######## seg_scan_ctrl ########
[config.mk]
export PLATFORM = sky130hd
export DESIGN_NAME = seg_scan_ctrl
export DESIGN_NICKNAME = d
export VERILOG_FILES = /design/src/rtl/seg_scan_pkg.sv /design/src/rtl/seg_scan_timer.sv /design/src/rtl/seg_scan_ctrl.sv
export SDC_FILE = /design/constraint.sdc
export NUM_CORES = 1
export LEC_CHECK = 0
export ABC_AREA = 1
export CAP_MARGIN = 10
export CORE_MARGIN = 2
export CORE_UTILIZATION = 57
export CTS_CLUSTER_DIAMETER = 100
export DETAILED_ROUTE_END_ITERATION = 12
export HOLD_SLACK_MARGIN = 0.1
export PLACE_DENSITY = 0.86
export SKIP_CTS_REPAIR_TIMING = 1
export SYNTH_ARGS = -nofsm -noshare
export SYNTH_HDL_FRONTEND = slang
export SYNTH_SLANG_ARGS = --single-unit
[constraint.sdc]
create_clock -name clk -period 2.6 [get_ports clk]
set_input_delay 0.65 -clock clk [delete_from_list [all_inputs] [get_ports clk]]
set_output_delay 0.65 -clock clk [all_outputs]
set_load 0.05 [all_outputs]
[src/rtl/seg_scan_pkg.sv]
// seg_scan_pkg: shared types and helpers for the 7-segment scan controller.
// State encoding, blank code and index-width helper.
package seg_scan_pkg;

   typedef enum logic [1:0] {
      ST_OFF   = 2'd0,
      ST_BLANK = 2'd1,
      ST_SHOW  = 2'd2
   } state_e;

   localparam logic [3:0] BCD_BLANK = 4'hF;

   function automatic int idx_width(input int n);
      return (n > 1) ? $clog2(n) : 1;
   endfunction

endpackage

[src/rtl/seg_scan_timer.sv]
// seg_scan_timer: loadable down-counter with terminal-count flag.
// Shared between the blank gap and the digit dwell interval.
module seg_scan_timer #(
   parameter int W = 16
) (
   input  logic         clk,
   input  logic         rst_n,
   input  logic         clr,
   input  logic         load,
   input  logic [W-1:0] load_val,
   output logic         tc
);

   localparam logic [W-1:0] ONE = W'(1);

   logic [W-1:0] cnt_q;
   logic [W-1:0] cnt_d;

   // Next count: clear wins, then load, then count down to zero.
   always_comb begin
      cnt_d = cnt_q;
      if (clr) begin
         cnt_d = '0;
      end else if (load) begin
         cnt_d = load_val;
      end else if (cnt_q != '0) begin
         cnt_d = cnt_q - ONE;
      end
   end

   // Counter register.
   always_ff @(posedge clk or negedge rst_n) begin
      if (!rst_n) begin
         cnt_q <= '0;
      end else begin
         cnt_q <= cnt_d;
      end
   end

   assign tc = (cnt_q == '0);

endmodule

[src/rtl/seg_scan_ctrl.sv]
// seg_scan_ctrl: multiplexed 7-segment scan with frame-aligned commit.
// Optional leading-zero blanking under `SEG_SCAN_LZB_EN.
module seg_scan_ctrl
   import seg_scan_pkg::*;
#(
   parameter int NUM_DIGITS   = 4,
   parameter int DWELL_CYCLES = 50000,
   parameter int BLANK_CYCLES = 16
) (
   input  logic                    clk,
   input  logic                    rst_n,
   input  logic                    enable,
   input  logic                    load,
   input  logic [4*NUM_DIGITS-1:0] value,
   output logic [3:0]              bcd,
   output logic [NUM_DIGITS-1:0]   digit_en,
   output logic                    frame_done,
   output logic                    pending
);

   localparam int IW = idx_width(NUM_DIGITS);
   localparam int MAXC = (DWELL_CYCLES > BLANK_CYCLES) ?
                         DWELL_CYCLES : BLANK_CYCLES;
   localparam int CW = (MAXC > 1) ? $clog2(MAXC) : 1;
   localparam logic [CW-1:0] BLANK_LD = CW'(BLANK_CYCLES - 1);
   localparam logic [CW-1:0] DWELL_LD = CW'(DWELL_CYCLES - 1);
   localparam logic [IW-1:0] LAST = IW'(NUM_DIGITS - 1);
   localparam logic [IW-1:0] IONE = IW'(1);

   state_e                  state_q, state_d;
   logic [IW-1:0]           idx_q, idx_d;
   logic [4*NUM_DIGITS-1:0] cmt_q, cmt_d;
   logic [4*NUM_DIGITS-1:0] buf_q, buf_d;
   logic                    pending_q, pending_d;
   logic [NUM_DIGITS-1:0]   digit_en_q, digit_en_d;
   logic [3:0]              bcd_q, bcd_d;
   logic                    frame_done_q, frame_done_d;

   logic                    tmr_load;
   logic [CW-1:0]           tmr_val;
   logic                    tmr_tc;
   logic                    wrap;
   logic [NUM_DIGITS-1:0]   lz_mask;

   seg_scan_timer #(
      .W(CW)
   ) u_timer (
      .clk      (clk),
      .rst_n    (rst_n),
      .clr      (!enable),
      .load     (tmr_load),
      .load_val (tmr_val),
      .tc       (tmr_tc)
   );

   // Scan sequencing: OFF -> BLANK -> SHOW per digit, wrap per frame.
   always_comb begin
      state_d  = state_q;
      idx_d    = idx_q;
      tmr_load = 1'b0;
      tmr_val  = BLANK_LD;
      wrap     = 1'b0;
      if (!enable) begin
         state_d = ST_OFF;
         idx_d   = '0;
      end else begin
         unique case (state_q)
            ST_OFF: begin
               state_d  = ST_BLANK;
               idx_d    = '0;
               tmr_load = 1'b1;
               tmr_val  = BLANK_LD;
            end
            ST_BLANK: begin
               if (tmr_tc) begin
                  state_d  = ST_SHOW;
                  tmr_load = 1'b1;
                  tmr_val  = DWELL_LD;
               end
            end
            ST_SHOW: begin
               if (tmr_tc) begin
                  state_d  = ST_BLANK;
                  tmr_load = 1'b1;
                  tmr_val  = BLANK_LD;
                  if (idx_q == LAST) begin
                     idx_d = '0;
                     wrap  = 1'b1;
                  end else begin
                     idx_d = idx_q + IONE;
                  end
               end
            end
            default: begin
               state_d = ST_OFF;
               idx_d   = '0;
            end
         endcase
      end
   end

   // Double buffer: loads park in buf, commit only at frame wrap.
   always_comb begin
      cmt_d     = cmt_q;
      buf_d     = buf_q;
      pending_d = pending_q;
      if (wrap) begin
         if (load) begin
            cmt_d = value;
         end else if (pending_q) begin
            cmt_d = buf_q;
         end
         pending_d = 1'b0;
      end else if (load) begin
         buf_d     = value;
         pending_d = 1'b1;
      end
   end

`ifdef SEG_SCAN_LZB_EN
   // Blank zeros that have only zeros above them; digit 0 always shows.
   always_comb begin : lzb
      logic zero_above;
      zero_above = 1'b1;
      lz_mask    = '0;
      for (int k = NUM_DIGITS - 1; k >= 1; k--) begin
         if (zero_above && cmt_d[4*k +: 4] == 4'h0) begin
            lz_mask[k] = 1'b1;
         end else begin
            zero_above = 1'b0;
         end
      end
   end
`else
   assign lz_mask = '0;
`endif

   // Outputs are computed from next state so they can be registered.
   always_comb begin
      digit_en_d   = '0;
      bcd_d        = cmt_d[4*int'(idx_d) +: 4];
      frame_done_d = wrap;
      if (state_d == ST_SHOW) begin
         digit_en_d[idx_d] = 1'b1;
      end
      if (state_d == ST_OFF || lz_mask[idx_d]) begin
         bcd_d = BCD_BLANK;
      end
   end

   // State, buffers and registered outputs.
   always_ff @(posedge clk or negedge rst_n) begin
      if (!rst_n) begin
         state_q      <= ST_OFF;
         idx_q        <= '0;
         cmt_q        <= {NUM_DIGITS{BCD_BLANK}};
         buf_q        <= '0;
         pending_q    <= 1'b0;
         digit_en_q   <= '0;
         bcd_q        <= BCD_BLANK;
         frame_done_q <= 1'b0;
      end else begin
         state_q      <= state_d;
         idx_q        <= idx_d;
         cmt_q        <= cmt_d;
         buf_q        <= buf_d;
         pending_q    <= pending_d;
         digit_en_q   <= digit_en_d;
         bcd_q        <= bcd_d;
         frame_done_q <= frame_done_d;
      end
   end

   assign bcd        = bcd_q;
   assign digit_en   = digit_en_q;
   assign frame_done = frame_done_q;
   assign pending    = pending_q;

endmodule

######## waveform_buffer_sender_flat ########
[src/rtl/waveform_buffer_sender_if.sv]
`default_nettype none
// ==========================================================================
// waveform_buffer_sender_if - capture-block handshake plus UART TX FIFO byte port
// Rev 1.0
// ==========================================================================
interface waveform_buffer_sender_if #(
  parameter int TX_WAVEFORM_BUFFER_WIDTH = 1024
);
  logic [1:TX_WAVEFORM_BUFFER_WIDTH] TX_BUFFER;
  logic                              TX_waveform_buffer_ready;
  logic                              TX_FIFO_ready;
  logic                              tx_fifo_full;
  logic [7:0]                        tx_data;
  logic                              tx_wr_en;
  logic                              busy;

  modport master (
    output TX_BUFFER, TX_waveform_buffer_ready, tx_fifo_full,
    input  TX_FIFO_ready, tx_data, tx_wr_en, busy
  );

  modport slave (
    input  TX_BUFFER, TX_waveform_buffer_ready, tx_fifo_full,
    output TX_FIFO_ready, tx_data, tx_wr_en, busy
  );
endinterface
`default_nettype wire

[src/rtl/waveform_buffer_sender.sv]
`default_nettype none
// ==========================================================================
// waveform_buffer_sender - frames capture blocks as ESC 'W' <ESC-stuffed payload>
// for the UART TX FIFO. Define WAVEFORM_SENDER_CHECKSUM_EN to append an XOR checksum.
// Rev 1.0
// ==========================================================================
module waveform_buffer_sender #(
  parameter int         TX_WAVEFORM_BUFFER_BYTES = 8'h80,
  parameter int         TX_WAVEFORM_BUFFER_WIDTH = 8 * TX_WAVEFORM_BUFFER_BYTES,
  parameter int         BYTE_COUNTER_WIDTH       = 8,
  parameter logic [7:0] ESC_CHAR                 = 8'h10,
  parameter logic [7:0] HEADER_CHAR              = "W"
) (
  input  wire                      CLK100MHZ,
  input  wire                      reset,
  waveform_buffer_sender_if.slave  bus
);

  localparam logic [2:0] c_ST_IDLE    = 3'd0;
  localparam logic [2:0] c_ST_HDR_ESC = 3'd1;
  localparam logic [2:0] c_ST_HDR_CMD = 3'd2;
  localparam logic [2:0] c_ST_PAYLOAD = 3'd3;
  localparam logic [2:0] c_ST_STUFF   = 3'd4;
`ifdef WAVEFORM_SENDER_CHECKSUM_EN
  localparam logic [2:0] c_ST_CKSUM       = 3'd5;
  localparam logic [2:0] c_ST_CKSUM_STUFF = 3'd6;
  localparam logic [2:0] c_ST_AFTER_DATA  = c_ST_CKSUM;
`else
  localparam logic [2:0] c_ST_AFTER_DATA  = c_ST_IDLE;
`endif

  localparam logic [BYTE_COUNTER_WIDTH-1:0] c_LAST_IDX  = BYTE_COUNTER_WIDTH'(TX_WAVEFORM_BUFFER_BYTES - 1);
  localparam logic [BYTE_COUNTER_WIDTH-1:0] c_COUNT_END = BYTE_COUNTER_WIDTH'(TX_WAVEFORM_BUFFER_BYTES);

  logic [2:0]                        r_state;
  logic [2:0]                        w_state_next;
  logic [1:TX_WAVEFORM_BUFFER_WIDTH] r_shift;
  logic [BYTE_COUNTER_WIDTH-1:0]     r_count;
  logic [7:0]                        r_tx_data;
  logic                              r_tx_wr_en;
  logic                              r_ready;
  logic                              r_busy;
  logic                              w_emit;
  logic                              w_load;
  logic [7:0]                        w_byte;
  logic [7:0]                        w_head;
`ifdef WAVEFORM_SENDER_CHECKSUM_EN
  logic [7:0]                        r_cksum;
`endif

  assign w_head = r_shift[1:8];

  always_ff @(posedge CLK100MHZ or posedge reset) begin
    if (reset) r_state <= c_ST_IDLE;
    else       r_state <= w_state_next;
  end

  always_comb begin
    w_state_next = r_state;
    case (r_state)
      c_ST_IDLE:    if (bus.TX_waveform_buffer_ready) w_state_next = c_ST_HDR_ESC;
      c_ST_HDR_ESC: if (!bus.tx_fifo_full) w_state_next = c_ST_HDR_CMD;
      c_ST_HDR_CMD: if (!bus.tx_fifo_full) w_state_next = c_ST_PAYLOAD;
      c_ST_PAYLOAD: begin
        if (!bus.tx_fifo_full) begin
          if (w_head == ESC_CHAR)        w_state_next = c_ST_STUFF;
          else if (r_count == c_LAST_IDX) w_state_next = c_ST_AFTER_DATA;
        end
      end
      // The counter was already bumped when the stuffed byte itself went out
      c_ST_STUFF: if (!bus.tx_fifo_full)
        w_state_next = (r_count == c_COUNT_END) ? c_ST_AFTER_DATA : c_ST_PAYLOAD;
`ifdef WAVEFORM_SENDER_CHECKSUM_EN
      c_ST_CKSUM: if (!bus.tx_fifo_full)
        w_state_next = (r_cksum == ESC_CHAR) ? c_ST_CKSUM_STUFF : c_ST_IDLE;
      c_ST_CKSUM_STUFF: if (!bus.tx_fifo_full) w_state_next = c_ST_IDLE;
`endif
      default: w_state_next = c_ST_IDLE;
    endcase
  end

  always_comb begin
    w_load = (r_state == c_ST_IDLE) && bus.TX_waveform_buffer_ready;
    w_emit = (r_state != c_ST_IDLE) && !bus.tx_fifo_full;
    w_byte = 8'h00;
    case (r_state)
      c_ST_HDR_ESC:     w_byte = ESC_CHAR;
      c_ST_HDR_CMD:     w_byte = HEADER_CHAR;
      c_ST_PAYLOAD:     w_byte = w_head;
      c_ST_STUFF:       w_byte = ESC_CHAR;
`ifdef WAVEFORM_SENDER_CHECKSUM_EN
      c_ST_CKSUM:       w_byte = r_cksum;
      c_ST_CKSUM_STUFF: w_byte = ESC_CHAR;
`endif
      default:          w_byte = 8'h00;
    endcase
  end

  always_ff @(posedge CLK100MHZ or posedge reset) begin
    if (reset) begin
      r_shift    <= '0;
      r_count    <= '0;
      r_tx_data  <= 8'h00;
      r_tx_wr_en <= 1'b0;
      r_ready    <= 1'b1;
      r_busy     <= 1'b0;
`ifdef WAVEFORM_SENDER_CHECKSUM_EN
      r_cksum    <= 8'h00;
`endif
    end else begin
      r_tx_wr_en <= w_emit;
      if (w_emit) r_tx_data <= w_byte;
      r_ready    <= (w_state_next == c_ST_IDLE);
      r_busy     <= (w_state_next != c_ST_IDLE);
      if (w_load) begin
        r_shift <= bus.TX_BUFFER;
        r_count <= '0;
`ifdef WAVEFORM_SENDER_CHECKSUM_EN
        r_cksum <= 8'h00;
`endif
      end else if (w_emit && (r_state == c_ST_PAYLOAD)) begin
        r_shift <= {r_shift[9:TX_WAVEFORM_BUFFER_WIDTH], 8'h00};
        r_count <= r_count + BYTE_COUNTER_WIDTH'(1);
`ifdef WAVEFORM_SENDER_CHECKSUM_EN
        r_cksum <= r_cksum ^ w_head;
`endif
      end
    end
  end

  assign bus.tx_data       = r_tx_data;
  assign bus.tx_wr_en      = r_tx_wr_en;
  assign bus.TX_FIFO_ready = r_ready;
  assign bus.busy          = r_busy;

endmodule
`default_nettype wire

[src/flat_wrapper.sv]
// flat-port wrapper written by rule: the top's interface ports become plain ports
module waveform_buffer_sender_flat 
#(
  parameter int         TX_WAVEFORM_BUFFER_BYTES = 8'h80,
  parameter int         TX_WAVEFORM_BUFFER_WIDTH = 8 * TX_WAVEFORM_BUFFER_BYTES,
  parameter int         BYTE_COUNTER_WIDTH       = 8,
  parameter logic [7:0] ESC_CHAR                 = 8'h10,
  parameter logic [7:0] HEADER_CHAR              = " "
)
  (CLK100MHZ, reset, bus_TX_BUFFER, bus_TX_waveform_buffer_ready, bus_tx_fifo_full, bus_TX_FIFO_ready, bus_tx_data, bus_tx_wr_en, bus_busy);
  waveform_buffer_sender_if #(.TX_WAVEFORM_BUFFER_WIDTH(TX_WAVEFORM_BUFFER_WIDTH)) bus_i ();
  input  wire CLK100MHZ;
  input  wire reset;
  input wire logic [$bits(bus_i.TX_BUFFER)-1:0] bus_TX_BUFFER;
  input wire logic [$bits(bus_i.TX_waveform_buffer_ready)-1:0] bus_TX_waveform_buffer_ready;
  input wire logic [$bits(bus_i.tx_fifo_full)-1:0] bus_tx_fifo_full;
  output wire logic [$bits(bus_i.TX_FIFO_ready)-1:0] bus_TX_FIFO_ready;
  output wire logic [$bits(bus_i.tx_data)-1:0] bus_tx_data;
  output wire logic [$bits(bus_i.tx_wr_en)-1:0] bus_tx_wr_en;
  output wire logic [$bits(bus_i.busy)-1:0] bus_busy;
  assign bus_i.TX_BUFFER = bus_TX_BUFFER;
  assign bus_i.TX_waveform_buffer_ready = bus_TX_waveform_buffer_ready;
  assign bus_i.tx_fifo_full = bus_tx_fifo_full;
  assign bus_TX_FIFO_ready = bus_i.TX_FIFO_ready;
  assign bus_tx_data = bus_i.tx_data;
  assign bus_tx_wr_en = bus_i.tx_wr_en;
  assign bus_busy = bus_i.busy;
  waveform_buffer_sender #(.TX_WAVEFORM_BUFFER_BYTES(TX_WAVEFORM_BUFFER_BYTES), .TX_WAVEFORM_BUFFER_WIDTH(TX_WAVEFORM_BUFFER_WIDTH), .BYTE_COUNTER_WIDTH(BYTE_COUNTER_WIDTH), .ESC_CHAR(ESC_CHAR), .HEADER_CHAR(HEADER_CHAR)) u_core (.CLK100MHZ(CLK100MHZ), .reset(reset), .bus(bus_i));
endmodule
[config.mk]
export PLATFORM = sky130hd
export DESIGN_NAME = waveform_buffer_sender_flat
export DESIGN_NICKNAME = d
export VERILOG_FILES = /design/src/rtl/waveform_buffer_sender_if.sv /design/src/rtl/waveform_buffer_sender.sv /design/src/flat_wrapper.sv
export SDC_FILE = /design/constraint.sdc
export NUM_CORES = 2
export LEC_CHECK = 0
export ABC_CLOCK_PERIOD_IN_PS = 47200
export CORE_AREA = 2 2 400 402
export DETAILED_ROUTE_END_ITERATION = 12
export DIE_AREA = 0 0 402 404
export PLACE_DENSITY = 0.59
export SLEW_MARGIN = 25
export SYNTH_ARGS = -nofsm -noshare
export SYNTH_HDL_FRONTEND = slang
export SYNTH_SLANG_ARGS = --single-unit
[constraint.sdc]
create_clock -name CLK100MHZ -period 47.2 [get_ports CLK100MHZ]
set_input_delay 4.72 -clock CLK100MHZ [delete_from_list [all_inputs] [get_ports CLK100MHZ]]
set_output_delay 4.72 -clock CLK100MHZ [all_outputs]
set_load 0.02 [all_outputs]
######## triumph_wb_stage ########
File: src/rtl/triumph_riscv_defines.v
// Shared core-wide widths for the Triumph RISC-V pipeline.
// Define TRIUMPH_WB_FWD_EN ahead of this header to enable the writeback bypass lookup; it is off by default.
`ifndef TRIUMPH_RISCV_DEFINES_V
`define TRIUMPH_RISCV_DEFINES_V
`define TRIUMPH_REG_ADDR_W 5
`define TRIUMPH_DATA_W 32
`endif

File: src/rtl/triumph_wb_stage_pkg.sv
// Types and widths shared by the writeback stage and its pending-write FIFO.
// Widths come from the core-wide defines; the guarded block mirrors them when that header is not read first.
`ifndef TRIUMPH_RISCV_DEFINES_V
`define TRIUMPH_RISCV_DEFINES_V
`define TRIUMPH_REG_ADDR_W 5
`define TRIUMPH_DATA_W 32
`endif

package triumph_wb_stage_pkg;

    localparam int unsigned REG_AW = `TRIUMPH_REG_ADDR_W;
    localparam int unsigned DATA_W = `TRIUMPH_DATA_W;

    typedef enum logic [1:0] {
        WB_EMPTY   = 2'd0,
        WB_PARTIAL = 2'd1,
        WB_FULL    = 2'd2
    } wb_state_e;

    typedef struct packed {
        logic [REG_AW-1:0] addr;
        logic [DATA_W-1:0] data;
    } wb_entry_t;

endpackage

File: src/rtl/triumph_wb_fifo.sv
// Pending-writeback FIFO: entry storage, head/tail pointers, occupancy and the EMPTY/PARTIAL/FULL state.
// With TRIUMPH_WB_FWD_EN defined, storage, head pointer and occupancy are exported for the bypass lookup.
module triumph_wb_fifo
    import triumph_wb_stage_pkg::*;
#(
    parameter int unsigned DEPTH = 2
) (
    input  logic                       clk_i,
    input  logic                       rst_i,
    input  logic                       push_i,
    input  wb_entry_t                  entry_i,
    input  logic                       pop_i,
    output wb_entry_t                  head_o,
    output wb_state_e                  state_o,
`ifdef TRIUMPH_WB_FWD_EN
    output wb_entry_t                  mem_o [DEPTH],
    output logic [$clog2(DEPTH)-1:0]   head_ptr_o,
    output logic [$clog2(DEPTH):0]     occ_o,
`endif
    output logic                       unused_o
);

    localparam int unsigned PTR_W = $clog2(DEPTH);
    localparam int unsigned OCC_W = PTR_W + 1;

    logic [PTR_W-1:0] head_q, head_d;
    logic [PTR_W-1:0] tail_q, tail_d;
    logic [OCC_W-1:0] occ_q, occ_d;
    wb_state_e        state_q, state_d;
    wb_entry_t        mem_q [DEPTH];
    wb_entry_t        mem_d [DEPTH];
    logic             do_push;
    logic             do_pop;

    // Push is refused while FULL even if a pop happens in the same cycle.
    assign do_push = push_i && (state_q != WB_FULL);
    assign do_pop  = pop_i && (state_q != WB_EMPTY);

    always_comb begin
        head_d  = head_q;
        tail_d  = tail_q;
        occ_d   = occ_q;
        state_d = state_q;
        mem_d   = mem_q;
        if (do_push) begin
            mem_d[tail_q] = entry_i;
            tail_d        = tail_q + PTR_W'(1);
        end
        if (do_pop) begin
            head_d = head_q + PTR_W'(1);
        end
        case ({do_push, do_pop})
            2'b10:   occ_d = occ_q + OCC_W'(1);
            2'b01:   occ_d = occ_q - OCC_W'(1);
            default: occ_d = occ_q;
        endcase
        if (occ_d == '0) begin
            state_d = WB_EMPTY;
        end else if (occ_d == OCC_W'(DEPTH)) begin
            state_d = WB_FULL;
        end else begin
            state_d = WB_PARTIAL;
        end
    end

    always_ff @(posedge clk_i or posedge rst_i) begin
        if (rst_i) begin
            head_q  <= '0;
            tail_q  <= '0;
            occ_q   <= '0;
            state_q <= WB_EMPTY;
        end else begin
            head_q  <= head_d;
            tail_q  <= tail_d;
            occ_q   <= occ_d;
            state_q <= state_d;
        end
    end

    // Storage is deliberately not reset; the state gates every read of it.
    always_ff @(posedge clk_i) begin
        mem_q <= mem_d;
    end

    assign head_o   = (state_q != WB_EMPTY) ? mem_q[head_q] : '0;
    assign state_o  = state_q;
    assign unused_o = 1'b0;

`ifdef TRIUMPH_WB_FWD_EN
    assign mem_o      = mem_q;
    assign head_ptr_o = head_q;
    assign occ_o      = occ_q;
`endif

endmodule

File: src/rtl/triumph_wb_stage.sv
// Writeback stage: buffers EX results ahead of the regfile write port, drops x0 writes, counts retired writes.
// Defining TRIUMPH_WB_FWD_EN adds a combinational bypass lookup over pending entries.
module triumph_wb_stage
    import triumph_wb_stage_pkg::*;
#(
    parameter int unsigned DEPTH = 2
) (
    input  logic              clk_i,
    input  logic              rst_i,
    input  logic              ex_valid_i,
    input  logic [REG_AW-1:0] ex_rd_addr_i,
    input  logic [DATA_W-1:0] ex_rd_data_i,
    output logic              ex_ready_o,
    output logic              rf_we_o,
    output logic [REG_AW-1:0] rf_waddr_o,
    output logic [DATA_W-1:0] rf_wdata_o,
    input  logic              rf_ready_i,
`ifdef TRIUMPH_WB_FWD_EN
    input  logic [REG_AW-1:0] fwd_rs_addr_i,
    output logic              fwd_hit_o,
    output logic [DATA_W-1:0] fwd_data_o,
`endif
    output logic [31:0]       retire_cnt_o
);

    localparam int unsigned PTR_W = $clog2(DEPTH);
    localparam int unsigned OCC_W = PTR_W + 1;

    wb_entry_t   head;
    wb_entry_t   push_entry;
    wb_state_e   wb_state;
    logic        push;
    logic        pop;
    logic        fifo_unused;
    logic [31:0] retire_cnt_q, retire_cnt_d;

    // Ready and write-request decode only the registered state, never rf_ready_i.
    assign ex_ready_o = (wb_state != WB_FULL);
    assign rf_we_o    = (wb_state != WB_EMPTY);
    assign rf_waddr_o = head.addr;
    assign rf_wdata_o = head.data;

    // x0 results are accepted but never buffered.
    assign push       = ex_valid_i && ex_ready_o && (ex_rd_addr_i != '0);
    assign pop        = rf_we_o && rf_ready_i;
    assign push_entry = '{addr: ex_rd_addr_i, data: ex_rd_data_i};

`ifdef TRIUMPH_WB_FWD_EN
    wb_entry_t        fwd_mem [DEPTH];
    logic [PTR_W-1:0] fwd_head_ptr;
    logic [OCC_W-1:0] fwd_occ;
    logic [PTR_W-1:0] fwd_idx;
`endif

    triumph_wb_fifo #(
        .DEPTH (DEPTH)
    ) u_fifo (
        .clk_i      (clk_i),
        .rst_i      (rst_i),
        .push_i     (push),
        .entry_i    (push_entry),
        .pop_i      (pop),
        .head_o     (head),
        .state_o    (wb_state),
`ifdef TRIUMPH_WB_FWD_EN
        .mem_o      (fwd_mem),
        .head_ptr_o (fwd_head_ptr),
        .occ_o      (fwd_occ),
`endif
        .unused_o   (fifo_unused)
    );

    always_comb begin
        retire_cnt_d = retire_cnt_q;
        if (pop && !fifo_unused) begin
            retire_cnt_d = retire_cnt_q + 32'd1;
        end
    end

    always_ff @(posedge clk_i or posedge rst_i) begin
        if (rst_i) begin
            retire_cnt_q <= '0;
        end else begin
            retire_cnt_q <= retire_cnt_d;
        end
    end

    assign retire_cnt_o = retire_cnt_q;

`ifdef TRIUMPH_WB_FWD_EN
    // Walk oldest to youngest so the youngest matching entry wins.
    always_comb begin
        fwd_hit_o  = 1'b0;
        fwd_data_o = '0;
        fwd_idx    = '0;
        for (int k = 0; k < DEPTH; k++) begin
            fwd_idx = fwd_head_ptr + PTR_W'(k);
            if ((OCC_W'(k) < fwd_occ) && (fwd_rs_addr_i != '0) &&
                (fwd_mem[fwd_idx].addr == fwd_rs_addr_i)) begin
                fwd_hit_o  = 1'b1;
                fwd_data_o = fwd_mem[fwd_idx].data;
            end
        end
    end
`endif

endmodule
File: config.mk
export PLATFORM = sky130hd
export DESIGN_NAME = triumph_wb_stage
export DESIGN_NICKNAME = d
export VERILOG_FILES = /design/src/rtl/triumph_riscv_defines.v /design/src/rtl/triumph_wb_stage_pkg.sv /design/src/rtl/triumph_wb_fifo.sv /design/src/rtl/triumph_wb_stage.sv
export SDC_FILE = /design/constraint.sdc
export NUM_CORES = 1
export LEC_CHECK = 0
export CORE_MARGIN = 1
export CORE_UTILIZATION = 40
export DETAILED_ROUTE_END_ITERATION = 7
export MAX_ROUTING_LAYER = met4
export PLACE_DENSITY_LB_ADDON = 0.1
export SLEW_MARGIN = 10
export SYNTH_ARGS = -nofsm -noshare
export SYNTH_HDL_FRONTEND = slang
export SYNTH_SLANG_ARGS = --single-unit
File: constraint.sdc
create_clock -name clk_i -period 3.75 [get_ports clk_i]
set_clock_uncertainty 0.05 [all_clocks]
set_input_delay 0.5625 -clock clk_i [delete_from_list [all_inputs] [get_ports clk_i]]
set_output_delay 0.5625 -clock clk_i [all_outputs]
set_load 0.01 [all_outputs]

## Gallery

Selected gate families.
panel A
Scale bar: 100 um.
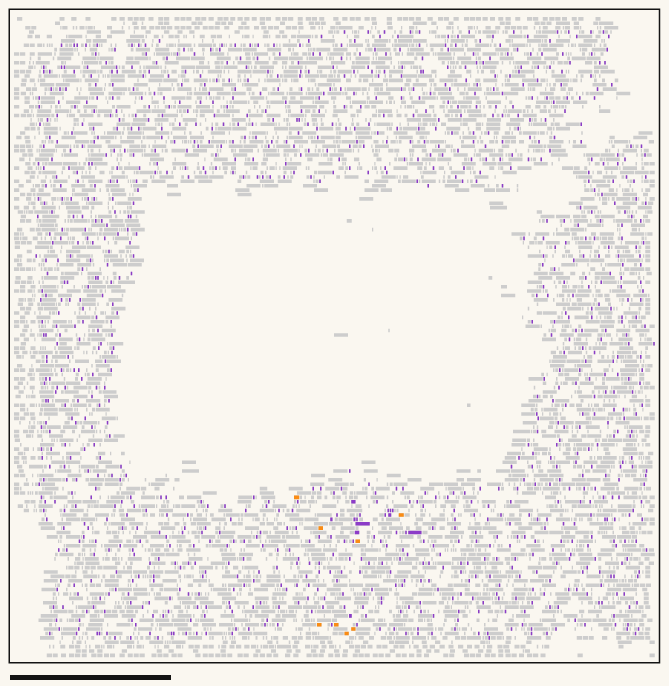
panel B
Scale bar: 20 um.
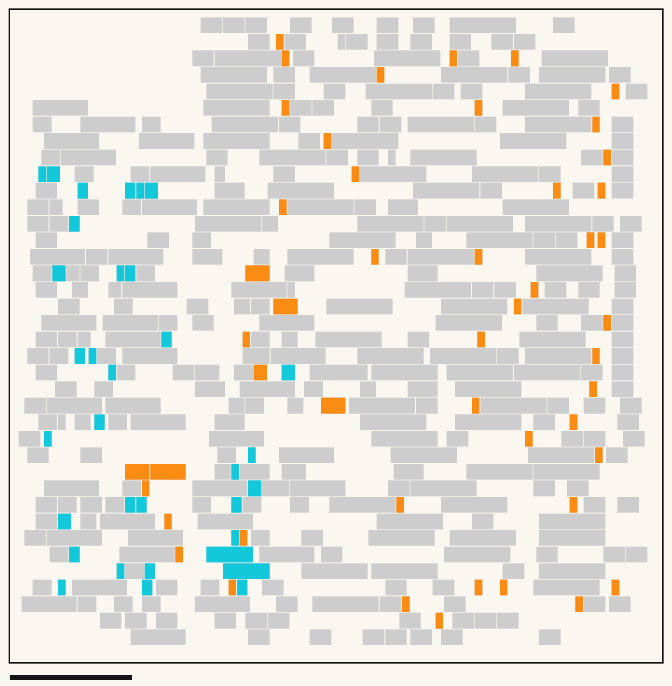
panel C
Scale bar: 20 um.
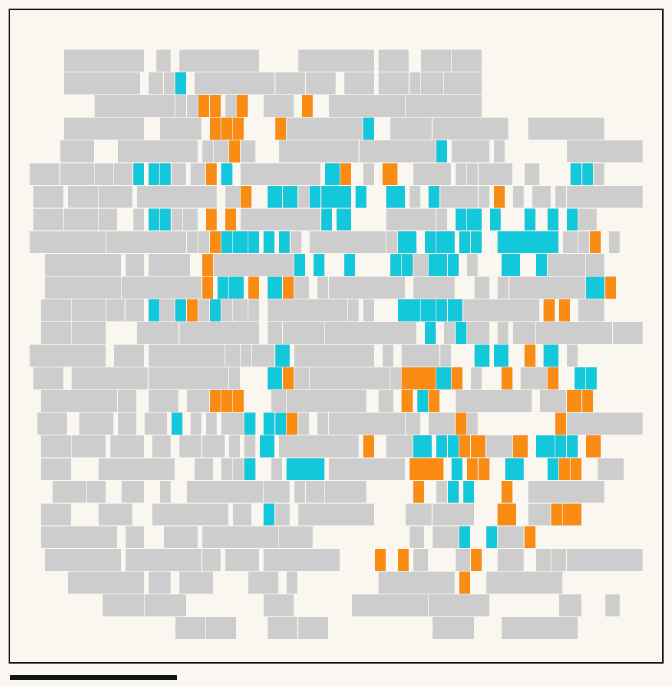
| from | picture |
|---|---|
| waveform_buffer_sender_flat | panel A |
| triumph_wb_stage | panel B |
| seg_scan_ctrl | panel C |
- largest die: panel A
- smallest die: panel C

**seg_scan_ctrl: routing congestion**

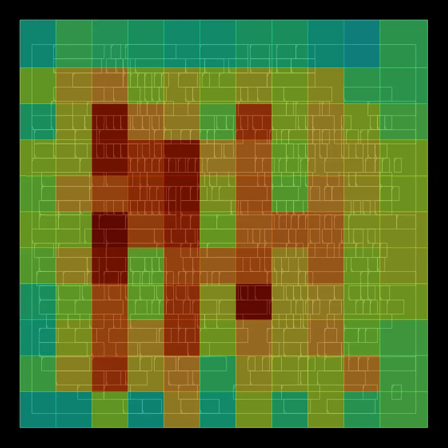
Top Usage Layer GRT: met2
routed wire length per instance: 14.2 um

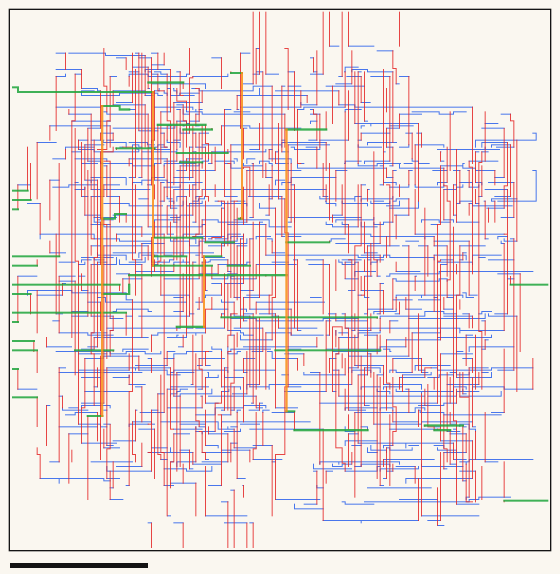
**Above:** seg_scan_ctrl (signal wires by layer).
Scale bar: 20 um.
Key: green = met3 [wire length 275 um]; red = met2 [wire length 3540 um]; blue = met1 [wire length 2770 um]; orange = met4 [wire length 142 um]
number of vias after detailed routing: 2534
final WL: 6720 um

==> flow_results.xml, seg_scan_ctrl <==
<?xml version="1.0" encoding="UTF-8"?>
<metrics>
  <group name="synthesis">
    <metric name="synth_cell_types" unit="">36</metric>
    <metric name="synth_cells" unit="">356</metric>
    <metric name="xor_share" unit="">0.0307</metric>
    <metric name="synth-edff-count" unit="">0</metric>
    <metric name="synthesis.nets" unit="">382</metric>
    <metric name="postSynthSeqShare" unit="">0.503</metric>
  </group>
  <group name="sta">
    <metric name="period_minus_slack" unit="ns">2.32</metric>
    <metric name="timing.fmax" unit="MHz">431</metric>
  </group>
  <group name="global_routing">
    <metric name="first_global_vias" unit="">2714</metric>
    <metric name="global_route.usage.met3" unit="">0.0483</metric>
  </group>
  <group name="placement">
    <metric name="post-place-cells" unit="">459</metric>
    <metric name="detailed_place_hpwl" unit="um">4890</metric>
  </group>
  <group name="layout">
    <metric name="dominant_logic_cell_type_in_the_layout" unit="">nand2_1</metric>
    <metric name="top_regs" unit="">buf_q x16, cmt_q x16, u_timer.cnt_q x16</metric>
    <metric name="antenna_cells_inserted" unit="">0</metric>
    <metric name="layout.cells.most_common_list" unit="">60 x nand2_1, 53 x nor2_1, 51 x inv_1</metric>
    <metric name="final_layout_size_suffix_gt1_frac" unit="">0.193</metric>
  </group>
  <group name="setup_path">
    <metric name="timing.critical_path.buf_inv" unit="">1</metric>
    <metric name="crit_path_max_incr_delay" unit="ns">0.80</metric>
    <metric name="worst_path_dominant_cell_family" unit="">buffers and inverters</metric>
    <metric name="worstSetupEndpointType" unit="">primary output</metric>
  </group>
  <group name="status">
    <metric name="outcome" unit="">finished clean</metric>
  </group>
</metrics>
==> seg_scan_ctrl: power by group <==
group | internal [mW] | leakage [nW] | switching [mW] | total, mW
logic | 0.255 | 1.05 | 0.388 | 0.643
clock network | 0.494 | 0.0996 | 0.371 | 0.866
registers | 1.05 | 0.741 | 0.0700 | 1.12
total | 1.80 | 1.89 | 0.830 | 2.63
==> seg_scan_ctrl: Yosys cell counts (all sizes together), types with 5 or more instances <==
cell type,instances,area (sq um)
a21oi,11,66.3
buf,5,33.8
dfrtp,42,1050
dfstp,20,526
ha,6,75.1
inv,52,195
mux2,15,169
nand2,67,269
nand3,18,95.1
nor2,57,234
nor3,5,25.0
o21ai,16,80.1
o22ai,16,100
xnor2,5,43.8
xor2,6,52.6
==> seg_scan_ctrl: area by class of cell <==
cell class / instances / share of cell area
Sequential cell: 62 / 0.419
Multi-Input combinational cell: 234 / 0.351
Timing Repair Buffer: 39 / 0.0992
Inverter: 54 / 0.0539
Clock buffer: 13 / 0.0423
Tap cell: 70 / 0.0233
Clock inverter: 3 / 0.0113
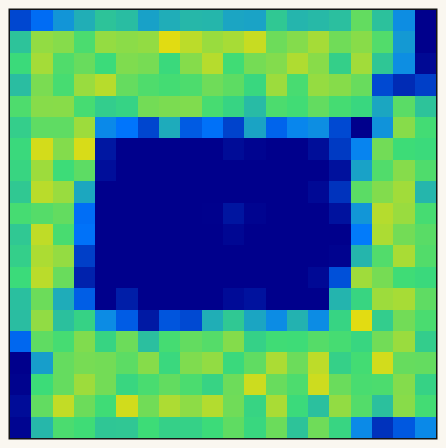
**Above:** waveform_buffer_sender_flat (placement density heat map).
The die is cut into 20 by 20 equal tiles; dark blue is low, red is high, 0 to 100% covered.
The mean over all tiles is 37%. 22% of the tiles are nearly empty. The fullest tile reaches 71%. The emptiest ninth of the die: centre.
Std-Cell Core Area: 158000 sq um
final core utilization: 0.394
initial standard-cell utilization of the core: 0.296

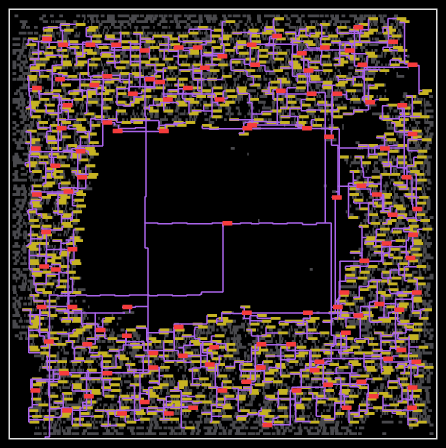
**Above:** waveform_buffer_sender_flat (routed clock nets over the placement).
Key: red = cells driving clock nets [count 116]; purple = clock wires [length 14900 um]; yellow = flip-flops [count 1046]
Position of the flops: all over the die. There are 117 routed clock nets.
reported clock group power: 0.951 mW
worst skew pair latency: 0.74 ns
share of power burned in the clock network: 0.251
Worst Skew: 0.0623 ns

==> flow_results.xml, waveform_buffer_sender_flat <==
<?xml version="1.0" encoding="UTF-8"?>
<metrics>
  <group name="clocking">
    <metric name="maximum_buffer_depth_of_the_clock_tree" unit="">3</metric>
  </group>
  <group name="layout">
    <metric name="area.combinational" unit="sq um">18400</metric>
  </group>
  <group name="synthesis">
    <metric name="yosysChipArea" unit="sq um">46700</metric>
    <metric name="ys_cells" unit="">5666</metric>
    <metric name="aoi_share" unit="">0.141</metric>
    <metric name="top_cells_by_area" unit="">dfrtp_1 56%, nand2_1 16%, a31oi_1 14%</metric>
    <metric name="synthesis.nets" unit="">6696</metric>
  </group>
  <group name="status">
    <metric name="outcome" unit="">finished clean</metric>
  </group>
  <group name="sta">
    <metric name="timing.fmax" unit="MHz">92.3</metric>
    <metric name="fin_crit_sh" unit="">0.230</metric>
  </group>
  <group name="power_and_ir_drop">
    <metric name="pwr_density_cell" unit="nW/um^2">60.9</metric>
    <metric name="power.internal" unit="mW">2.35</metric>
  </group>
  <group name="global_routing">
    <metric name="grt_antenna_before_repair" unit="">47</metric>
  </group>
  <group name="placement">
    <metric name="detailed_place_hpwl" unit="um">119000</metric>
  </group>
  <group name="setup_path">
    <metric name="worstSetupEndpointType" unit="">register</metric>
  </group>
  <group name="floorplan">
    <metric name="floorplan.io_pins" unit="">1039</metric>
  </group>
</metrics>
## waveform_buffer_sender_flat: sequential cells by signal (all words and copies together) (netlist names)
name	flops
u_core.bus.TX_FIFO_ready	1
u_core.bus.tx_wr_en	1
u_core.bus.tx_data	8
u_core.bus.busy	1
u_core.r_count	8
u_core.r_shift	1024
u_core.r_state	3
## waveform_buffer_sender_flat: cell type report
cell class              count  area share
flip-flops and latches   1046       0.421
multi-input cells        4154       0.296
repair buffers           1087       0.176
clock buffers             170      0.0554
well taps                2072      0.0416
clock inverters            42     0.00900
diodes                     30     0.00121
inverters                   6    0.000482
## waveform_buffer_sender_flat: power by group through the flow
stage | combinational, mW | clock, mW | sequential [mW]
after global placement | 1.28 | 0 | 1.53
after floorplan | 1.01 | 0 | 1.46
after global routing | 1.50 | 1.01 | 1.57
after CTS | 1.32 | 0.974 | 1.52
final | 1.31 | 0.951 | 1.53
after detailed placement | 1.31 | 0 | 1.54
## waveform_buffer_sender_flat: cell usage after synthesis (all sizes together), types with 3 or more instances
cell type and number:
a22o 6, inv 6, nor2 1029, clkbuf 221
buf 239, nand2 2049, dfrtp 1045, xnor2 3
nand3 3, a21oi 10, o21ai 3, a31oi 1016
nor4b 3
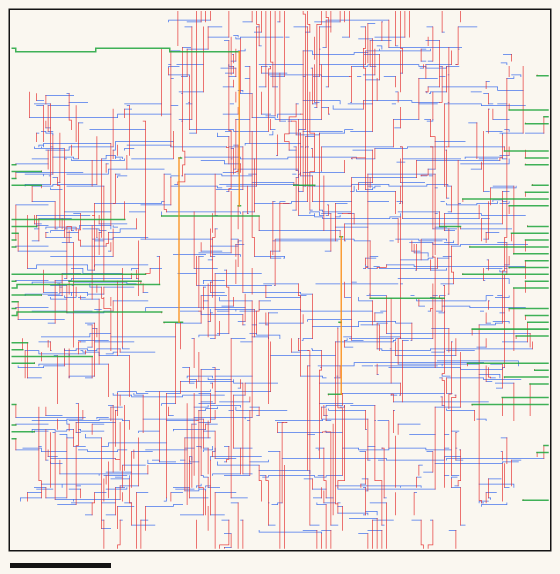
**Above:** triumph_wb_stage (signal wires by layer).
Scale bar: 20 um.
Key: red = met2 [wire length 3940 um]; blue = met1 [wire length 3740 um]; green = met3 [wire length 523 um]; orange = met4 [wire length 94.5 um]

==> flow_results.xml, triumph_wb_stage <==
<?xml version="1.0" encoding="UTF-8"?>
<metrics>
  <group name="sta">
    <metric name="fin_crit_sh" unit="">0.773</metric>
    <metric name="hold_slack" unit="ns">0.413</metric>
  </group>
  <group name="min_path">
    <metric name="worstHoldEndpoint" unit="">u_fifo.head_q</metric>
    <metric name="hold_class" unit="">register to register</metric>
  </group>
  <group name="power_and_ir_drop">
    <metric name="powerComb" unit="mW">1.47</metric>
  </group>
  <group name="layout">
    <metric name="antenna_cells_inserted" unit="">0</metric>
    <metric name="postLayoutCellArea" unit="sq um">5930</metric>
  </group>
  <group name="detailed_routing">
    <metric name="detail-route-antenna-nets" unit="">0</metric>
    <metric name="remaining_routing_drc_violations" unit="">0</metric>
    <metric name="wl_met3" unit="um">523</metric>
  </group>
  <group name="clocking">
    <metric name="maximum_buffer_depth_of_the_clock_tree" unit="">2</metric>
    <metric name="h-tree-depth" unit="">3</metric>
  </group>
  <group name="status">
    <metric name="outcome" unit="">finished clean</metric>
  </group>
  <group name="floorplan">
    <metric name="floorplan.rows" unit="">38</metric>
  </group>
  <group name="placement">
    <metric name="globalplace.congestion" unit="">0.714</metric>
  </group>
</metrics>
[triumph_wb_stage: sequential cells by signal, indices dropped and copies added, names as in the netlist]
name,count
retire_cnt_o,32
u_fifo.occ_q,2
u_fifo.head_q,1
u_fifo.mem_q,74
u_fifo.state_o,1
u_fifo.tail_q,1
[triumph_wb_stage: worst max-delay path, delay by kind of cell (launching register included)]
family                 cells  cell delay (ns)
buffers and inverters      1             0.53
DFF                        1             0.48
and+or+nand+nor            2             0.93
[triumph_wb_stage: cell type report]
| type | count | area share |
|---|---|---|
| flip-flops and latches | 111 | 0.531 |
| repair buffers | 115 | 0.193 |
| clock inverters | 6 | 0.0118 |
| inverters | 3 | 0.00190 |
| multi-input cells | 172 | 0.211 |
| well taps | 140 | 0.0296 |
| clock buffers | 10 | 0.0215 |
[triumph_wb_stage: logic make-up after synthesis]
kind of cell | count (synthesis)
AND-OR/OR-AND | 2
XOR/XNOR | 36
adder cells (fa/ha/maj) | 2
buffers and inverters | 12
flip-flops | 111
multiplexers | 38
AND/OR/NAND/NOR | 94

######## spi_mst ########
**spi_mst: selected gate families**

Scale bar: 50 um.
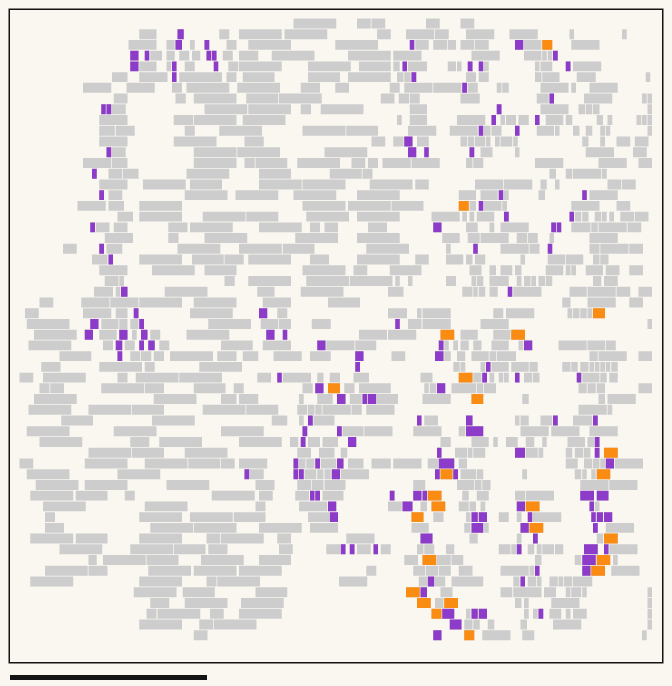

===== config.mk =====
export PLATFORM = sky130hd
export DESIGN_NAME = spi_mst
export DESIGN_NICKNAME = d
export VERILOG_FILES = /design/src/rtl/spi_mst.sv
export SDC_FILE = /design/constraint.sdc
export NUM_CORES = 1
export LEC_CHECK = 0
export ABC_CLOCK_PERIOD_IN_PS = 4000
export CAP_MARGIN = 20
export CORE_MARGIN = 2
export CORE_UTILIZATION = 40
export CTS_BUF_LIST = sky130_fd_sc_hd__clkbuf_4 sky130_fd_sc_hd__clkbuf_8
export CTS_CLUSTER_DIAMETER = 150
export CTS_CLUSTER_SIZE = 8
export DETAILED_ROUTE_END_ITERATION = 6
export PLACE_DENSITY_LB_ADDON = 0.08
export SYNTH_ARGS = -nofsm -noshare
export SYNTH_HDL_FRONTEND = slang
export SYNTH_SLANG_ARGS = --single-unit

===== constraint.sdc =====
create_clock -name clk -period 4 [get_ports clk]
set_clock_uncertainty 0.05 [all_clocks]
set_input_delay 1 -clock clk [delete_from_list [all_inputs] [get_ports clk]]
set_output_delay 1 -clock clk [all_outputs]
set_load 0.02 [all_outputs]

===== src/rtl/spi_mst.sv =====
// SPI master with TX/RX byte FIFOs, four CPOL/CPHA modes, LSB-first option,
// software-owned chip selects, sticky overflow flags and a maskable interrupt.
module spi_mst #(
    parameter int unsigned XLEN  = 32,
    parameter int unsigned DEPTH = 8,
    parameter int unsigned NCS   = 2,
    parameter int unsigned ALSB  = 2
) (
    input  logic              clk,
    input  logic              rst,
    input  logic              dcs,
    input  logic              drd,
    input  logic              dwe,
    input  logic [XLEN/8-1:0] dwst,
    input  logic [XLEN-1:0]   dadrs,
    input  logic [XLEN-1:0]   din,
    output logic [XLEN-1:0]   dout,
    output logic              irq,
    output logic              sclk,
    output logic              mosi,
    input  logic              miso,
    output logic [NCS-1:0]    csn
);
    localparam int unsigned AW = $clog2(DEPTH);
    localparam int unsigned CW = AW + 1;

    typedef enum logic [1:0] {StIdle, StLead, StTrail, StDone} state_e;

    state_e          state_q, state_d;
    logic [15:0]     div_q, div_d;
    logic [3:0]      bitcnt_q, bitcnt_d;
    logic [7:0]      tx_sh_q, tx_sh_d, rx_sh_q, rx_sh_d;
    logic            sclk_q, sclk_d, mosi_q, mosi_d;
    logic [9:0]      ctrl_q, ctrl_d;
    logic [NCS-1:0]  csn_q, csn_d;
    logic [XLEN-1:0] dout_q, dout_d;
    logic            irq_q, irq_d, rxovf_q, rxovf_d, txovf_q, txovf_d;
    logic [AW-1:0]   tx_wptr_q, tx_wptr_d, tx_rptr_q, tx_rptr_d;
    logic [AW-1:0]   rx_wptr_q, rx_wptr_d, rx_rptr_q, rx_rptr_d;
    logic [CW-1:0]   tx_cnt_q, tx_cnt_d, rx_cnt_q, rx_cnt_d;
    logic [7:0]      tx_mem_q [DEPTH];
    logic [7:0]      rx_mem_q [DEPTH];

    logic [1:0]      reg_sel;
    logic            wr_en, rd_en, stat_rd;
    logic            cpol, cpha, lsbf, ie_rx, ie_txe;
    logic [3:0]      ld;
    logic [15:0]     tc;
    logic            tx_full, tx_empty, rx_full, rx_empty, idle;
    logic            tx_push_req, tx_push, tx_pop, rx_push_req, rx_push, rx_pop;
    logic [7:0]      tx_head, tx_head_shift, tx_sh_shift, rx_sh_shift;
    logic            tx_head_bit, tx_sh_bit;
    logic [XLEN-1:0] rdata;
    logic            unused_bits;

    assign reg_sel  = dadrs[ALSB+1:ALSB];
    assign wr_en    = dcs & dwe & dwst[0];
    assign rd_en    = dcs & drd;
    assign stat_rd  = rd_en && (reg_sel == 2'd1);
    assign cpol     = ctrl_q[5];
    assign cpha     = ctrl_q[6];
    assign lsbf     = ctrl_q[7];
    assign ie_rx    = ctrl_q[8];
    assign ie_txe   = ctrl_q[9];
    assign tx_full  = (tx_cnt_q == CW'(DEPTH));
    assign tx_empty = (tx_cnt_q == '0);
    assign rx_full  = (rx_cnt_q == CW'(DEPTH));
    assign rx_empty = (rx_cnt_q == '0);
    assign idle     = tx_empty && (state_q == StIdle);
    assign tx_head  = tx_mem_q[tx_rptr_q];

    // Bit order helpers: the outgoing bit and the shifted remainder, plus the receive shift.
    assign tx_head_bit   = lsbf ? tx_head[0] : tx_head[7];
    assign tx_head_shift = lsbf ? {1'b0, tx_head[7:1]} : {tx_head[6:0], 1'b0};
    assign tx_sh_bit     = lsbf ? tx_sh_q[0] : tx_sh_q[7];
    assign tx_sh_shift   = lsbf ? {1'b0, tx_sh_q[7:1]} : {tx_sh_q[6:0], 1'b0};
    assign rx_sh_shift   = lsbf ? {miso, rx_sh_q[7:1]} : {rx_sh_q[6:0], miso};

    assign unused_bits = ^{dadrs, din, dwst};

    // Half-period terminal count; log2div of 0 acts as 1 and anything above 15 saturates.
    always_comb begin
        if (ctrl_q[4:0] == 5'd0) begin
            ld = 4'd1;
        end else if (ctrl_q[4]) begin
            ld = 4'd15;
        end else begin
            ld = ctrl_q[3:0];
        end
        tc = (16'd1 << ld) - 16'd1;
    end

    // Shift engine: next state, divider, sclk/mosi and shift registers.
    always_comb begin
        state_d     = state_q;
        div_d       = div_q;
        bitcnt_d    = bitcnt_q;
        tx_sh_d     = tx_sh_q;
        rx_sh_d     = rx_sh_q;
        sclk_d      = sclk_q;
        mosi_d      = mosi_q;
        tx_pop      = 1'b0;
        rx_push_req = 1'b0;
        unique case (state_q)
            StIdle: begin
                sclk_d = cpol;
                if (!tx_empty) begin
                    tx_pop   = 1'b1;
                    bitcnt_d = 4'd8;
                    div_d    = '0;
                    state_d  = StLead;
                    tx_sh_d  = tx_head;
                    if (!cpha) begin
                        mosi_d  = tx_head_bit;
                        tx_sh_d = tx_head_shift;
                    end
                end
            end
            StLead: begin
                if (div_q == tc) begin
                    div_d   = '0;
                    sclk_d  = ~sclk_q;
                    state_d = StTrail;
                    if (cpha) begin
                        mosi_d  = tx_sh_bit;
                        tx_sh_d = tx_sh_shift;
                    end else begin
                        rx_sh_d = rx_sh_shift;
                    end
                end else begin
                    div_d = div_q + 16'd1;
                end
            end
            StTrail: begin
                if (div_q == tc) begin
                    div_d    = '0;
                    sclk_d   = cpol;
                    bitcnt_d = bitcnt_q - 4'd1;
                    state_d  = (bitcnt_q == 4'd1) ? StDone : StLead;
                    if (cpha) begin
                        rx_sh_d = rx_sh_shift;
                    end else if (bitcnt_q != 4'd1) begin
                        // No bit left to present after the final trailing edge.
                        mosi_d  = tx_sh_bit;
                        tx_sh_d = tx_sh_shift;
                    end
                end else begin
                    div_d = div_q + 16'd1;
                end
            end
            StDone: begin
                rx_push_req = 1'b1;
                state_d     = StIdle;
            end
            default: state_d = StIdle;
        endcase
    end

    // Bus side: register writes, FIFO bookkeeping, sticky flags, read mux and irq.
    always_comb begin
        ctrl_d      = ctrl_q;
        csn_d       = csn_q;
        rdata       = '0;
        tx_push_req = wr_en && (reg_sel == 2'd0);
        tx_push     = tx_push_req && (!tx_full || tx_pop);
        rx_pop      = rd_en && (reg_sel == 2'd0) && !rx_empty;
        rx_push     = rx_push_req && (!rx_full || rx_pop);
        // A newly raised flag wins over a clearing STATUS read in the same cycle.
        txovf_d     = (txovf_q & ~stat_rd) | (tx_push_req & ~tx_push);
        rxovf_d     = (rxovf_q & ~stat_rd) | (rx_push_req & ~rx_push);
        tx_wptr_d   = tx_wptr_q + AW'(tx_push);
        tx_rptr_d   = tx_rptr_q + AW'(tx_pop);
        tx_cnt_d    = tx_cnt_q + CW'(tx_push) - CW'(tx_pop);
        rx_wptr_d   = rx_wptr_q + AW'(rx_push);
        rx_rptr_d   = rx_rptr_q + AW'(rx_pop);
        rx_cnt_d    = rx_cnt_q + CW'(rx_push) - CW'(rx_pop);
        if (wr_en && (reg_sel == 2'd2)) begin
            ctrl_d[9:8] = din[9:8];
            if (idle) begin
                ctrl_d[7:0] = din[7:0];
            end
        end
        if (wr_en && (reg_sel == 2'd3)) begin
            csn_d = din[NCS-1:0];
        end
        case (reg_sel)
            2'd0: rdata[7:0] = rx_empty ? 8'h00 : rx_mem_q[rx_rptr_q];
            2'd1: begin
                rdata[0]     = idle;
                rdata[1]     = tx_full;
                rdata[2]     = rx_empty;
                rdata[3]     = rxovf_q;
                rdata[4]     = txovf_q;
                rdata[15:8]  = 8'(tx_cnt_q);
                rdata[23:16] = 8'(rx_cnt_q);
            end
            2'd2: rdata[9:0] = ctrl_q;
            default: rdata[NCS-1:0] = csn_q;
        endcase
        dout_d = rd_en ? rdata : dout_q;
        irq_d  = (ie_rx & ~rx_empty) | (ie_txe & idle);
    end

    // FIFO storage; emptiness is tracked by the pointers, so no reset is needed here.
    always_ff @(posedge clk) begin
        if (tx_push) begin
            tx_mem_q[tx_wptr_q] <= din[7:0];
        end
        if (rx_push) begin
            rx_mem_q[rx_wptr_q] <= rx_sh_q;
        end
    end

    // State registers with synchronous reset.
    always_ff @(posedge clk) begin
        if (rst) begin
            state_q   <= StIdle;
            div_q     <= '0;
            bitcnt_q  <= '0;
            tx_sh_q   <= '0;
            rx_sh_q   <= '0;
            sclk_q    <= 1'b0;
            mosi_q    <= 1'b0;
            ctrl_q    <= 10'h001;
            csn_q     <= '1;
            dout_q    <= '0;
            irq_q     <= 1'b0;
            rxovf_q   <= 1'b0;
            txovf_q   <= 1'b0;
            tx_wptr_q <= '0;
            tx_rptr_q <= '0;
            tx_cnt_q  <= '0;
            rx_wptr_q <= '0;
            rx_rptr_q <= '0;
            rx_cnt_q  <= '0;
        end else begin
            state_q   <= state_d;
            div_q     <= div_d;
            bitcnt_q  <= bitcnt_d;
            tx_sh_q   <= tx_sh_d;
            rx_sh_q   <= rx_sh_d;
            sclk_q    <= sclk_d;
            mosi_q    <= mosi_d;
            ctrl_q    <= ctrl_d;
            csn_q     <= csn_d;
            dout_q    <= dout_d;
            irq_q     <= irq_d;
            rxovf_q   <= rxovf_d;
            txovf_q   <= txovf_d;
            tx_wptr_q <= tx_wptr_d;
            tx_rptr_q <= tx_rptr_d;
            tx_cnt_q  <= tx_cnt_d;
            rx_wptr_q <= rx_wptr_d;
            rx_rptr_q <= rx_rptr_d;
            rx_cnt_q  <= rx_cnt_d;
        end
    end

    assign dout = dout_q;
    assign irq  = irq_q;
    assign sclk = sclk_q;
    assign mosi = mosi_q;
    assign csn  = csn_q;

endmodule


######## fp_vector_driver_flat ########
$ cat src/rtl/fp_vector_driver_if.sv
// Bundle of the driver's ROM, adder, result-buffer and status signals.
// The driver side connects to master; the ROM, adder and host side connect to slave.
interface fp_vector_driver_if;
    logic        start;
    logic [3:0]  address;
    logic [63:0] mem_content;
    logic [31:0] num_a;
    logic [31:0] num_b;
    logic        operands_valid;
    logic [31:0] result;
    logic [3:0]  res_addr;
    logic [31:0] res_data;
    logic        busy;
    logic        done;
    logic [3:0]  err_count;

    modport master (
        input  start, mem_content, result, res_addr,
        output address, num_a, num_b, operands_valid, res_data, busy, done, err_count
    );

    modport slave (
        output start, mem_content, result, res_addr,
        input  address, num_a, num_b, operands_valid, res_data, busy, done, err_count
    );
endinterface

$ cat src/rtl/fp_vector_driver.sv
// Walks the operand ROM, issues A/B pairs to an FP adder and buffers each sum.
// Optional Inf/NaN result counting is enabled with the FP_DRIVER_CHECK_EN macro.
module fp_vector_driver #(
    parameter int NUM_VECTORS   = 11,
    parameter int ADDER_LATENCY = 2
) (
    input logic                 clk,
    input logic                 reset,
    fp_vector_driver_if.master  bus
);
    typedef enum logic [2:0] {
        S_IDLE, S_ADDR, S_MEMWAIT, S_ISSUE, S_WAIT, S_DONE
    } state_t;

    localparam logic [3:0] LAST_IDX  = 4'(NUM_VECTORS - 1);
    localparam logic [3:0] WAIT_INIT = 4'(ADDER_LATENCY - 1);
    localparam logic [4:0] NV        = 5'(NUM_VECTORS);

    state_t      state_q;
    logic [3:0]  idx_q;
    logic [3:0]  addr_q;
    logic [3:0]  wait_q;
    logic [31:0] num_a_q;
    logic [31:0] num_b_q;
    logic        opv_q;
    logic        busy_q;
    logic        done_q;
    logic [31:0] res_data_q;
    logic [31:0] buf_q [16];

    logic [3:0]  idx_d;
    logic        start_ok;
    logic        last_wait;

    assign idx_d     = idx_q + 4'd1;
    assign start_ok  = bus.start && (state_q == S_IDLE || state_q == S_DONE);
    assign last_wait = (state_q == S_WAIT) && (wait_q == 4'd0);

    always_ff @(posedge clk) begin
        if (reset) begin
            state_q <= S_IDLE;
            idx_q   <= '0;
            addr_q  <= '0;
            wait_q  <= '0;
            num_a_q <= '0;
            num_b_q <= '0;
            opv_q   <= 1'b0;
            busy_q  <= 1'b0;
            done_q  <= 1'b0;
        end else begin
            opv_q <= 1'b0;
            unique case (state_q)
                S_IDLE, S_DONE: begin
                    if (start_ok) begin
                        idx_q   <= '0;
                        addr_q  <= '0;
                        done_q  <= 1'b0;
                        busy_q  <= 1'b1;
                        state_q <= S_ADDR;
                    end
                end
                S_ADDR: state_q <= S_MEMWAIT;
                S_MEMWAIT: begin
                    num_a_q <= bus.mem_content[63:32];
                    num_b_q <= bus.mem_content[31:0];
                    opv_q   <= 1'b1;
                    state_q <= S_ISSUE;
                end
                S_ISSUE: begin
                    wait_q  <= WAIT_INIT;
                    state_q <= S_WAIT;
                end
                S_WAIT: begin
                    if (wait_q != 4'd0) begin
                        wait_q <= wait_q - 4'd1;
                    end else if (idx_q == LAST_IDX) begin
                        busy_q  <= 1'b0;
                        done_q  <= 1'b1;
                        state_q <= S_DONE;
                    end else begin
                        // Address advances in step with the index so it never passes the last entry.
                        idx_q   <= idx_d;
                        addr_q  <= idx_d;
                        state_q <= S_ADDR;
                    end
                end
                default: state_q <= S_IDLE;
            endcase
        end
    end

    // Read port uses pre-write contents, so a same-cycle read sees the old entry.
    always_ff @(posedge clk) begin
        if (reset) begin
            for (int i = 0; i < 16; i++) buf_q[i] <= '0;
            res_data_q <= '0;
        end else begin
            if (last_wait) buf_q[idx_q] <= bus.result;
            res_data_q <= ({1'b0, bus.res_addr} < NV) ? buf_q[bus.res_addr] : '0;
        end
    end

`ifdef FP_DRIVER_CHECK_EN
    logic [3:0] err_q;
    logic [3:0] err_d;

    function automatic logic [3:0] sat_inc(input logic [3:0] v);
        return (v == 4'hF) ? v : v + 4'd1;
    endfunction

    always_comb begin
        err_d = err_q;
        if (start_ok)
            err_d = '0;
        else if (last_wait && (bus.result[30:23] == 8'hFF))
            err_d = sat_inc(err_q);
    end

    always_ff @(posedge clk) begin
        if (reset) err_q <= '0;
        else       err_q <= err_d;
    end

    assign bus.err_count = err_q;
`else
    assign bus.err_count = '0;
`endif

    assign bus.address        = addr_q;
    assign bus.num_a          = num_a_q;
    assign bus.num_b          = num_b_q;
    assign bus.operands_valid = opv_q;
    assign bus.res_data       = res_data_q;
    assign bus.busy           = busy_q;
    assign bus.done           = done_q;
endmodule

$ cat src/flat_wrapper.sv
// flat-port wrapper written by rule: the top's interface ports become plain ports
module fp_vector_driver_flat 
#(
    parameter int NUM_VECTORS   = 11,
    parameter int ADDER_LATENCY = 2
)
  (clk, reset, bus_start, bus_mem_content, bus_result, bus_res_addr, bus_address, bus_num_a, bus_num_b, bus_operands_valid, bus_res_data, bus_busy, bus_done, bus_err_count);
  fp_vector_driver_if bus_i ();
  input logic clk;
  input logic reset;
  input wire logic [$bits(bus_i.start)-1:0] bus_start;
  input wire logic [$bits(bus_i.mem_content)-1:0] bus_mem_content;
  input wire logic [$bits(bus_i.result)-1:0] bus_result;
  input wire logic [$bits(bus_i.res_addr)-1:0] bus_res_addr;
  output wire logic [$bits(bus_i.address)-1:0] bus_address;
  output wire logic [$bits(bus_i.num_a)-1:0] bus_num_a;
  output wire logic [$bits(bus_i.num_b)-1:0] bus_num_b;
  output wire logic [$bits(bus_i.operands_valid)-1:0] bus_operands_valid;
  output wire logic [$bits(bus_i.res_data)-1:0] bus_res_data;
  output wire logic [$bits(bus_i.busy)-1:0] bus_busy;
  output wire logic [$bits(bus_i.done)-1:0] bus_done;
  output wire logic [$bits(bus_i.err_count)-1:0] bus_err_count;
  assign bus_i.start = bus_start;
  assign bus_i.mem_content = bus_mem_content;
  assign bus_i.result = bus_result;
  assign bus_i.res_addr = bus_res_addr;
  assign bus_address = bus_i.address;
  assign bus_num_a = bus_i.num_a;
  assign bus_num_b = bus_i.num_b;
  assign bus_operands_valid = bus_i.operands_valid;
  assign bus_res_data = bus_i.res_data;
  assign bus_busy = bus_i.busy;
  assign bus_done = bus_i.done;
  assign bus_err_count = bus_i.err_count;
  fp_vector_driver #(.NUM_VECTORS(NUM_VECTORS), .ADDER_LATENCY(ADDER_LATENCY)) u_core (.clk(clk), .reset(reset), .bus(bus_i));
endmodule
$ cat config.mk
export PLATFORM = sky130hd
export DESIGN_NAME = fp_vector_driver_flat
export DESIGN_NICKNAME = d
export VERILOG_FILES = /design/src/rtl/fp_vector_driver_if.sv /design/src/rtl/fp_vector_driver.sv /design/src/flat_wrapper.sv
export SDC_FILE = /design/constraint.sdc
export NUM_CORES = 1
export LEC_CHECK = 0
export ABC_CLOCK_PERIOD_IN_PS = 5100
export CAP_MARGIN = 40
export CORE_MARGIN = 3
export CORE_UTILIZATION = 60
export DETAILED_ROUTE_END_ITERATION = 8
export PLACE_DENSITY = 0.91
export SYNTH_ARGS = -nofsm -noshare
export SYNTH_HDL_FRONTEND = slang
export SYNTH_SLANG_ARGS = --single-unit
$ cat constraint.sdc
create_clock -name clk -period 5.1 [get_ports clk]
set_clock_uncertainty 0.15 [all_clocks]
set_input_delay 0.51 -clock clk [delete_from_list [all_inputs] [get_ports clk]]
set_output_delay 0.51 -clock clk [all_outputs]
set_load 0.01 [all_outputs]
######## loom_scan_ctrl ########
--- config.mk ---
export PLATFORM = sky130hd
export DESIGN_NAME = loom_scan_ctrl
export DESIGN_NICKNAME = d
export VERILOG_FILES = /design/src/rtl/loom_scan_pkg.sv /design/src/rtl/loom_scan_ctrl.sv
export SDC_FILE = /design/constraint.sdc
export NUM_CORES = 1
export LEC_CHECK = 0
export ABC_CLOCK_PERIOD_IN_PS = 12750
export CORE_MARGIN = 5
export CORE_UTILIZATION = 56
export DETAILED_ROUTE_END_ITERATION = 7
export GPL_ROUTABILITY_DRIVEN = 0
export PLACE_DENSITY = 0.87
export SYNTH_ARGS = -nofsm -noshare
export SYNTH_HDL_FRONTEND = slang
export SYNTH_SLANG_ARGS = --single-unit
--- constraint.sdc ---
create_clock -name clk_i -period 12.75 [get_ports clk_i]
set_input_delay 1.275 -clock clk_i [delete_from_list [all_inputs] [get_ports clk_i]]
set_output_delay 1.275 -clock clk_i [all_outputs]
set_load 0.03 [all_outputs]
--- src/rtl/loom_scan_pkg.sv ---
// -----------------------------------------------------------------------------
// loom_scan_pkg
// Shared definitions for the scan-chain controller and the host-side command
// driver: command codes and the controller state encoding.
// -----------------------------------------------------------------------------
`timescale 1ns/1ps
package loom_scan_pkg;

  // Command codes carried on cmd_i. Codes 3..7 are reserved and ignored.
  localparam logic [2:0] ScanCmdNop     = 3'd0;
  localparam logic [2:0] ScanCmdCapture = 3'd1;
  localparam logic [2:0] ScanCmdRestore = 3'd2;

  typedef enum logic [1:0] {
    ScanIdle   = 2'd0,
    ScanFreeze = 2'd1,
    ScanShift  = 2'd2,
    ScanDone   = 2'd3
  } scan_state_e;

endpackage

--- src/rtl/loom_scan_ctrl.sv ---
// -----------------------------------------------------------------------------
// loom_scan_ctrl
// Serial scan-chain controller. On a Capture or Restore command it freezes the
// user design, waits FreezeCycles settle cycles, then shifts the single-bit
// chain for N cycles. Capture loops the chain tail back to its head while
// recording the first W bits (non-destructive); Restore drives the data word
// into the chain head, padding with zeros beyond W bits.
//
// Ports
//   clk_i          design clock
//   rst_ni         asynchronous active-low reset
//   cmd_valid_i    single-cycle command strobe
//   cmd_i          command code (Nop / Capture / Restore, others reserved)
//   shift_count_i  number of shift cycles N
//   data_i         restore data word
//   data_o         data register (captured or echoed word)
//   busy_o         command in progress (Freeze and Shift states)
//   done_o         single-cycle completion pulse
//   freeze_o       user design clock-enable low
//   scan_enable_o  chain shift enable
//   scan_in_o      serial data into the chain head
//   scan_out_i     serial data from the chain tail
//   state_o        current FSM state, for observation only
//
// Handshake: a command is taken when cmd_valid_i is high in a cycle where the
// FSM is Idle and cmd_i is Capture or Restore. Any strobe seen outside Idle is
// dropped, there is no queue; the host waits for done_o before issuing again.
// -----------------------------------------------------------------------------
`timescale 1ns/1ps
module loom_scan_ctrl
  import loom_scan_pkg::*;
#(
  parameter int ScanDataWidth = 64,
  parameter int FreezeCycles  = 1
) (
  input  logic                     clk_i,
  input  logic                     rst_ni,
  input  logic                     cmd_valid_i,
  input  logic [2:0]               cmd_i,
  input  logic [15:0]              shift_count_i,
  input  logic [ScanDataWidth-1:0] data_i,
  output logic [ScanDataWidth-1:0] data_o,
  output logic                     busy_o,
  output logic                     done_o,
  output logic                     freeze_o,
  output logic                     scan_enable_o,
  output logic                     scan_in_o,
  input  logic                     scan_out_i,
  output scan_state_e              state_o
);

  // Bit index into the data word; the shift counter is 16 bits wide, so words
  // wider than 65536 bits are not reachable anyway.
  localparam int IdxW = (ScanDataWidth > 1) ? $clog2(ScanDataWidth) : 1;
  localparam logic [3:0] SettleLast = 4'(FreezeCycles - 1);

  scan_state_e state_q, state_d;
  logic [3:0]  settle_q, settle_d;
  logic [15:0] shift_q, shift_d;
  logic [15:0] n_q;
  logic [2:0]  op_q;
  logic [ScanDataWidth-1:0] data_q;

  logic busy_q, done_q, freeze_q, scan_en_q, scan_bit_q;
  logic accept;
  logic cur_in_range, next_in_range;
  logic [IdxW-1:0] cur_idx, next_idx;
  logic op_is_capture, op_is_restore;

  assign op_is_capture = (op_q == ScanCmdCapture);
  assign op_is_restore = (op_q == ScanCmdRestore);

  assign cur_idx       = shift_q[IdxW-1:0];
  assign next_idx      = shift_d[IdxW-1:0];
  assign cur_in_range  = (int'(shift_q) < ScanDataWidth);
  assign next_in_range = (int'(shift_d) < ScanDataWidth);

  // ---------------------------------------------------------------------------
  // Next-state logic
  // ---------------------------------------------------------------------------
  always_comb begin
    state_d  = state_q;
    settle_d = settle_q;
    shift_d  = shift_q;
    accept   = 1'b0;
    unique case (state_q)
      ScanIdle: begin
        if (cmd_valid_i && (cmd_i == ScanCmdCapture || cmd_i == ScanCmdRestore)) begin
          accept   = 1'b1;
          state_d  = ScanFreeze;
          settle_d = '0;
          shift_d  = '0;
        end
      end
      ScanFreeze: begin
        if (settle_q == SettleLast) begin
          state_d = (n_q == 16'd0) ? ScanDone : ScanShift;
          shift_d = '0;
        end else begin
          settle_d = settle_q + 4'd1;
        end
      end
      ScanShift: begin
        // Compare against N-1 so N=65535 finishes without the counter wrapping.
        if (shift_q == n_q - 16'd1) begin
          state_d = ScanDone;
        end else begin
          shift_d = shift_q + 16'd1;
        end
      end
      ScanDone: begin
        state_d = ScanIdle;
      end
      default: begin
        state_d = ScanIdle;
      end
    endcase
  end

  // ---------------------------------------------------------------------------
  // State, counters, data register and registered outputs
  // ---------------------------------------------------------------------------
  always_ff @(posedge clk_i or negedge rst_ni) begin
    if (!rst_ni) begin
      state_q    <= ScanIdle;
      settle_q   <= '0;
      shift_q    <= '0;
      n_q        <= '0;
      op_q       <= ScanCmdNop;
      data_q     <= '0;
      busy_q     <= 1'b0;
      done_q     <= 1'b0;
      freeze_q   <= 1'b0;
      scan_en_q  <= 1'b0;
      scan_bit_q <= 1'b0;
    end else begin
      state_q  <= state_d;
      settle_q <= settle_d;
      shift_q  <= shift_d;

      if (accept) begin
        op_q   <= cmd_i;
        n_q    <= shift_count_i;
        data_q <= (cmd_i == ScanCmdCapture) ? '0 : data_i;
      end else if (state_q == ScanShift && op_is_capture && cur_in_range) begin
        data_q[cur_idx] <= scan_out_i;
      end

      busy_q    <= (state_d == ScanFreeze) || (state_d == ScanShift);
      freeze_q  <= (state_d != ScanIdle);
      scan_en_q <= (state_d == ScanShift);
      done_q    <= (state_d == ScanDone);

      // Restore bit for the upcoming shift cycle. The data register is loaded
      // at accept, at least one Freeze cycle before the first shift.
      scan_bit_q <= (state_d == ScanShift) && op_is_restore && next_in_range
                    ? data_q[next_idx] : 1'b0;
    end
  end

  assign data_o        = data_q;
  assign busy_o        = busy_q;
  assign done_o        = done_q;
  assign freeze_o      = freeze_q;
  assign scan_enable_o = scan_en_q;
  assign state_o       = state_q;

  // Capture rotates the chain: tail feeds head with no register in between.
  assign scan_in_o = (state_q == ScanShift && op_is_capture) ? scan_out_i : scan_bit_q;

endmodule

######## pulse_blinker ########
===== src/rtl/pulse_blinker.sv =====
// pulse_blinker: turns a single-cycle trig pulse into N timed LED blinks.
// Each blink is ON_CYCLES lit followed by OFF_CYCLES unlit, except that the
// last blink has no trailing off phase. busy covers the whole sequence and
// done pulses for one cycle right after the final on phase.
module pulse_blinker #(
  parameter int unsigned ON_CYCLES   = 25000000,
  parameter int unsigned OFF_CYCLES  = 25000000,
  parameter int unsigned CNT_W       = 32,
  parameter bit          ACTIVE_HIGH = 1'b1,
  parameter bit          RETRIGGER   = 1'b0
) (
  input  logic       clk,
  input  logic       rst,
  input  logic       trig,
  input  logic [3:0] n_blinks,
  output logic       led,
  output logic       busy,
  output logic       done
);

  typedef enum logic [1:0] {
    IDLE = 2'd0,
    ON   = 2'd1,
    OFF  = 2'd2
  } state_t;

  // Last count value of each phase; the counter runs 0..LEN-1 and is cleared
  // on every phase transition, so it never wraps.
  localparam logic [CNT_W-1:0] ON_LAST  = CNT_W'(ON_CYCLES - 1);
  localparam logic [CNT_W-1:0] OFF_LAST = CNT_W'(OFF_CYCLES - 1);

  // LED level while not lit.
  localparam logic LED_IDLE = ~ACTIVE_HIGH;

  state_t           state_reg, state_next;
  logic [CNT_W-1:0] cnt_reg, cnt_next;
  logic [3:0]       remaining_reg, remaining_next;
  logic             led_reg;
  logic             busy_reg, busy_next;
  logic             done_reg, done_next;
  logic             lit_next;

  // A trig while a sequence is running only matters when retriggering is on.
  logic restart;
  assign restart = RETRIGGER && trig;

  // State, counters and the registered outputs.
  always_ff @(posedge clk or posedge rst) begin
    if (rst) begin
      state_reg     <= IDLE;
      cnt_reg       <= '0;
      remaining_reg <= '0;
      led_reg       <= LED_IDLE;
      busy_reg      <= 1'b0;
      done_reg      <= 1'b0;
    end else begin
      state_reg     <= state_next;
      cnt_reg       <= cnt_next;
      remaining_reg <= remaining_next;
      led_reg       <= ACTIVE_HIGH ? lit_next : ~lit_next;
      busy_reg      <= busy_next;
      done_reg      <= done_next;
    end
  end

  // Next-state logic: phase sequencing, blink countdown and (re)start handling.
  always_comb begin
    state_next     = state_reg;
    cnt_next       = cnt_reg;
    remaining_next = remaining_reg;
    lit_next       = (state_reg == ON);
    busy_next      = (state_reg != IDLE);
    done_next      = 1'b0;

    case (state_reg)
      IDLE: begin
        lit_next  = 1'b0;
        busy_next = 1'b0;
        if (trig && (n_blinks != 4'd0)) begin
          state_next     = ON;
          cnt_next       = '0;
          remaining_next = n_blinks;
          lit_next       = 1'b1;
          busy_next      = 1'b1;
        end
      end

      ON: begin
        if (cnt_reg == ON_LAST) begin
          cnt_next       = '0;
          remaining_next = remaining_reg - 4'd1;
          if (remaining_reg == 4'd1) begin
            // Final blink ends without an off phase.
            state_next = IDLE;
            lit_next   = 1'b0;
            busy_next  = 1'b0;
            done_next  = 1'b1;
          end else begin
            state_next = OFF;
            lit_next   = 1'b0;
          end
        end else begin
          cnt_next = cnt_reg + CNT_W'(1);
        end
      end

      OFF: begin
        if (cnt_reg == OFF_LAST) begin
          state_next = ON;
          cnt_next   = '0;
          lit_next   = 1'b1;
        end else begin
          cnt_next = cnt_reg + CNT_W'(1);
        end
      end

      default: begin
        state_next = IDLE;
        cnt_next   = '0;
        lit_next   = 1'b0;
        busy_next  = 1'b0;
      end
    endcase

    // A retrigger overrides whatever the running phase would have done,
    // including a phase end in the same cycle, so no done fires then.
    if (restart && (state_reg != IDLE)) begin
      cnt_next = '0;
      if (n_blinks == 4'd0) begin
        state_next     = IDLE;
        remaining_next = '0;
        lit_next       = 1'b0;
        busy_next      = 1'b0;
        done_next      = 1'b1;
      end else begin
        state_next     = ON;
        remaining_next = n_blinks;
        lit_next       = 1'b1;
        busy_next      = 1'b1;
        done_next      = 1'b0;
      end
    end
  end

  assign led  = led_reg;
  assign busy = busy_reg;
  assign done = done_reg;

endmodule


===== config.mk =====
export PLATFORM = sky130hd
export DESIGN_NAME = pulse_blinker
export DESIGN_NICKNAME = d
export VERILOG_FILES = /design/src/rtl/pulse_blinker.sv
export SDC_FILE = /design/constraint.sdc
export NUM_CORES = 1
export LEC_CHECK = 0
export CAP_MARGIN = 20
export CORE_UTILIZATION = 60
export CTS_CLUSTER_DIAMETER = 30
export CTS_CLUSTER_SIZE = 24
export DETAILED_ROUTE_END_ITERATION = 10
export GPL_TIMING_DRIVEN = 0
export PLACE_DENSITY = 0.87
export SLEW_MARGIN = 10
export SYNTH_ARGS = -nofsm -noshare
export SYNTH_HDL_FRONTEND = slang
export SYNTH_SLANG_ARGS = --single-unit

===== constraint.sdc =====
create_clock -name clk -period 2.95 [get_ports clk]
set_input_delay 0.59 -clock clk [delete_from_list [all_inputs] [get_ports clk]]
set_output_delay 0.59 -clock clk [all_outputs]
set_load 0.01 [all_outputs]


## Gallery

Routed clock nets over the placement.
picture 1
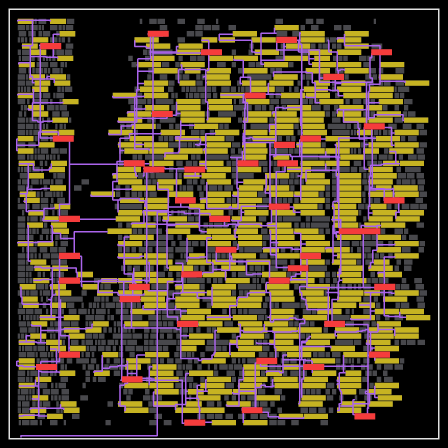
picture 2
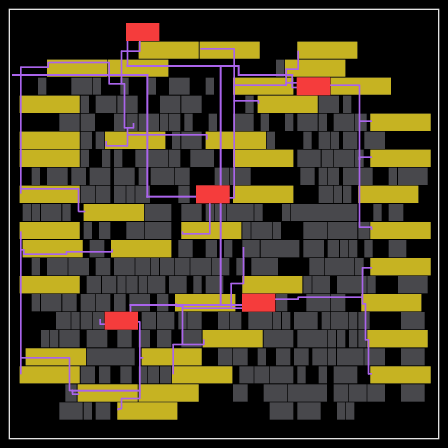
picture 3
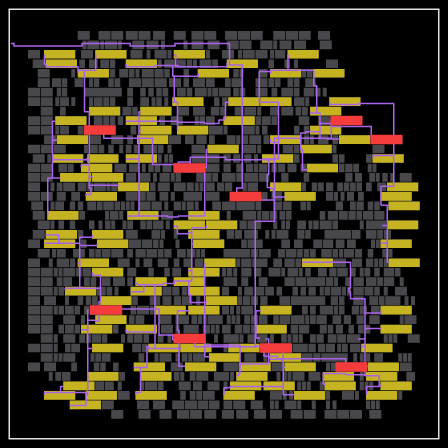
picture 4
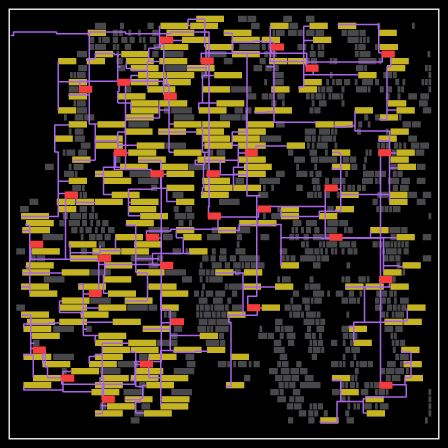
picture 3 -> loom_scan_ctrl
picture 2 -> pulse_blinker
picture 1 -> fp_vector_driver_flat
picture 4 -> spi_mst

Key to picture 1:
Key: red = cells driving clock nets [count 45]; purple = clock wires [length 5060 um]; yellow = flip-flops [count 462]
Position of the flops: all over the die.

**loom_scan_ctrl: placement density heat map**

The die is cut into 12 by 12 equal tiles; dark blue is low, red is high, 0 to 100% covered.
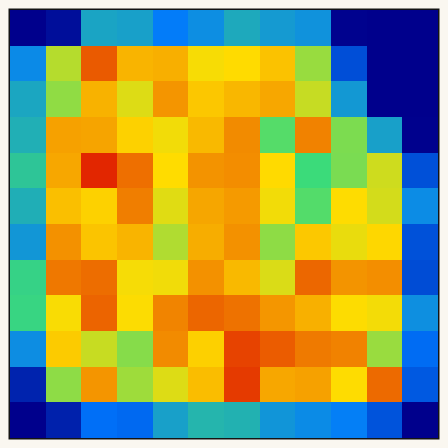
The fullest tile reaches 96%. 42% of the tiles are over 75% full. The mean over all tiles is 58%. The emptiest ninth of the die: north-east. 7.6% of the tiles are nearly empty.
final core utilization: 0.718
Std-Cell Core Area: 12600 sq um
initial standard-cell utilization of the core: 0.568

==> flow_results.xml, loom_scan_ctrl <==
<?xml version="1.0" encoding="UTF-8"?>
<metrics>
  <group name="status">
    <metric name="outcome" unit="">finished clean</metric>
  </group>
  <group name="min_path">
    <metric name="timing.hold.worst.start" unit="">op_q[1]</metric>
    <metric name="hold_class" unit="">register to register</metric>
  </group>
  <group name="sta">
    <metric name="period_minus_slack" unit="ns">5.47</metric>
    <metric name="timing.slew.headroom" unit="">0.175</metric>
    <metric name="finalHoldViolations" unit="">0</metric>
  </group>
  <group name="layout">
    <metric name="dominant_logic_cell_type_in_the_layout" unit="">clkdlybuf4s50_1</metric>
    <metric name="layout.cells.most_common_list" unit="">156 x clkdlybuf4s50_1, 130 x nand2_1, 110 x dfrtp_1</metric>
  </group>
  <group name="clocking">
    <metric name="cts-buffers-inserted" unit="">9</metric>
    <metric name="h-tree-depth" unit="">3</metric>
  </group>
  <group name="synthesis">
    <metric name="synthArstFlopShare" unit="">1.00</metric>
    <metric name="yosysChipArea" unit="sq um">7130</metric>
    <metric name="synth.cellmix.adderShare" unit="">0.0123</metric>
    <metric name="post_synthesis_average_cell_area" unit="sq um">8.29</metric>
  </group>
  <group name="floorplan">
    <metric name="floorplan.rows" unit="">41</metric>
    <metric name="nWellTaps" unit="">172</metric>
  </group>
  <group name="power_and_ir_drop">
    <metric name="p_comb_frac" unit="">0.556</metric>
  </group>
  <group name="placement">
    <metric name="post-place-cells" unit="">1133</metric>
  </group>
  <group name="global_routing">
    <metric name="grt.met1_usage" unit="">0.414</metric>
    <metric name="global_route.usage.met3" unit="">0.0737</metric>
  </group>
  <group name="detailed_routing">
    <metric name="detail-route-antenna-nets" unit="">0</metric>
  </group>
</metrics>
==> loom_scan_ctrl: worst max-delay path by stage <==
stage	depth (start not counted)	start	to
2_1_floorplan	15	n_q[0]	scan_bit_q
3_3_place_gp	13	cmd_i[1]	scan_bit_q
3_5_place_dp	13	cmd_i[1]	scan_bit_q
4_1_cts	15	n_q[0]	scan_bit_q
5_1_grt	15	n_q[0]	scan_bit_q
6_report	15	n_q[0]	scan_bit_q
==> loom_scan_ctrl: metal layers <==
metal,share of wire,up-vias
met2,0.48,482
met3,0.10,82
met5,0,-
met1,0.39,3513
met4,0.029,0
li1,-,3358
==> loom_scan_ctrl: power groups by stage <==
stage | Combinational, mW | Sequential [mW] | Clock (mW)
6_report | 1.24 | 0.693 | 0.297
5_1_grt | 1.32 | 0.711 | 0.311
4_1_cts | 1.23 | 0.686 | 0.298
3_5_place_dp | 1.22 | 0.690 | 0
3_3_place_gp | 1.20 | 0.691 | 0
2_1_floorplan | 0.659 | 0.804 | 0
==> loom_scan_ctrl: flip-flops by register name, indices dropped and copies added, names as in the netlist <==
register and count:
busy_o 1, scan_bit_q 1, state_o 2, done_o 1, shift_q 16, scan_enable_o 1, n_q 16, settle_q 4
data_o 64, freeze_o 1, op_q 3
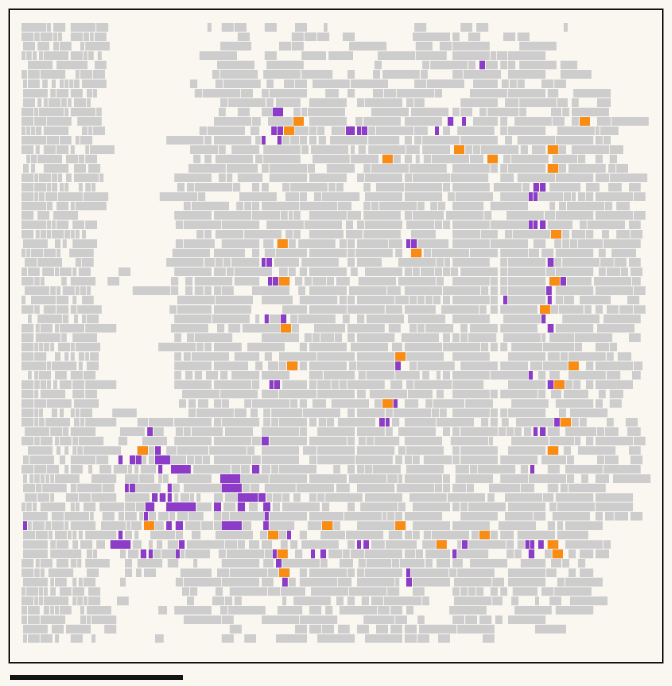
**Above:** fp_vector_driver_flat (selected gate families).
Scale bar: 50 um.
Key: purple = NOR gates [cells 100, where all over the die]; orange = AND-OR and OR-AND gates [cells 33, most used o22a_1]

==> flow_results.xml, fp_vector_driver_flat <==
<?xml version="1.0" encoding="UTF-8"?>
<metrics>
  <group name="status">
    <metric name="outcome" unit="">finished clean</metric>
  </group>
  <group name="power_and_ir_drop">
    <metric name="pwr_density_cell" unit="nW/um^2">347</metric>
    <metric name="pg_clk" unit="mW">3.26</metric>
    <metric name="power_sequential" unit="mW">4.26</metric>
  </group>
  <group name="setup_path">
    <metric name="r2r-start" unit="">u_core.wait_q[0]</metric>
    <metric name="timing.critical_path.arrival" unit="ns">3.29</metric>
  </group>
  <group name="layout">
    <metric name="final_net_count" unit="">1805</metric>
    <metric name="final_layout_size_suffix_gt1_frac" unit="">0.136</metric>
    <metric name="layout.non_clock_buffers" unit="">238</metric>
    <metric name="cell_type_taking_the_most_area" unit="">sequential cells</metric>
    <metric name="layout_clock_area_frac" unit="">0.0600</metric>
    <metric name="area_growth_syn_to_layout" unit="%">19.5</metric>
  </group>
  <group name="clocking">
    <metric name="clkTransAtPathRegs" unit="ns">0.06</metric>
    <metric name="h-tree-depth" unit="">2</metric>
  </group>
  <group name="detailed_routing">
    <metric name="number_of_vias_after_detailed_routing" unit="">13304</metric>
    <metric name="wl_met3" unit="um">5130</metric>
  </group>
  <group name="placement">
    <metric name="post-place-cells" unit="">2088</metric>
    <metric name="place.port_buffers" unit="">205</metric>
  </group>
  <group name="synthesis">
    <metric name="xor_share" unit="">0.00175</metric>
    <metric name="synth-simple-area-share" unit="">0.174</metric>
    <metric name="post_synthesis_average_cell_area" unit="sq um">12.8</metric>
  </group>
  <group name="floorplan">
    <metric name="coreArea" unit="sq um">32700</metric>
  </group>
  <group name="global_routing">
    <metric name="maximum_number_of_pins_on_one_net_before_global_route_repair" unit="">78</metric>
    <metric name="grtUsageMet2" unit="">0.494</metric>
  </group>
</metrics>
==> fp_vector_driver_flat: through the flow <==
step | cell area, sq um | hold slack, ns | worst slack, ns
after CTS | 23800 | 0.307 | 1.80
after global placement | 22200 | 0.291 | 1.73
final | 23900 | 0.302 | 1.91
after floorplan | 20000 | 0.318 | 2.72
after detailed placement | 22400 | 0.299 | 1.68
after global routing | 23900 | 0.326 | 1.80
==> fp_vector_driver_flat: how the worst min path moves through the flow <==
stage	start	to	slack, ns	cells after the start
floorplan	u_core.wait_q[0]	u_core.wait_q[0]	0.32	1
global placement	u_core.bus.num_b[4]	u_core.bus.num_b[4]	0.29	2
detailed placement	u_core.bus.num_a[6]	u_core.bus.num_a[6]	0.30	2
CTS	u_core.bus.num_a[21]	u_core.bus.num_a[21]	0.31	2
global route	u_core.bus.num_a[29]	u_core.bus.num_a[29]	0.33	2
finish	u_core.bus.num_a[21]	u_core.bus.num_a[21]	0.30	2
==> fp_vector_driver_flat: worst max-delay path, cell delays in order (launching register included) <==
cell	delay, ns
dfxtp_1	0.34
inv_1	0.09
ha_1	0.16
nor3b_2	0.56
nand3_2	0.27
nor3_4	0.17
buf_4	0.37
or2_2	0.53
buf_16	0.23
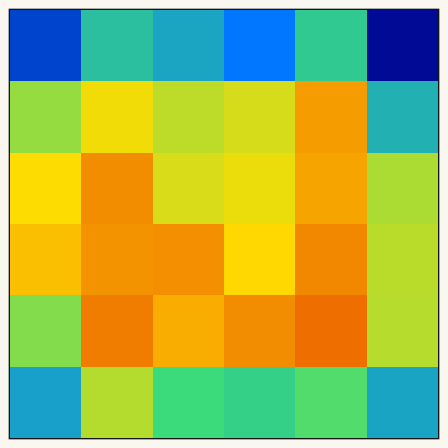
**Above:** pulse_blinker (placement density heat map).
The die is cut into 6 by 6 equal tiles; dark blue is low, red is high, 0 to 100% covered.
The fullest tile reaches 87%. The mean over all tiles is 62%. The emptiest ninth of the die: north-east. 33% of the tiles are over 75% full.
final core utilization: 0.708
Std-Cell Core Area: 3720 sq um
initial standard-cell utilization of the core: 0.631

==> flow_results.xml, pulse_blinker <==
<?xml version="1.0" encoding="UTF-8"?>
<metrics>
  <group name="synthesis">
    <metric name="xor_share" unit="">0.0971</metric>
    <metric name="synth.mux.area_fraction" unit="">0.0176</metric>
    <metric name="aoi_share" unit="">0.0869</metric>
    <metric name="post_synthesis_average_cell_area" unit="sq um">9.24</metric>
    <metric name="synth-simple-area-share" unit="">0.267</metric>
  </group>
  <group name="power_and_ir_drop">
    <metric name="pwr-share-seq" unit="">0.591</metric>
    <metric name="pwr_density_cell" unit="nW/um^2">361</metric>
    <metric name="static-leakage-power" unit="nW">1.15</metric>
  </group>
  <group name="floorplan">
    <metric name="floorplan.die.width" unit="um">64.5</metric>
    <metric name="vertical_die_dimension" unit="um">64.5</metric>
    <metric name="floorplan.rows" unit="">22</metric>
  </group>
  <group name="layout">
    <metric name="seq_area_frac" unit="">0.390</metric>
    <metric name="antenna_cells_inserted" unit="">0</metric>
    <metric name="multiInputCombCellCount" unit="">189</metric>
    <metric name="final_layout_size_suffix_gt1_frac" unit="">0.0952</metric>
  </group>
  <group name="global_routing">
    <metric name="grtUsageMet2" unit="">0.428</metric>
  </group>
  <group name="setup_path">
    <metric name="timing.critical_path.buf_inv" unit="">3</metric>
    <metric name="critPathLaunch" unit="">state_reg[1]</metric>
    <metric name="timing.critical_path.required" unit="ns">3.16</metric>
  </group>
  <group name="clocking">
    <metric name="clkLatencyLatePin" unit="ns">0.30</metric>
    <metric name="hold_buf_count_cts" unit="">0</metric>
  </group>
  <group name="status">
    <metric name="outcome" unit="">finished clean</metric>
  </group>
  <group name="sta">
    <metric name="timing.fmax" unit="MHz">368</metric>
  </group>
  <group name="placement">
    <metric name="post-place-cells" unit="">312</metric>
  </group>
</metrics>
pulse_blinker: placed cells by master (no fill, tap or decap), types with 2 or more instances in the layout:
| cell type | Yosys | final |
|---|---|---|
| a21oi_1 | 8 | 8 |
| and2_1 | 2 | 2 |
| and3_1 | 4 | 4 |
| buf_6 | 4 | 4 |
| clkbuf_1 | 9 | 9 |
| clkbuf_8 | 0 | 5 |
| clkdlybuf4s50_1 | 0 | 9 |
| clkinv_2 | 0 | 2 |
| dfrtp_1 | 41 | 41 |
| ha_1 | 8 | 8 |
| inv_1 | 11 | 10 |
| mux2i_1 | 3 | 3 |
| nand2_1 | 21 | 21 |
| nand2b_1 | 2 | 2 |
| nand3_1 | 14 | 14 |
| nand4_1 | 12 | 12 |
| nand4b_1 | 2 | 2 |
| nor2_1 | 35 | 35 |
| nor2_2 | 2 | 2 |
| nor3_1 | 5 | 5 |
| nor4_1 | 4 | 4 |
| o211ai_1 | 3 | 3 |
| o21ai_0 | 4 | 4 |
| o22ai_1 | 4 | 4 |
| o2bb2ai_1 | 2 | 2 |
| or2_2 | 2 | 2 |
| or3_1 | 4 | 4 |
| or4_1 | 4 | 4 |
| xnor2_1 | 6 | 6 |
| xor2_1 | 20 | 20 |
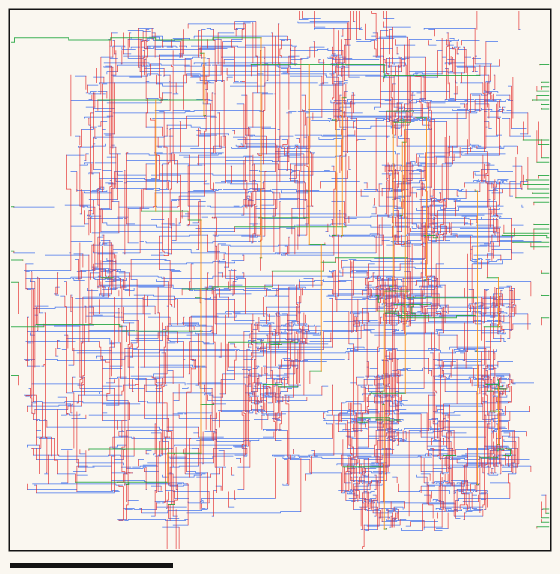
**Above:** spi_mst (signal wires by layer).
Scale bar: 50 um.
Key: green = met3 [wire length 881 um]; red = met2 [wire length 10500 um]; blue = met1 [wire length 11000 um]; orange = met4 [wire length 769 um]
final WL: 23200 um
GRT Overall Usage: 0.174

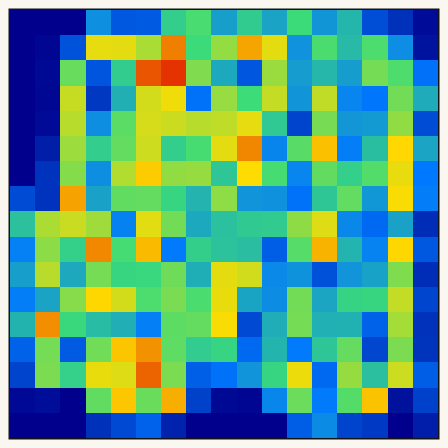
**Above:** spi_mst (placement density heat map).
The die is cut into 17 by 17 equal tiles; dark blue is low, red is high, 0 to 100% covered.
7.3% of the tiles are over 75% full. The emptiest ninth of the die: north-west. 8.3% of the tiles are nearly empty. The mean over all tiles is 41%. The densest ninth of the die: north.

Notes on 'selected gate families' of spi_mst above:
Key: orange = AND-OR and OR-AND gates [cells 25, most used a221o_1]; purple = NOR gates [cells 146, most used nor2_1, where all over the die]

==> flow_results.xml, spi_mst <==
<?xml version="1.0" encoding="UTF-8"?>
<metrics>
  <group name="status">
    <metric name="outcome" unit="">finished clean</metric>
  </group>
  <group name="detailed_routing">
    <metric name="remaining_routing_drc_violations" unit="">0</metric>
    <metric name="detailed_routing_wirelength_on_met1" unit="um">11000</metric>
  </group>
  <group name="clocking">
    <metric name="h-tree-depth" unit="">1</metric>
    <metric name="cts.repair_timing.setup_buffer_count" unit="">0</metric>
    <metric name="cts-buffers-inserted" unit="">31</metric>
  </group>
  <group name="synthesis">
    <metric name="yosys_warnings" unit="">0</metric>
    <metric name="postSynth.topFlopCell" unit="">edfxtp_1</metric>
    <metric name="aoi_share" unit="">0.0860</metric>
  </group>
  <group name="placement">
    <metric name="place.port_buffers" unit="">39</metric>
  </group>
  <group name="layout">
    <metric name="layout.cells.most_common_list" unit="">128 x edfxtp_1, 91 x dfxtp_1, 89 x nor2_1</metric>
  </group>
  <group name="sta">
    <metric name="period_minus_slack" unit="ns">3.20</metric>
  </group>
  <group name="global_routing">
    <metric name="first_global_vias" unit="">6821</metric>
    <metric name="maximum_number_of_pins_on_one_net_before_global_route_repair" unit="">50</metric>
  </group>
  <group name="min_path">
    <metric name="timing.hold.worst.start" unit="">dout[1]</metric>
  </group>
</metrics>
-- spi_mst: registers in the layout, summed over array words and instances (netlist names), 4 cells and up --
| register | count |
|---|---|
| tx_mem_q | 64 |
| ctrl_q | 10 |
| tx_cnt_q | 4 |
| tx_sh_q | 8 |
| rx_sh_q | 8 |
| dout | 16 |
| bitcnt_q | 4 |
| rx_cnt_q | 4 |
| div_q | 16 |
| rx_mem_q | 64 |
-- spi_mst: area by class of cell --
cell class | instances | area, sq um
repair buffers | 68 | 603
clock buffers | 48 | 554
flip-flops and latches | 219 | 5670
clock inverters | 2 | 17.5
well taps | 335 | 419
multi-input cells | 565 | 4350
inverters | 26 | 97.6
fillers | 2362 | 14100
-- spi_mst: final timing paths --
path,end,slack (ns)
worst max-delay path,rx_sh_q[2],0.80
worst min-delay path,dout[1],0.41
worst max register to register,rx_sh_q[2],0.80
worst min register to register,dout[1],0.41
-- spi_mst: tightest hold or removal path: cells and delay by family (launching register included) --
kind,cells,cell delay [ns]
AOI/OAI and AO/OA,1,0.05
DFF,1,0.31
and+or+nand+nor,1,0.05
-- spi_mst: power by group --
group          leakage [nW]  internal (mW)  switching, mW
logic                  1.93          0.634          0.805
registers              1.91           2.48          0.113
clock network         0.312          0.872          0.816

######## word_deaggregator ########
**word_deaggregator: placement density heat map**

The die is cut into 7 by 11 equal tiles; dark blue is low, red is high, 0 to 100% covered.
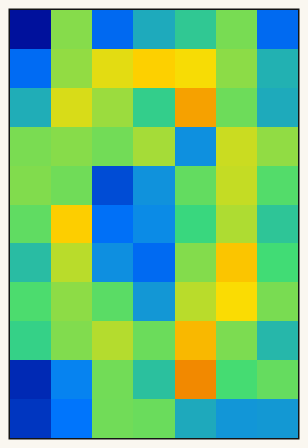

--- src/rtl/word_deaggregator_pkg.sv ---
// Shared definitions for the word de-aggregator slice.
// Holds the default word/fetch geometry, the control FSM state encoding and
// a helper that sizes the word index for a given fetch width.
package word_deaggregator_pkg;

   localparam int DEF_DATA_WIDTH  = 16;
   localparam int DEF_FETCH_WIDTH = 4;
   localparam int IDX_W           = $clog2(DEF_FETCH_WIDTH);

   // IDLE: buffer empty, WAIT: fetch data arriving, EMIT: pushing words out
   typedef enum logic [1:0] {
      IDLE,
      WAIT,
      EMIT
   } state_t;

   // Index width for a fetch of n words; never narrower than one bit
   function automatic int idxWidth(input int n);
      return (n < 2) ? 1 : $clog2(n);
   endfunction

endpackage

--- src/rtl/word_deaggregator.sv ---
// Splits one wide fetch of FETCH_WIDTH words into single DATA_WIDTH words and
// pushes them, word 0 first, into a narrow downstream FIFO at one per cycle.
// Ports:
//   clk, rst_n        clock and asynchronous active-low reset
//   sender_data       wide fetch, word i at [(i+1)*DATA_WIDTH-1 : i*DATA_WIDTH]
//   sender_empty_n    sender has a fetch available
//   sender_deq        one-cycle pop/request; data is valid one cycle later
//   receiver_data     word currently offered downstream
//   receiver_full_n   downstream can accept a word this cycle
//   receiver_enq      word pushed downstream this cycle
module word_deaggregator
   import word_deaggregator_pkg::*;
#(
   parameter int DATA_WIDTH  = DEF_DATA_WIDTH,
   parameter int FETCH_WIDTH = DEF_FETCH_WIDTH
) (
   input  logic                              clk,
   input  logic                              rst_n,
   input  logic [FETCH_WIDTH*DATA_WIDTH-1:0] sender_data,
   input  logic                              sender_empty_n,
   output logic                              sender_deq,
   output logic [DATA_WIDTH-1:0]             receiver_data,
   input  logic                              receiver_full_n,
   output logic                              receiver_enq
);

   localparam int IW = idxWidth(FETCH_WIDTH);
   localparam logic [IW-1:0] LAST_IDX = IW'(FETCH_WIDTH - 1);

   state_t                state_q, state_d;
   logic [IW-1:0]         idx_q, idx_d;
   logic [DATA_WIDTH-1:0] fetchBuf_q [FETCH_WIDTH];
   logic                  capture;
   logic                  deqReq;
   logic                  enqReq;

   // Next-state logic. The pop for the following fetch is issued in the same
   // cycle as the last word is pushed, so back-to-back fetches cost only the
   // single WAIT cycle of request latency.
   always_comb begin
      state_d = state_q;
      idx_d   = idx_q;
      capture = 1'b0;
      deqReq  = 1'b0;
      enqReq  = 1'b0;
      case (state_q)
         IDLE: begin
            deqReq = sender_empty_n;
            if (sender_empty_n) begin
               state_d = WAIT;
            end
         end
         WAIT: begin
            capture = 1'b1;
            idx_d   = '0;
            state_d = EMIT;
         end
         EMIT: begin
            enqReq = receiver_full_n;
            if (receiver_full_n) begin
               if (idx_q == LAST_IDX) begin
                  idx_d = '0;
                  if (sender_empty_n) begin
                     deqReq  = 1'b1;
                     state_d = WAIT;
                  end else begin
                     state_d = IDLE;
                  end
               end else begin
                  idx_d = idx_q + 1'b1;
               end
            end
         end
         default: begin
            state_d = IDLE;
            idx_d   = '0;
         end
      endcase
   end

   // The strobes are masked by reset as well, so neither FIFO sees a push or
   // pop while reset is held even though IDLE would otherwise request.
   always_comb begin
      sender_deq    = rst_n & deqReq;
      receiver_enq  = rst_n & enqReq;
      receiver_data = fetchBuf_q[idx_q];
   end

   // FSM state and word index registers.
   always_ff @(posedge clk or negedge rst_n) begin
      if (!rst_n) begin
         state_q <= IDLE;
         idx_q   <= '0;
      end else begin
         state_q <= state_d;
         idx_q   <= idx_d;
      end
   end

   // The fetch buffer is loaded only in WAIT, i.e. on the edge that ends the
   // cycle after the pop, when the sender already shows the popped fetch.
   always_ff @(posedge clk or negedge rst_n) begin
      if (!rst_n) begin
         for (int i = 0; i < FETCH_WIDTH; i++) begin
            fetchBuf_q[i] <= '0;
         end
      end else if (capture) begin
         for (int i = 0; i < FETCH_WIDTH; i++) begin
            fetchBuf_q[i] <= sender_data[i*DATA_WIDTH +: DATA_WIDTH];
         end
      end
   end

endmodule

--- config.mk ---
export PLATFORM = sky130hd
export DESIGN_NAME = word_deaggregator
export DESIGN_NICKNAME = d
export VERILOG_FILES = /design/src/rtl/word_deaggregator_pkg.sv /design/src/rtl/word_deaggregator.sv
export SDC_FILE = /design/constraint.sdc
export NUM_CORES = 1
export LEC_CHECK = 0
export CAP_MARGIN = 20
export CORE_ASPECT_RATIO = 1.5
export CORE_MARGIN = 1
export CORE_UTILIZATION = 40
export CTS_BUF_LIST = sky130_fd_sc_hd__clkbuf_8
export CTS_CLUSTER_SIZE = 10
export DETAILED_ROUTE_END_ITERATION = 12
export PLACE_DENSITY = 0.66
export SLEW_MARGIN = 20
export SYNTH_ARGS = -nofsm -noshare
export SYNTH_HDL_FRONTEND = slang
export SYNTH_SLANG_ARGS = --single-unit
--- constraint.sdc ---
create_clock -name clk -period 4 [get_ports clk]
set_input_delay 0.6 -clock clk [delete_from_list [all_inputs] [get_ports clk]]
set_output_delay 0.6 -clock clk [all_outputs]
set_load 0.02 [all_outputs]
######## alu_pipe ########
File: src/rtl/alu_pipe.sv
// alu_pipe: pipelined WIDTH-bit VeriRISC ALU with valid handshake, carry and zero flags.
// Optional build macro ALU_PIPE_SAT_ADD_EN: ADD saturates to all ones on overflow (carry still 1).

package typedefs_v2;
    typedef enum logic [2:0] {
        HLT = 3'd0,
        SKZ = 3'd1,
        ADD = 3'd2,
        AND = 3'd3,
        XOR = 3'd4,
        LDA = 3'd5,
        STO = 3'd6,
        JMP = 3'd7
    } opcode_t;
endpackage

module alu_pipe
    import typedefs_v2::*;
#(
    parameter int WIDTH   = 8,
    parameter int LATENCY = 1
) (
    input  logic             clk,
    input  logic             rst_,
    input  logic             in_valid,
    input  opcode_t          opcode,
    input  logic [WIDTH-1:0] accum,
    input  logic [WIDTH-1:0] data,
    output logic             out_valid,
    output logic [WIDTH-1:0] out,
    output logic             zero,
    output logic             carry
);

    // {carry, result} for one instruction; all arithmetic is unsigned.
    function automatic logic [WIDTH:0] alu_result(
        input opcode_t          op,
        input logic [WIDTH-1:0] a,
        input logic [WIDTH-1:0] d
    );
        logic [WIDTH:0] sum;
        sum = {1'b0, a} + {1'b0, d};
        case (op)
            ADD: begin
`ifdef ALU_PIPE_SAT_ADD_EN
                if (sum[WIDTH]) begin
                    alu_result = {1'b1, {WIDTH{1'b1}}};
                end else begin
                    alu_result = sum;
                end
`else
                alu_result = sum;
`endif
            end
            AND:     alu_result = {1'b0, a & d};
            XOR:     alu_result = {1'b0, a ^ d};
            LDA:     alu_result = {1'b0, d};
            HLT,
            SKZ,
            STO,
            JMP:     alu_result = {1'b0, a};
            default: alu_result = {1'b0, a};
        endcase
    endfunction

    logic             s1_valid_r;
    opcode_t          s1_op_r;
    logic [WIDTH-1:0] s1_accum_r;
    logic [WIDTH-1:0] s1_data_r;

    logic [WIDTH:0]   res_s;
    logic             zero_s;

    logic [LATENCY-1:0]            valid_r;
    logic [LATENCY-1:0][WIDTH-1:0] out_r;
    logic [LATENCY-1:0]            zero_r;
    logic [LATENCY-1:0]            carry_r;

    // Stage 1: capture operands and opcode of each accepted transaction.
    always_ff @(posedge clk or negedge rst_) begin
        if (!rst_) begin
            s1_valid_r <= 1'b0;
            s1_op_r    <= HLT;
            s1_accum_r <= {WIDTH{1'b0}};
            s1_data_r  <= {WIDTH{1'b0}};
        end else begin
            s1_valid_r <= in_valid;
            if (in_valid) begin
                s1_op_r    <= opcode;
                s1_accum_r <= accum;
                s1_data_r  <= data;
            end
        end
    end

    // Result and zero flag evaluated from the stage-1 registers.
    always_comb begin
        res_s  = alu_result(s1_op_r, s1_accum_r, s1_data_r);
        zero_s = (s1_accum_r == {WIDTH{1'b0}});
    end

    // Result register followed by LATENCY-1 delay stages; payload only
    // loads behind a valid bit, so the last stage holds across idle cycles.
    always_ff @(posedge clk or negedge rst_) begin
        if (!rst_) begin
            valid_r <= {LATENCY{1'b0}};
            out_r   <= {(LATENCY*WIDTH){1'b0}};
            zero_r  <= {LATENCY{1'b0}};
            carry_r <= {LATENCY{1'b0}};
        end else begin
            valid_r[0] <= s1_valid_r;
            if (s1_valid_r) begin
                out_r[0]   <= res_s[WIDTH-1:0];
                carry_r[0] <= res_s[WIDTH];
                zero_r[0]  <= zero_s;
            end
            for (int i = 1; i < LATENCY; i++) begin
                valid_r[i] <= valid_r[i-1];
                if (valid_r[i-1]) begin
                    out_r[i]   <= out_r[i-1];
                    carry_r[i] <= carry_r[i-1];
                    zero_r[i]  <= zero_r[i-1];
                end
            end
        end
    end

    assign out_valid = valid_r[LATENCY-1];
    assign out       = out_r[LATENCY-1];
    assign zero      = zero_r[LATENCY-1];
    assign carry     = carry_r[LATENCY-1];

endmodule

File: config.mk
export PLATFORM = sky130hd
export DESIGN_NAME = alu_pipe
export DESIGN_NICKNAME = d
export VERILOG_FILES = /design/src/rtl/alu_pipe.sv
export SDC_FILE = /design/constraint.sdc
export NUM_CORES = 1
export LEC_CHECK = 0
export ABC_AREA = 1
export CAP_MARGIN = 20
export CELL_PAD_IN_SITES_DETAIL_PLACEMENT = 1
export CELL_PAD_IN_SITES_GLOBAL_PLACEMENT = 1
export CORE_MARGIN = 2
export CORE_UTILIZATION = 34
export CTS_CLUSTER_DIAMETER = 100
export DETAILED_ROUTE_END_ITERATION = 10
export HOLD_SLACK_MARGIN = 0.12
export PLACE_DENSITY = 0.82
export SYNTH_ARGS = -nofsm -noshare
export SYNTH_HDL_FRONTEND = slang
export SYNTH_SLANG_ARGS = --single-unit
File: constraint.sdc
create_clock -name clk -period 1.65 [get_ports clk]
set_input_delay 0.33 -clock clk [delete_from_list [all_inputs] [get_ports clk]]
set_output_delay 0.33 -clock clk [all_outputs]
set_load 0.01 [all_outputs]
######## pre_add ########
==> config.mk <==
export PLATFORM = sky130hd
export DESIGN_NAME = pre_add
export DESIGN_NICKNAME = d
export VERILOG_FILES = /design/src/rtl/pre_add.sv
export SDC_FILE = /design/constraint.sdc
export NUM_CORES = 1
export LEC_CHECK = 0
export CORE_MARGIN = 4
export CORE_UTILIZATION = 44
export DETAILED_ROUTE_END_ITERATION = 8
export HOLD_SLACK_MARGIN = 0.15
export PLACE_DENSITY = 0.75
export SLEW_MARGIN = 5
export SYNTH_ARGS = -nofsm -noshare
export SYNTH_HDL_FRONTEND = slang
export SYNTH_SLANG_ARGS = --single-unit
==> constraint.sdc <==
create_clock -name Clk -period 4.49 [get_ports Clk]
set_clock_uncertainty 0.05 [all_clocks]
set_input_delay 0.6735 -clock Clk [delete_from_list [all_inputs] [get_ports Clk]]
set_output_delay 0.6735 -clock Clk [all_outputs]
set_load 0.02 [all_outputs]
==> src/rtl/pre_add.sv <==
// pre_add: TX-side preamble inserter.
// Prepends the start/preamble/SFD word to every frame, delays the frame by one
// word through a hold register, forces an inter-frame gap after each Eof, and
// closes frames that underrun or are cut by an early Sof with an Err-marked Eof.
module pre_add #(
    parameter logic [63:0] PRE_NUM   = 64'hfb555555555555d5,
    parameter int          IFG_WORDS = 2
) (
    input  logic        Clk,
    input  logic        Reset,
    input  logic        TxDv,
    input  logic [63:0] TxD,
    input  logic        TxSof,
    input  logic        TxEof,
    input  logic [2:0]  TxMod,
    output logic        TxRdy,
    output logic        PreTxdv,
    output logic [63:0] PreTxd,
    output logic        PreTxSof,
    output logic        PreTxEof,
    output logic [2:0]  PreTxMod,
    output logic        PreTxErr
);

    localparam logic [3:0] IFG_CNT = 4'(IFG_WORDS);

    typedef enum logic [1:0] {
        ST_IDLE = 2'd0,
        ST_DATA = 2'd1,
        ST_IFG  = 2'd2
    } state_t;

    state_t      r_state, w_state_nxt;

    logic        r_hold_vld, w_hold_vld;
    logic [63:0] r_hold_d,   w_hold_d;
    logic        r_hold_eof, w_hold_eof;
    logic [2:0]  r_hold_mod, w_hold_mod;
    logic [3:0]  r_cnt,      w_cnt;

    logic        r_dv,  w_dv;
    logic [63:0] r_d,   w_d;
    logic        r_sof, w_sof;
    logic        r_eof, w_eof;
    logic [2:0]  r_mod, w_mod;
    logic        r_err, w_err;

    logic        w_acc;

    // Ready is a pure state decode so the encoder-side source sees no
    // combinational path from its own valid back to ready.
    assign TxRdy = ~Reset & ((r_state == ST_IDLE) |
                             ((r_state == ST_DATA) & ~r_hold_eof));
    assign w_acc = TxDv & TxRdy;

    // State register
    always_ff @(posedge Clk or posedge Reset) begin
        if (Reset) r_state <= ST_IDLE;
        else       r_state <= w_state_nxt;
    end

    // Next-state decode; any DATA cycle that is not a plain continuation closes the frame
    always_comb begin
        w_state_nxt = r_state;
        case (r_state)
            ST_IDLE: if (w_acc && TxSof) w_state_nxt = ST_DATA;
            ST_DATA: if (!r_hold_vld || r_hold_eof || !TxDv || TxSof) w_state_nxt = ST_IFG;
            ST_IFG:  if (r_cnt <= 4'd1) w_state_nxt = ST_IDLE;
            default: w_state_nxt = ST_IDLE;
        endcase
    end

    // Next output word, hold register and gap counter
    always_comb begin
        w_dv       = 1'b0;
        w_d        = '0;
        w_sof      = 1'b0;
        w_eof      = 1'b0;
        w_mod      = '0;
        w_err      = 1'b0;
        w_hold_vld = r_hold_vld;
        w_hold_d   = r_hold_d;
        w_hold_eof = r_hold_eof;
        w_hold_mod = r_hold_mod;
        w_cnt      = r_cnt;
        case (r_state)
            ST_IDLE: begin
                // Non-Sof words accepted here are dropped (tail of an aborted frame)
                if (w_acc && TxSof) begin
                    w_dv       = 1'b1;
                    w_sof      = 1'b1;
                    w_d        = PRE_NUM;
                    w_hold_vld = 1'b1;
                    w_hold_d   = TxD;
                    w_hold_eof = TxEof;
                    w_hold_mod = TxEof ? TxMod : 3'd0;
                end
            end
            ST_DATA: begin
                if (r_hold_vld) begin
                    w_dv = 1'b1;
                    w_d  = r_hold_d;
                    if (r_hold_eof) begin
                        w_eof = 1'b1;
                        w_mod = r_hold_mod;
                    end else if (TxDv && !TxSof) begin
                        w_hold_d   = TxD;
                        w_hold_eof = TxEof;
                        w_hold_mod = TxEof ? TxMod : 3'd0;
                    end else begin
                        // Underrun or early Sof: close with an errored Eof
                        w_eof = 1'b1;
                        w_err = 1'b1;
                    end
                end
                if (!r_hold_vld || r_hold_eof || !TxDv || TxSof) begin
                    w_hold_vld = 1'b0;
                    w_hold_d   = '0;
                    w_hold_eof = 1'b0;
                    w_hold_mod = '0;
                    w_cnt      = IFG_CNT;
                end
            end
            ST_IFG: begin
                if (r_cnt != 4'd0) w_cnt = r_cnt - 4'd1;
            end
            default: ;
        endcase
    end

    // Registered outputs, hold register and counter
    always_ff @(posedge Clk or posedge Reset) begin
        if (Reset) begin
            r_dv       <= 1'b0;
            r_d        <= '0;
            r_sof      <= 1'b0;
            r_eof      <= 1'b0;
            r_mod      <= '0;
            r_err      <= 1'b0;
            r_hold_vld <= 1'b0;
            r_hold_d   <= '0;
            r_hold_eof <= 1'b0;
            r_hold_mod <= '0;
            r_cnt      <= '0;
        end else begin
            r_dv       <= w_dv;
            r_d        <= w_d;
            r_sof      <= w_sof;
            r_eof      <= w_eof;
            r_mod      <= w_mod;
            r_err      <= w_err;
            r_hold_vld <= w_hold_vld;
            r_hold_d   <= w_hold_d;
            r_hold_eof <= w_hold_eof;
            r_hold_mod <= w_hold_mod;
            r_cnt      <= w_cnt;
        end
    end

    assign PreTxdv  = r_dv;
    assign PreTxd   = r_d;
    assign PreTxSof = r_sof;
    assign PreTxEof = r_eof;
    assign PreTxMod = r_mod;
    assign PreTxErr = r_err;

endmodule

**pre_add: routing congestion**

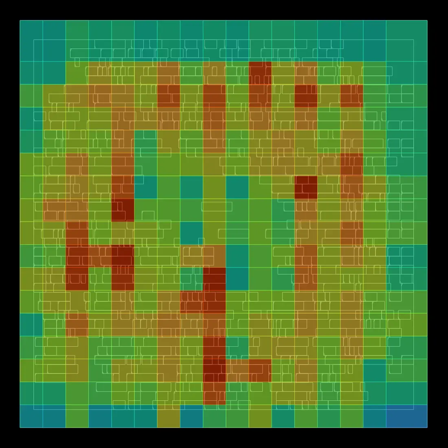
met3 capacity usage during global routing: 0.0576
GR Layer Usage met1: 0.243

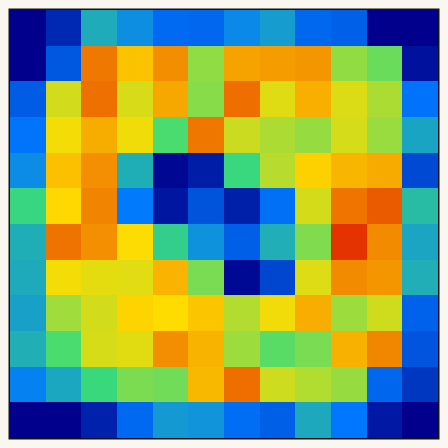
**Above:** pre_add (placement density heat map).
The die is cut into 12 by 12 equal tiles; dark blue is low, red is high, 0 to 100% covered.
6.2% of the tiles are nearly empty. The mean over all tiles is 51%. 26% of the tiles are over 75% full. The emptiest ninth of the die: centre.
final core utilization: 0.619
Std-Cell Core Area: 12800 sq um
initial standard-cell utilization of the core: 0.454

==> flow_results.xml, pre_add <==
<?xml version="1.0" encoding="UTF-8"?>
<metrics>
  <group name="layout">
    <metric name="dominant_logic_cell_type_in_the_layout" unit="">dfrtp_1</metric>
    <metric name="stdcell_count" unit="">813</metric>
  </group>
  <group name="synthesis">
    <metric name="postSynth.topFlopCell" unit="">dfrtp_1</metric>
  </group>
  <group name="sta">
    <metric name="finalHoldViolations" unit="">0</metric>
    <metric name="timing.slew.headroom" unit="">0.379</metric>
  </group>
  <group name="global_routing">
    <metric name="grt_overflow_total" unit="">0</metric>
    <metric name="grtUsageTotal" unit="">0.190</metric>
    <metric name="first_global_vias" unit="">4399</metric>
  </group>
  <group name="placement">
    <metric name="place.port_buffers" unit="">143</metric>
    <metric name="detailed_place_hpwl" unit="um">8300</metric>
    <metric name="placement.cell_area" unit="sq um">7400</metric>
  </group>
  <group name="detailed_routing">
    <metric name="drt-vias-per-instance" unit="">5.06</metric>
    <metric name="routed-wl-met2" unit="um">6470</metric>
  </group>
  <group name="status">
    <metric name="outcome" unit="">finished clean</metric>
  </group>
  <group name="clocking">
    <metric name="h-tree-depth" unit="">4</metric>
  </group>
  <group name="setup_path">
    <metric name="worst_path_dominant_cell_family" unit="">buffers and inverters</metric>
  </group>
  <group name="min_path">
    <metric name="hold_path_depth" unit="">1</metric>
  </group>
  <group name="floorplan">
    <metric name="floorplan.rows" unit="">41</metric>
  </group>
</metrics>
[pre_add: synth_stat cells (all sizes together) (2+ instances only)]
cell type | count | area [sq um]
nand3b | 2 | 15.0
nand3 | 3 | 15.0
nor2 | 30 | 120
nor3 | 5 | 25.0
nand2b | 2 | 12.5
dfrtp | 146 | 3650
ha | 3 | 37.5
a21oi | 5 | 28.8
mux2i | 70 | 701
inv | 73 | 274
buf | 19 | 105
o211ai | 3 | 22.5
clkbuf | 15 | 62.6
nor2b | 2 | 12.5
or2 | 2 | 12.5
a21o | 36 | 270
o21ai | 69 | 345
[pre_add: final cells by class]
cell class / instances / area (sq um) / share of cell area
Sequential cell: 146 / 3650 / 0.462
Multi-Input combinational cell: 242 / 1730 / 0.219
Timing Repair Buffer: 151 / 1520 / 0.192
Clock buffer: 22 / 454 / 0.0574
Inverter: 73 / 278 / 0.0351
Tap cell: 172 / 215 / 0.0272
Clock inverter: 7 / 62.6 / 0.00791
[pre_add: report_power, final]
part,internal (mW),leakage [nW],switching (mW),total (mW)
registers,1.72,1.88,0.194,1.91
logic,0.481,1.74,0.589,1.07
clock network,0.762,0.255,0.501,1.26
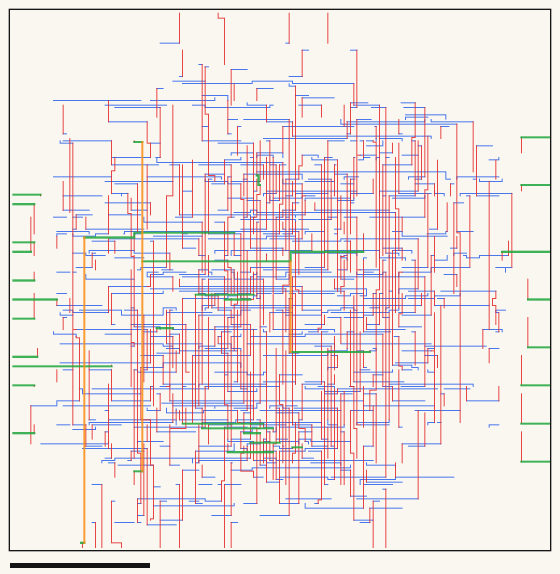
**Above:** alu_pipe (signal wires by layer).
Scale bar: 20 um.
Key: orange = met4 [wire length 103 um]; red = met2 [wire length 2660 um]; green = met3 [wire length 201 um]; blue = met1 [wire length 2420 um]
GRT Overall Usage: 0.197
final WL: 5380 um

==> flow_results.xml, alu_pipe <==
<?xml version="1.0" encoding="UTF-8"?>
<metrics>
  <group name="detailed_routing">
    <metric name="wl_met3" unit="um">200</metric>
    <metric name="detailed_routing_wirelength_on_met1" unit="um">2420</metric>
  </group>
  <group name="sta">
    <metric name="setup_viol_count_final" unit="">2</metric>
    <metric name="final_ws_setup" unit="ns">-0.0404</metric>
  </group>
  <group name="clocking">
    <metric name="clkLatencyLatePin" unit="ns">0.30</metric>
    <metric name="ctsResizeCount" unit="">8</metric>
  </group>
  <group name="setup_path">
    <metric name="worst-path-max-fanout" unit="">3</metric>
    <metric name="timing.critical_path.arrival" unit="ns">1.88</metric>
    <metric name="worst_r2r_path_depth" unit="">10</metric>
    <metric name="critPathLaunch" unit="">s1_accum_r[0]</metric>
  </group>
  <group name="floorplan">
    <metric name="coreArea" unit="sq um">5110</metric>
    <metric name="floorplanUtilization" unit="">0.354</metric>
  </group>
  <group name="flow_run">
    <metric name="max_cap_viols" unit="">0</metric>
  </group>
  <group name="status">
    <metric name="outcome" unit="">complete, but fails checks</metric>
    <metric name="violations" unit="">negative setup slack</metric>
  </group>
</metrics>
==> alu_pipe: worst min path at each step <==
stage | start | end | slack, ns | depth (start not counted)
floorplan | rst_ | carry | 0.03 | 0
global placement | out[4] | out[4] | 0.47 | 2
detailed placement | carry | carry | 0.47 | 2
CTS | carry | carry | 0.48 | 2
global route | rst_ | s1_data_r[3] | 0.51 | 2
finish | rst_ | s1_data_r[3] | 0.47 | 2
==> alu_pipe: cells in the final DEF, fill, tap and decap left out, types with 2 or more instances in the layout <==
cell / instances
o22ai_1: 4
nand4_1: 3
clkdlybuf4s50_1: 32
nand2_1: 56
nand2_2: 6
nand2_4: 3
ha_2: 3
o21ai_1: 6
buf_4: 14
nand3_1: 11
clkbuf_8: 6
inv_1: 25
nor2_1: 13
o21ai_0: 15
mux2_2: 5
nor3_1: 6
nand3_2: 4
clkinv_1: 2
ha_1: 5
inv_2: 6
a21oi_1: 9
dfrtp_1: 31
a21oi_2: 2
==> alu_pipe: final cells by class <==
class / instances / share of cell area
multi-input combinational: 160 / 0.372
sequential: 31 / 0.314
timing repair buffer: 47 / 0.180
inverter: 33 / 0.0502
tap: 70 / 0.0355
clock buffer: 6 / 0.0334
clock inverter: 2 / 0.0142
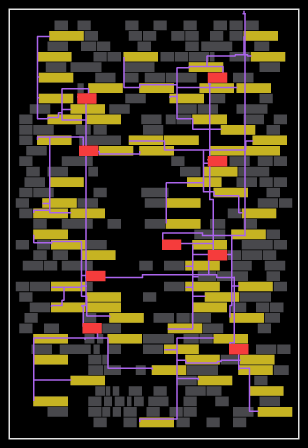
**Above:** word_deaggregator (routed clock nets over the placement).
Key: yellow = flip-flops [count 68]; red = cells driving clock nets [count 9]; purple = clock wires [length 881 um]
There are 10 routed clock nets.

## Picture notes: 'placement density heat map' of word_deaggregator
The fullest tile reaches 84%. The mean over all tiles is 50%. 7.8% of the tiles are over 75% full.

==> flow_results.xml, word_deaggregator <==
<?xml version="1.0" encoding="UTF-8"?>
<metrics>
  <group name="status">
    <metric name="outcome" unit="">finished clean</metric>
  </group>
  <group name="detailed_routing">
    <metric name="wl_met3" unit="um">298</metric>
    <metric name="totalWireLength" unit="um">6260</metric>
    <metric name="first_iter_violations" unit="">90</metric>
  </group>
  <group name="global_routing">
    <metric name="grtUsageTotal" unit="">0.170</metric>
  </group>
  <group name="setup_path">
    <metric name="worst_r2r_path_depth" unit="">3</metric>
    <metric name="timing.critical_path.buf_inv" unit="">2</metric>
    <metric name="path_depth" unit="">3</metric>
    <metric name="r2r-start" unit="">state_q[1]</metric>
    <metric name="crit_type" unit="">register to primary output</metric>
  </group>
  <group name="synthesis">
    <metric name="synth_top_cell_by_area" unit="">dfrtp_1</metric>
    <metric name="synth.cellmix.adderShare" unit="">0.00392</metric>
  </group>
  <group name="sta">
    <metric name="hold_slack" unit="ns">0.0541</metric>
    <metric name="fin_tns_setup" unit="ns">0</metric>
  </group>
  <group name="power_and_ir_drop">
    <metric name="static-leakage-power" unit="nW">1.82</metric>
  </group>
  <group name="layout">
    <metric name="comb_area_share" unit="">0.320</metric>
    <metric name="layout.cells.most_common_list" unit="">84 x clkdlybuf4s50_1, 68 x dfrtp_1, 49 x mux2_4</metric>
  </group>
  <group name="min_path">
    <metric name="hold_class" unit="">input port to asynchronous set/reset pin</metric>
  </group>
  <group name="floorplan">
    <metric name="floorplan.die.width" unit="um">75.0</metric>
  </group>
  <group name="flow_run">
    <metric name="stage_log_warnings" unit="">26</metric>
  </group>
</metrics>
word_deaggregator: report_power, final:
| part | total (mW) | internal, mW | switching, mW |
|---|---|---|---|
| Sequential | 1.26 | 1.04 | 0.224 |
| Clock | 0.566 | 0.317 | 0.249 |
| Combinational | 1.58 | 1.04 | 0.543 |
word_deaggregator: flip-flops by register name, summed over array words and instances (netlist names):
name / count
state_q: 2
idx_q: 2
fetchBuf_q: 64
word_deaggregator: worst reg2reg max path, delay by kind of cell (launching register included):
family / cells / cell delay [ns]
buffers and inverters: 1 / 0.39
muxes: 1 / 0.41
and+or+nand+nor: 1 / 0.70
DFF: 1 / 0.48
word_deaggregator: cells in the mapped netlist:
cell type and number:
a211oi_1 1, a21bo_2 2, a21o_1 1, a21oi_1 3
and3_1 1, buf_2 3, buf_4 1, buf_6 3
buf_8 4, dfrtp_1 68, ha_1 1, inv_1 1
mux2_2 15, mux2_4 49, mux4_2 16, nand2_1 1
nand2b_1 1, nand3_1 1, nand4bb_1 1, nor2b_1 2
word_deaggregator: per-stage QoR:
stage                     power (mW)  utilization
final                           3.41        0.562
after global routing            3.62        0.562
after CTS                       3.47        0.562
after detailed placement        2.88        0.536
after global placement          2.86        0.536
after floorplan                 2.39            -

## Gallery

Selected gate families.
Scale bar: 20 um.
(a)
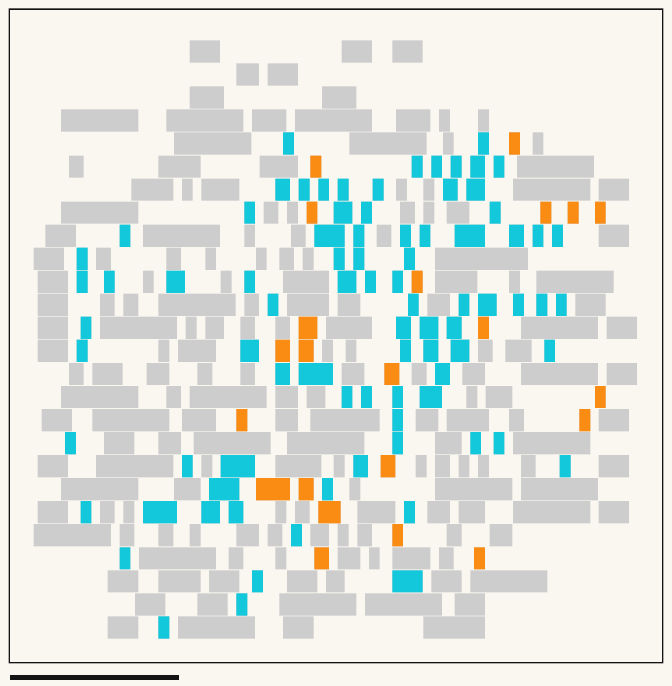
(b)
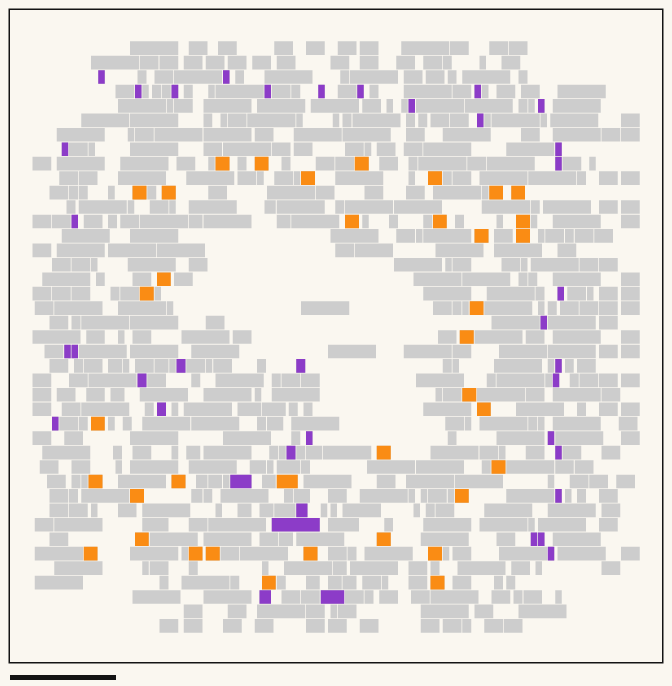
(c)
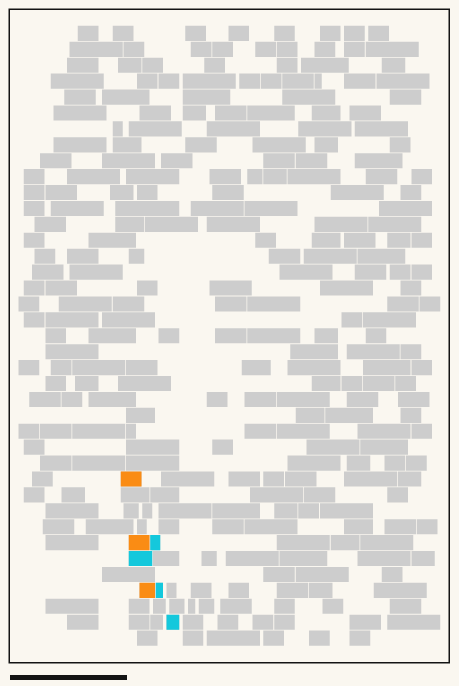
- largest die: (b)
(a): alu_pipe
(c): word_deaggregator
(b): pre_add

Key to (b):
Key: orange = AND-OR and OR-AND gates [cells 37, most used a21o_1]; purple = NOR gates [cells 39, most used nor2_1, where all over the die]



==> screenshots <==
Routed clock nets over the placement.
Plate I
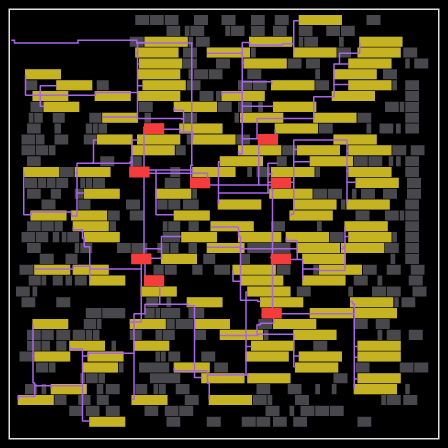
Plate II
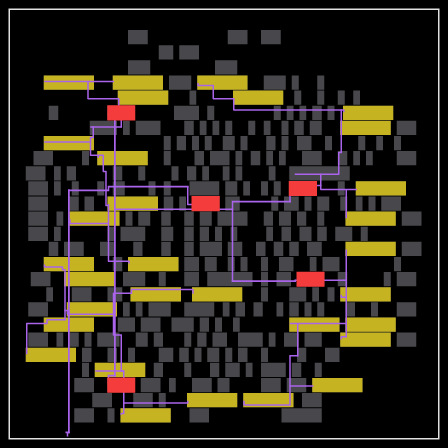
Plate III
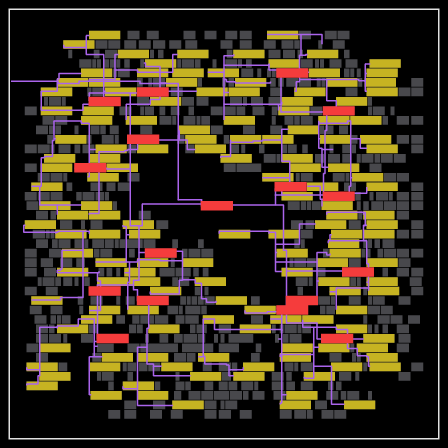
Plate IV
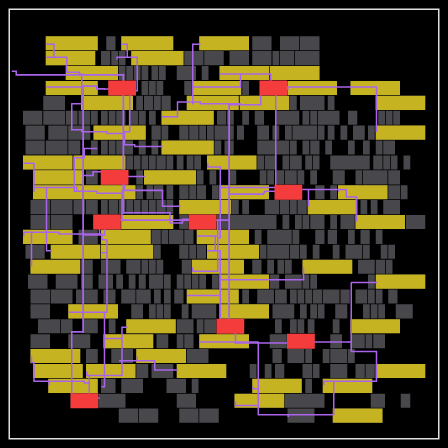
Plate IV comes from seg_scan_ctrl.
Plate II comes from alu_pipe.
Plate III comes from pre_add.
Plate I comes from triumph_wb_stage.
The one with the fewest sequential cells is Plate II.
The one with the most sequential cells is Plate III.


==> gallery <==
Placement density heat map.
image #1
The die is cut into 11 by 11 equal tiles; dark blue is low, red is high, 0 to 100% covered.
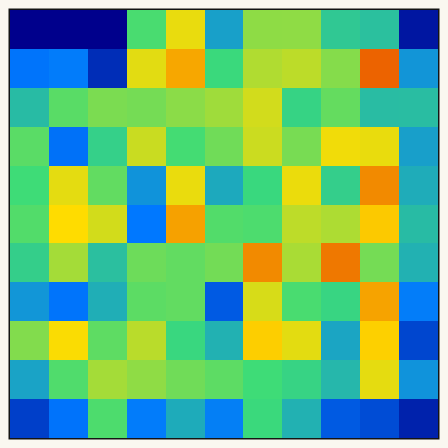
image #2
The die is cut into 8 by 8 equal tiles; dark blue is low, red is high, 0 to 100% covered.
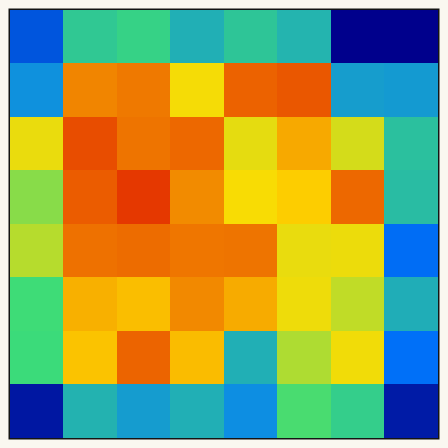
image #3
The die is cut into 19 by 19 equal tiles; dark blue is low, red is high, 0 to 100% covered.
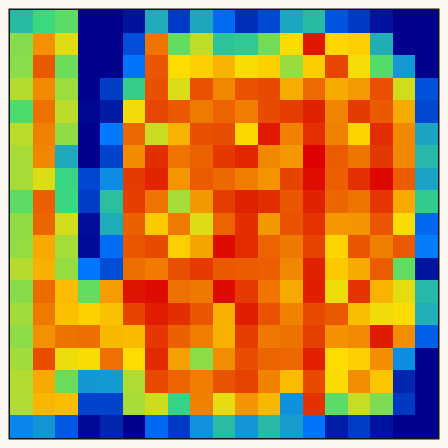
image #4
The die is cut into 8 by 8 equal tiles; dark blue is low, red is high, 0 to 100% covered.
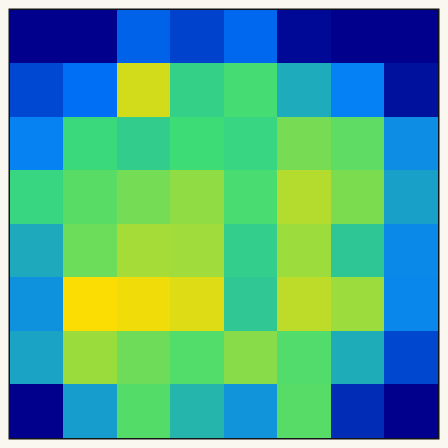
Image #4 comes from alu_pipe.
Image #3 comes from fp_vector_driver_flat.
Image #2 comes from seg_scan_ctrl.
Image #1 comes from triumph_wb_stage.

Key to image #1:
9.1% of the tiles are over 75% full. The emptiest ninth of the die: north-west. The fullest tile reaches 89%.

No activity file was given, so power comes from the tool's default toggle rates.
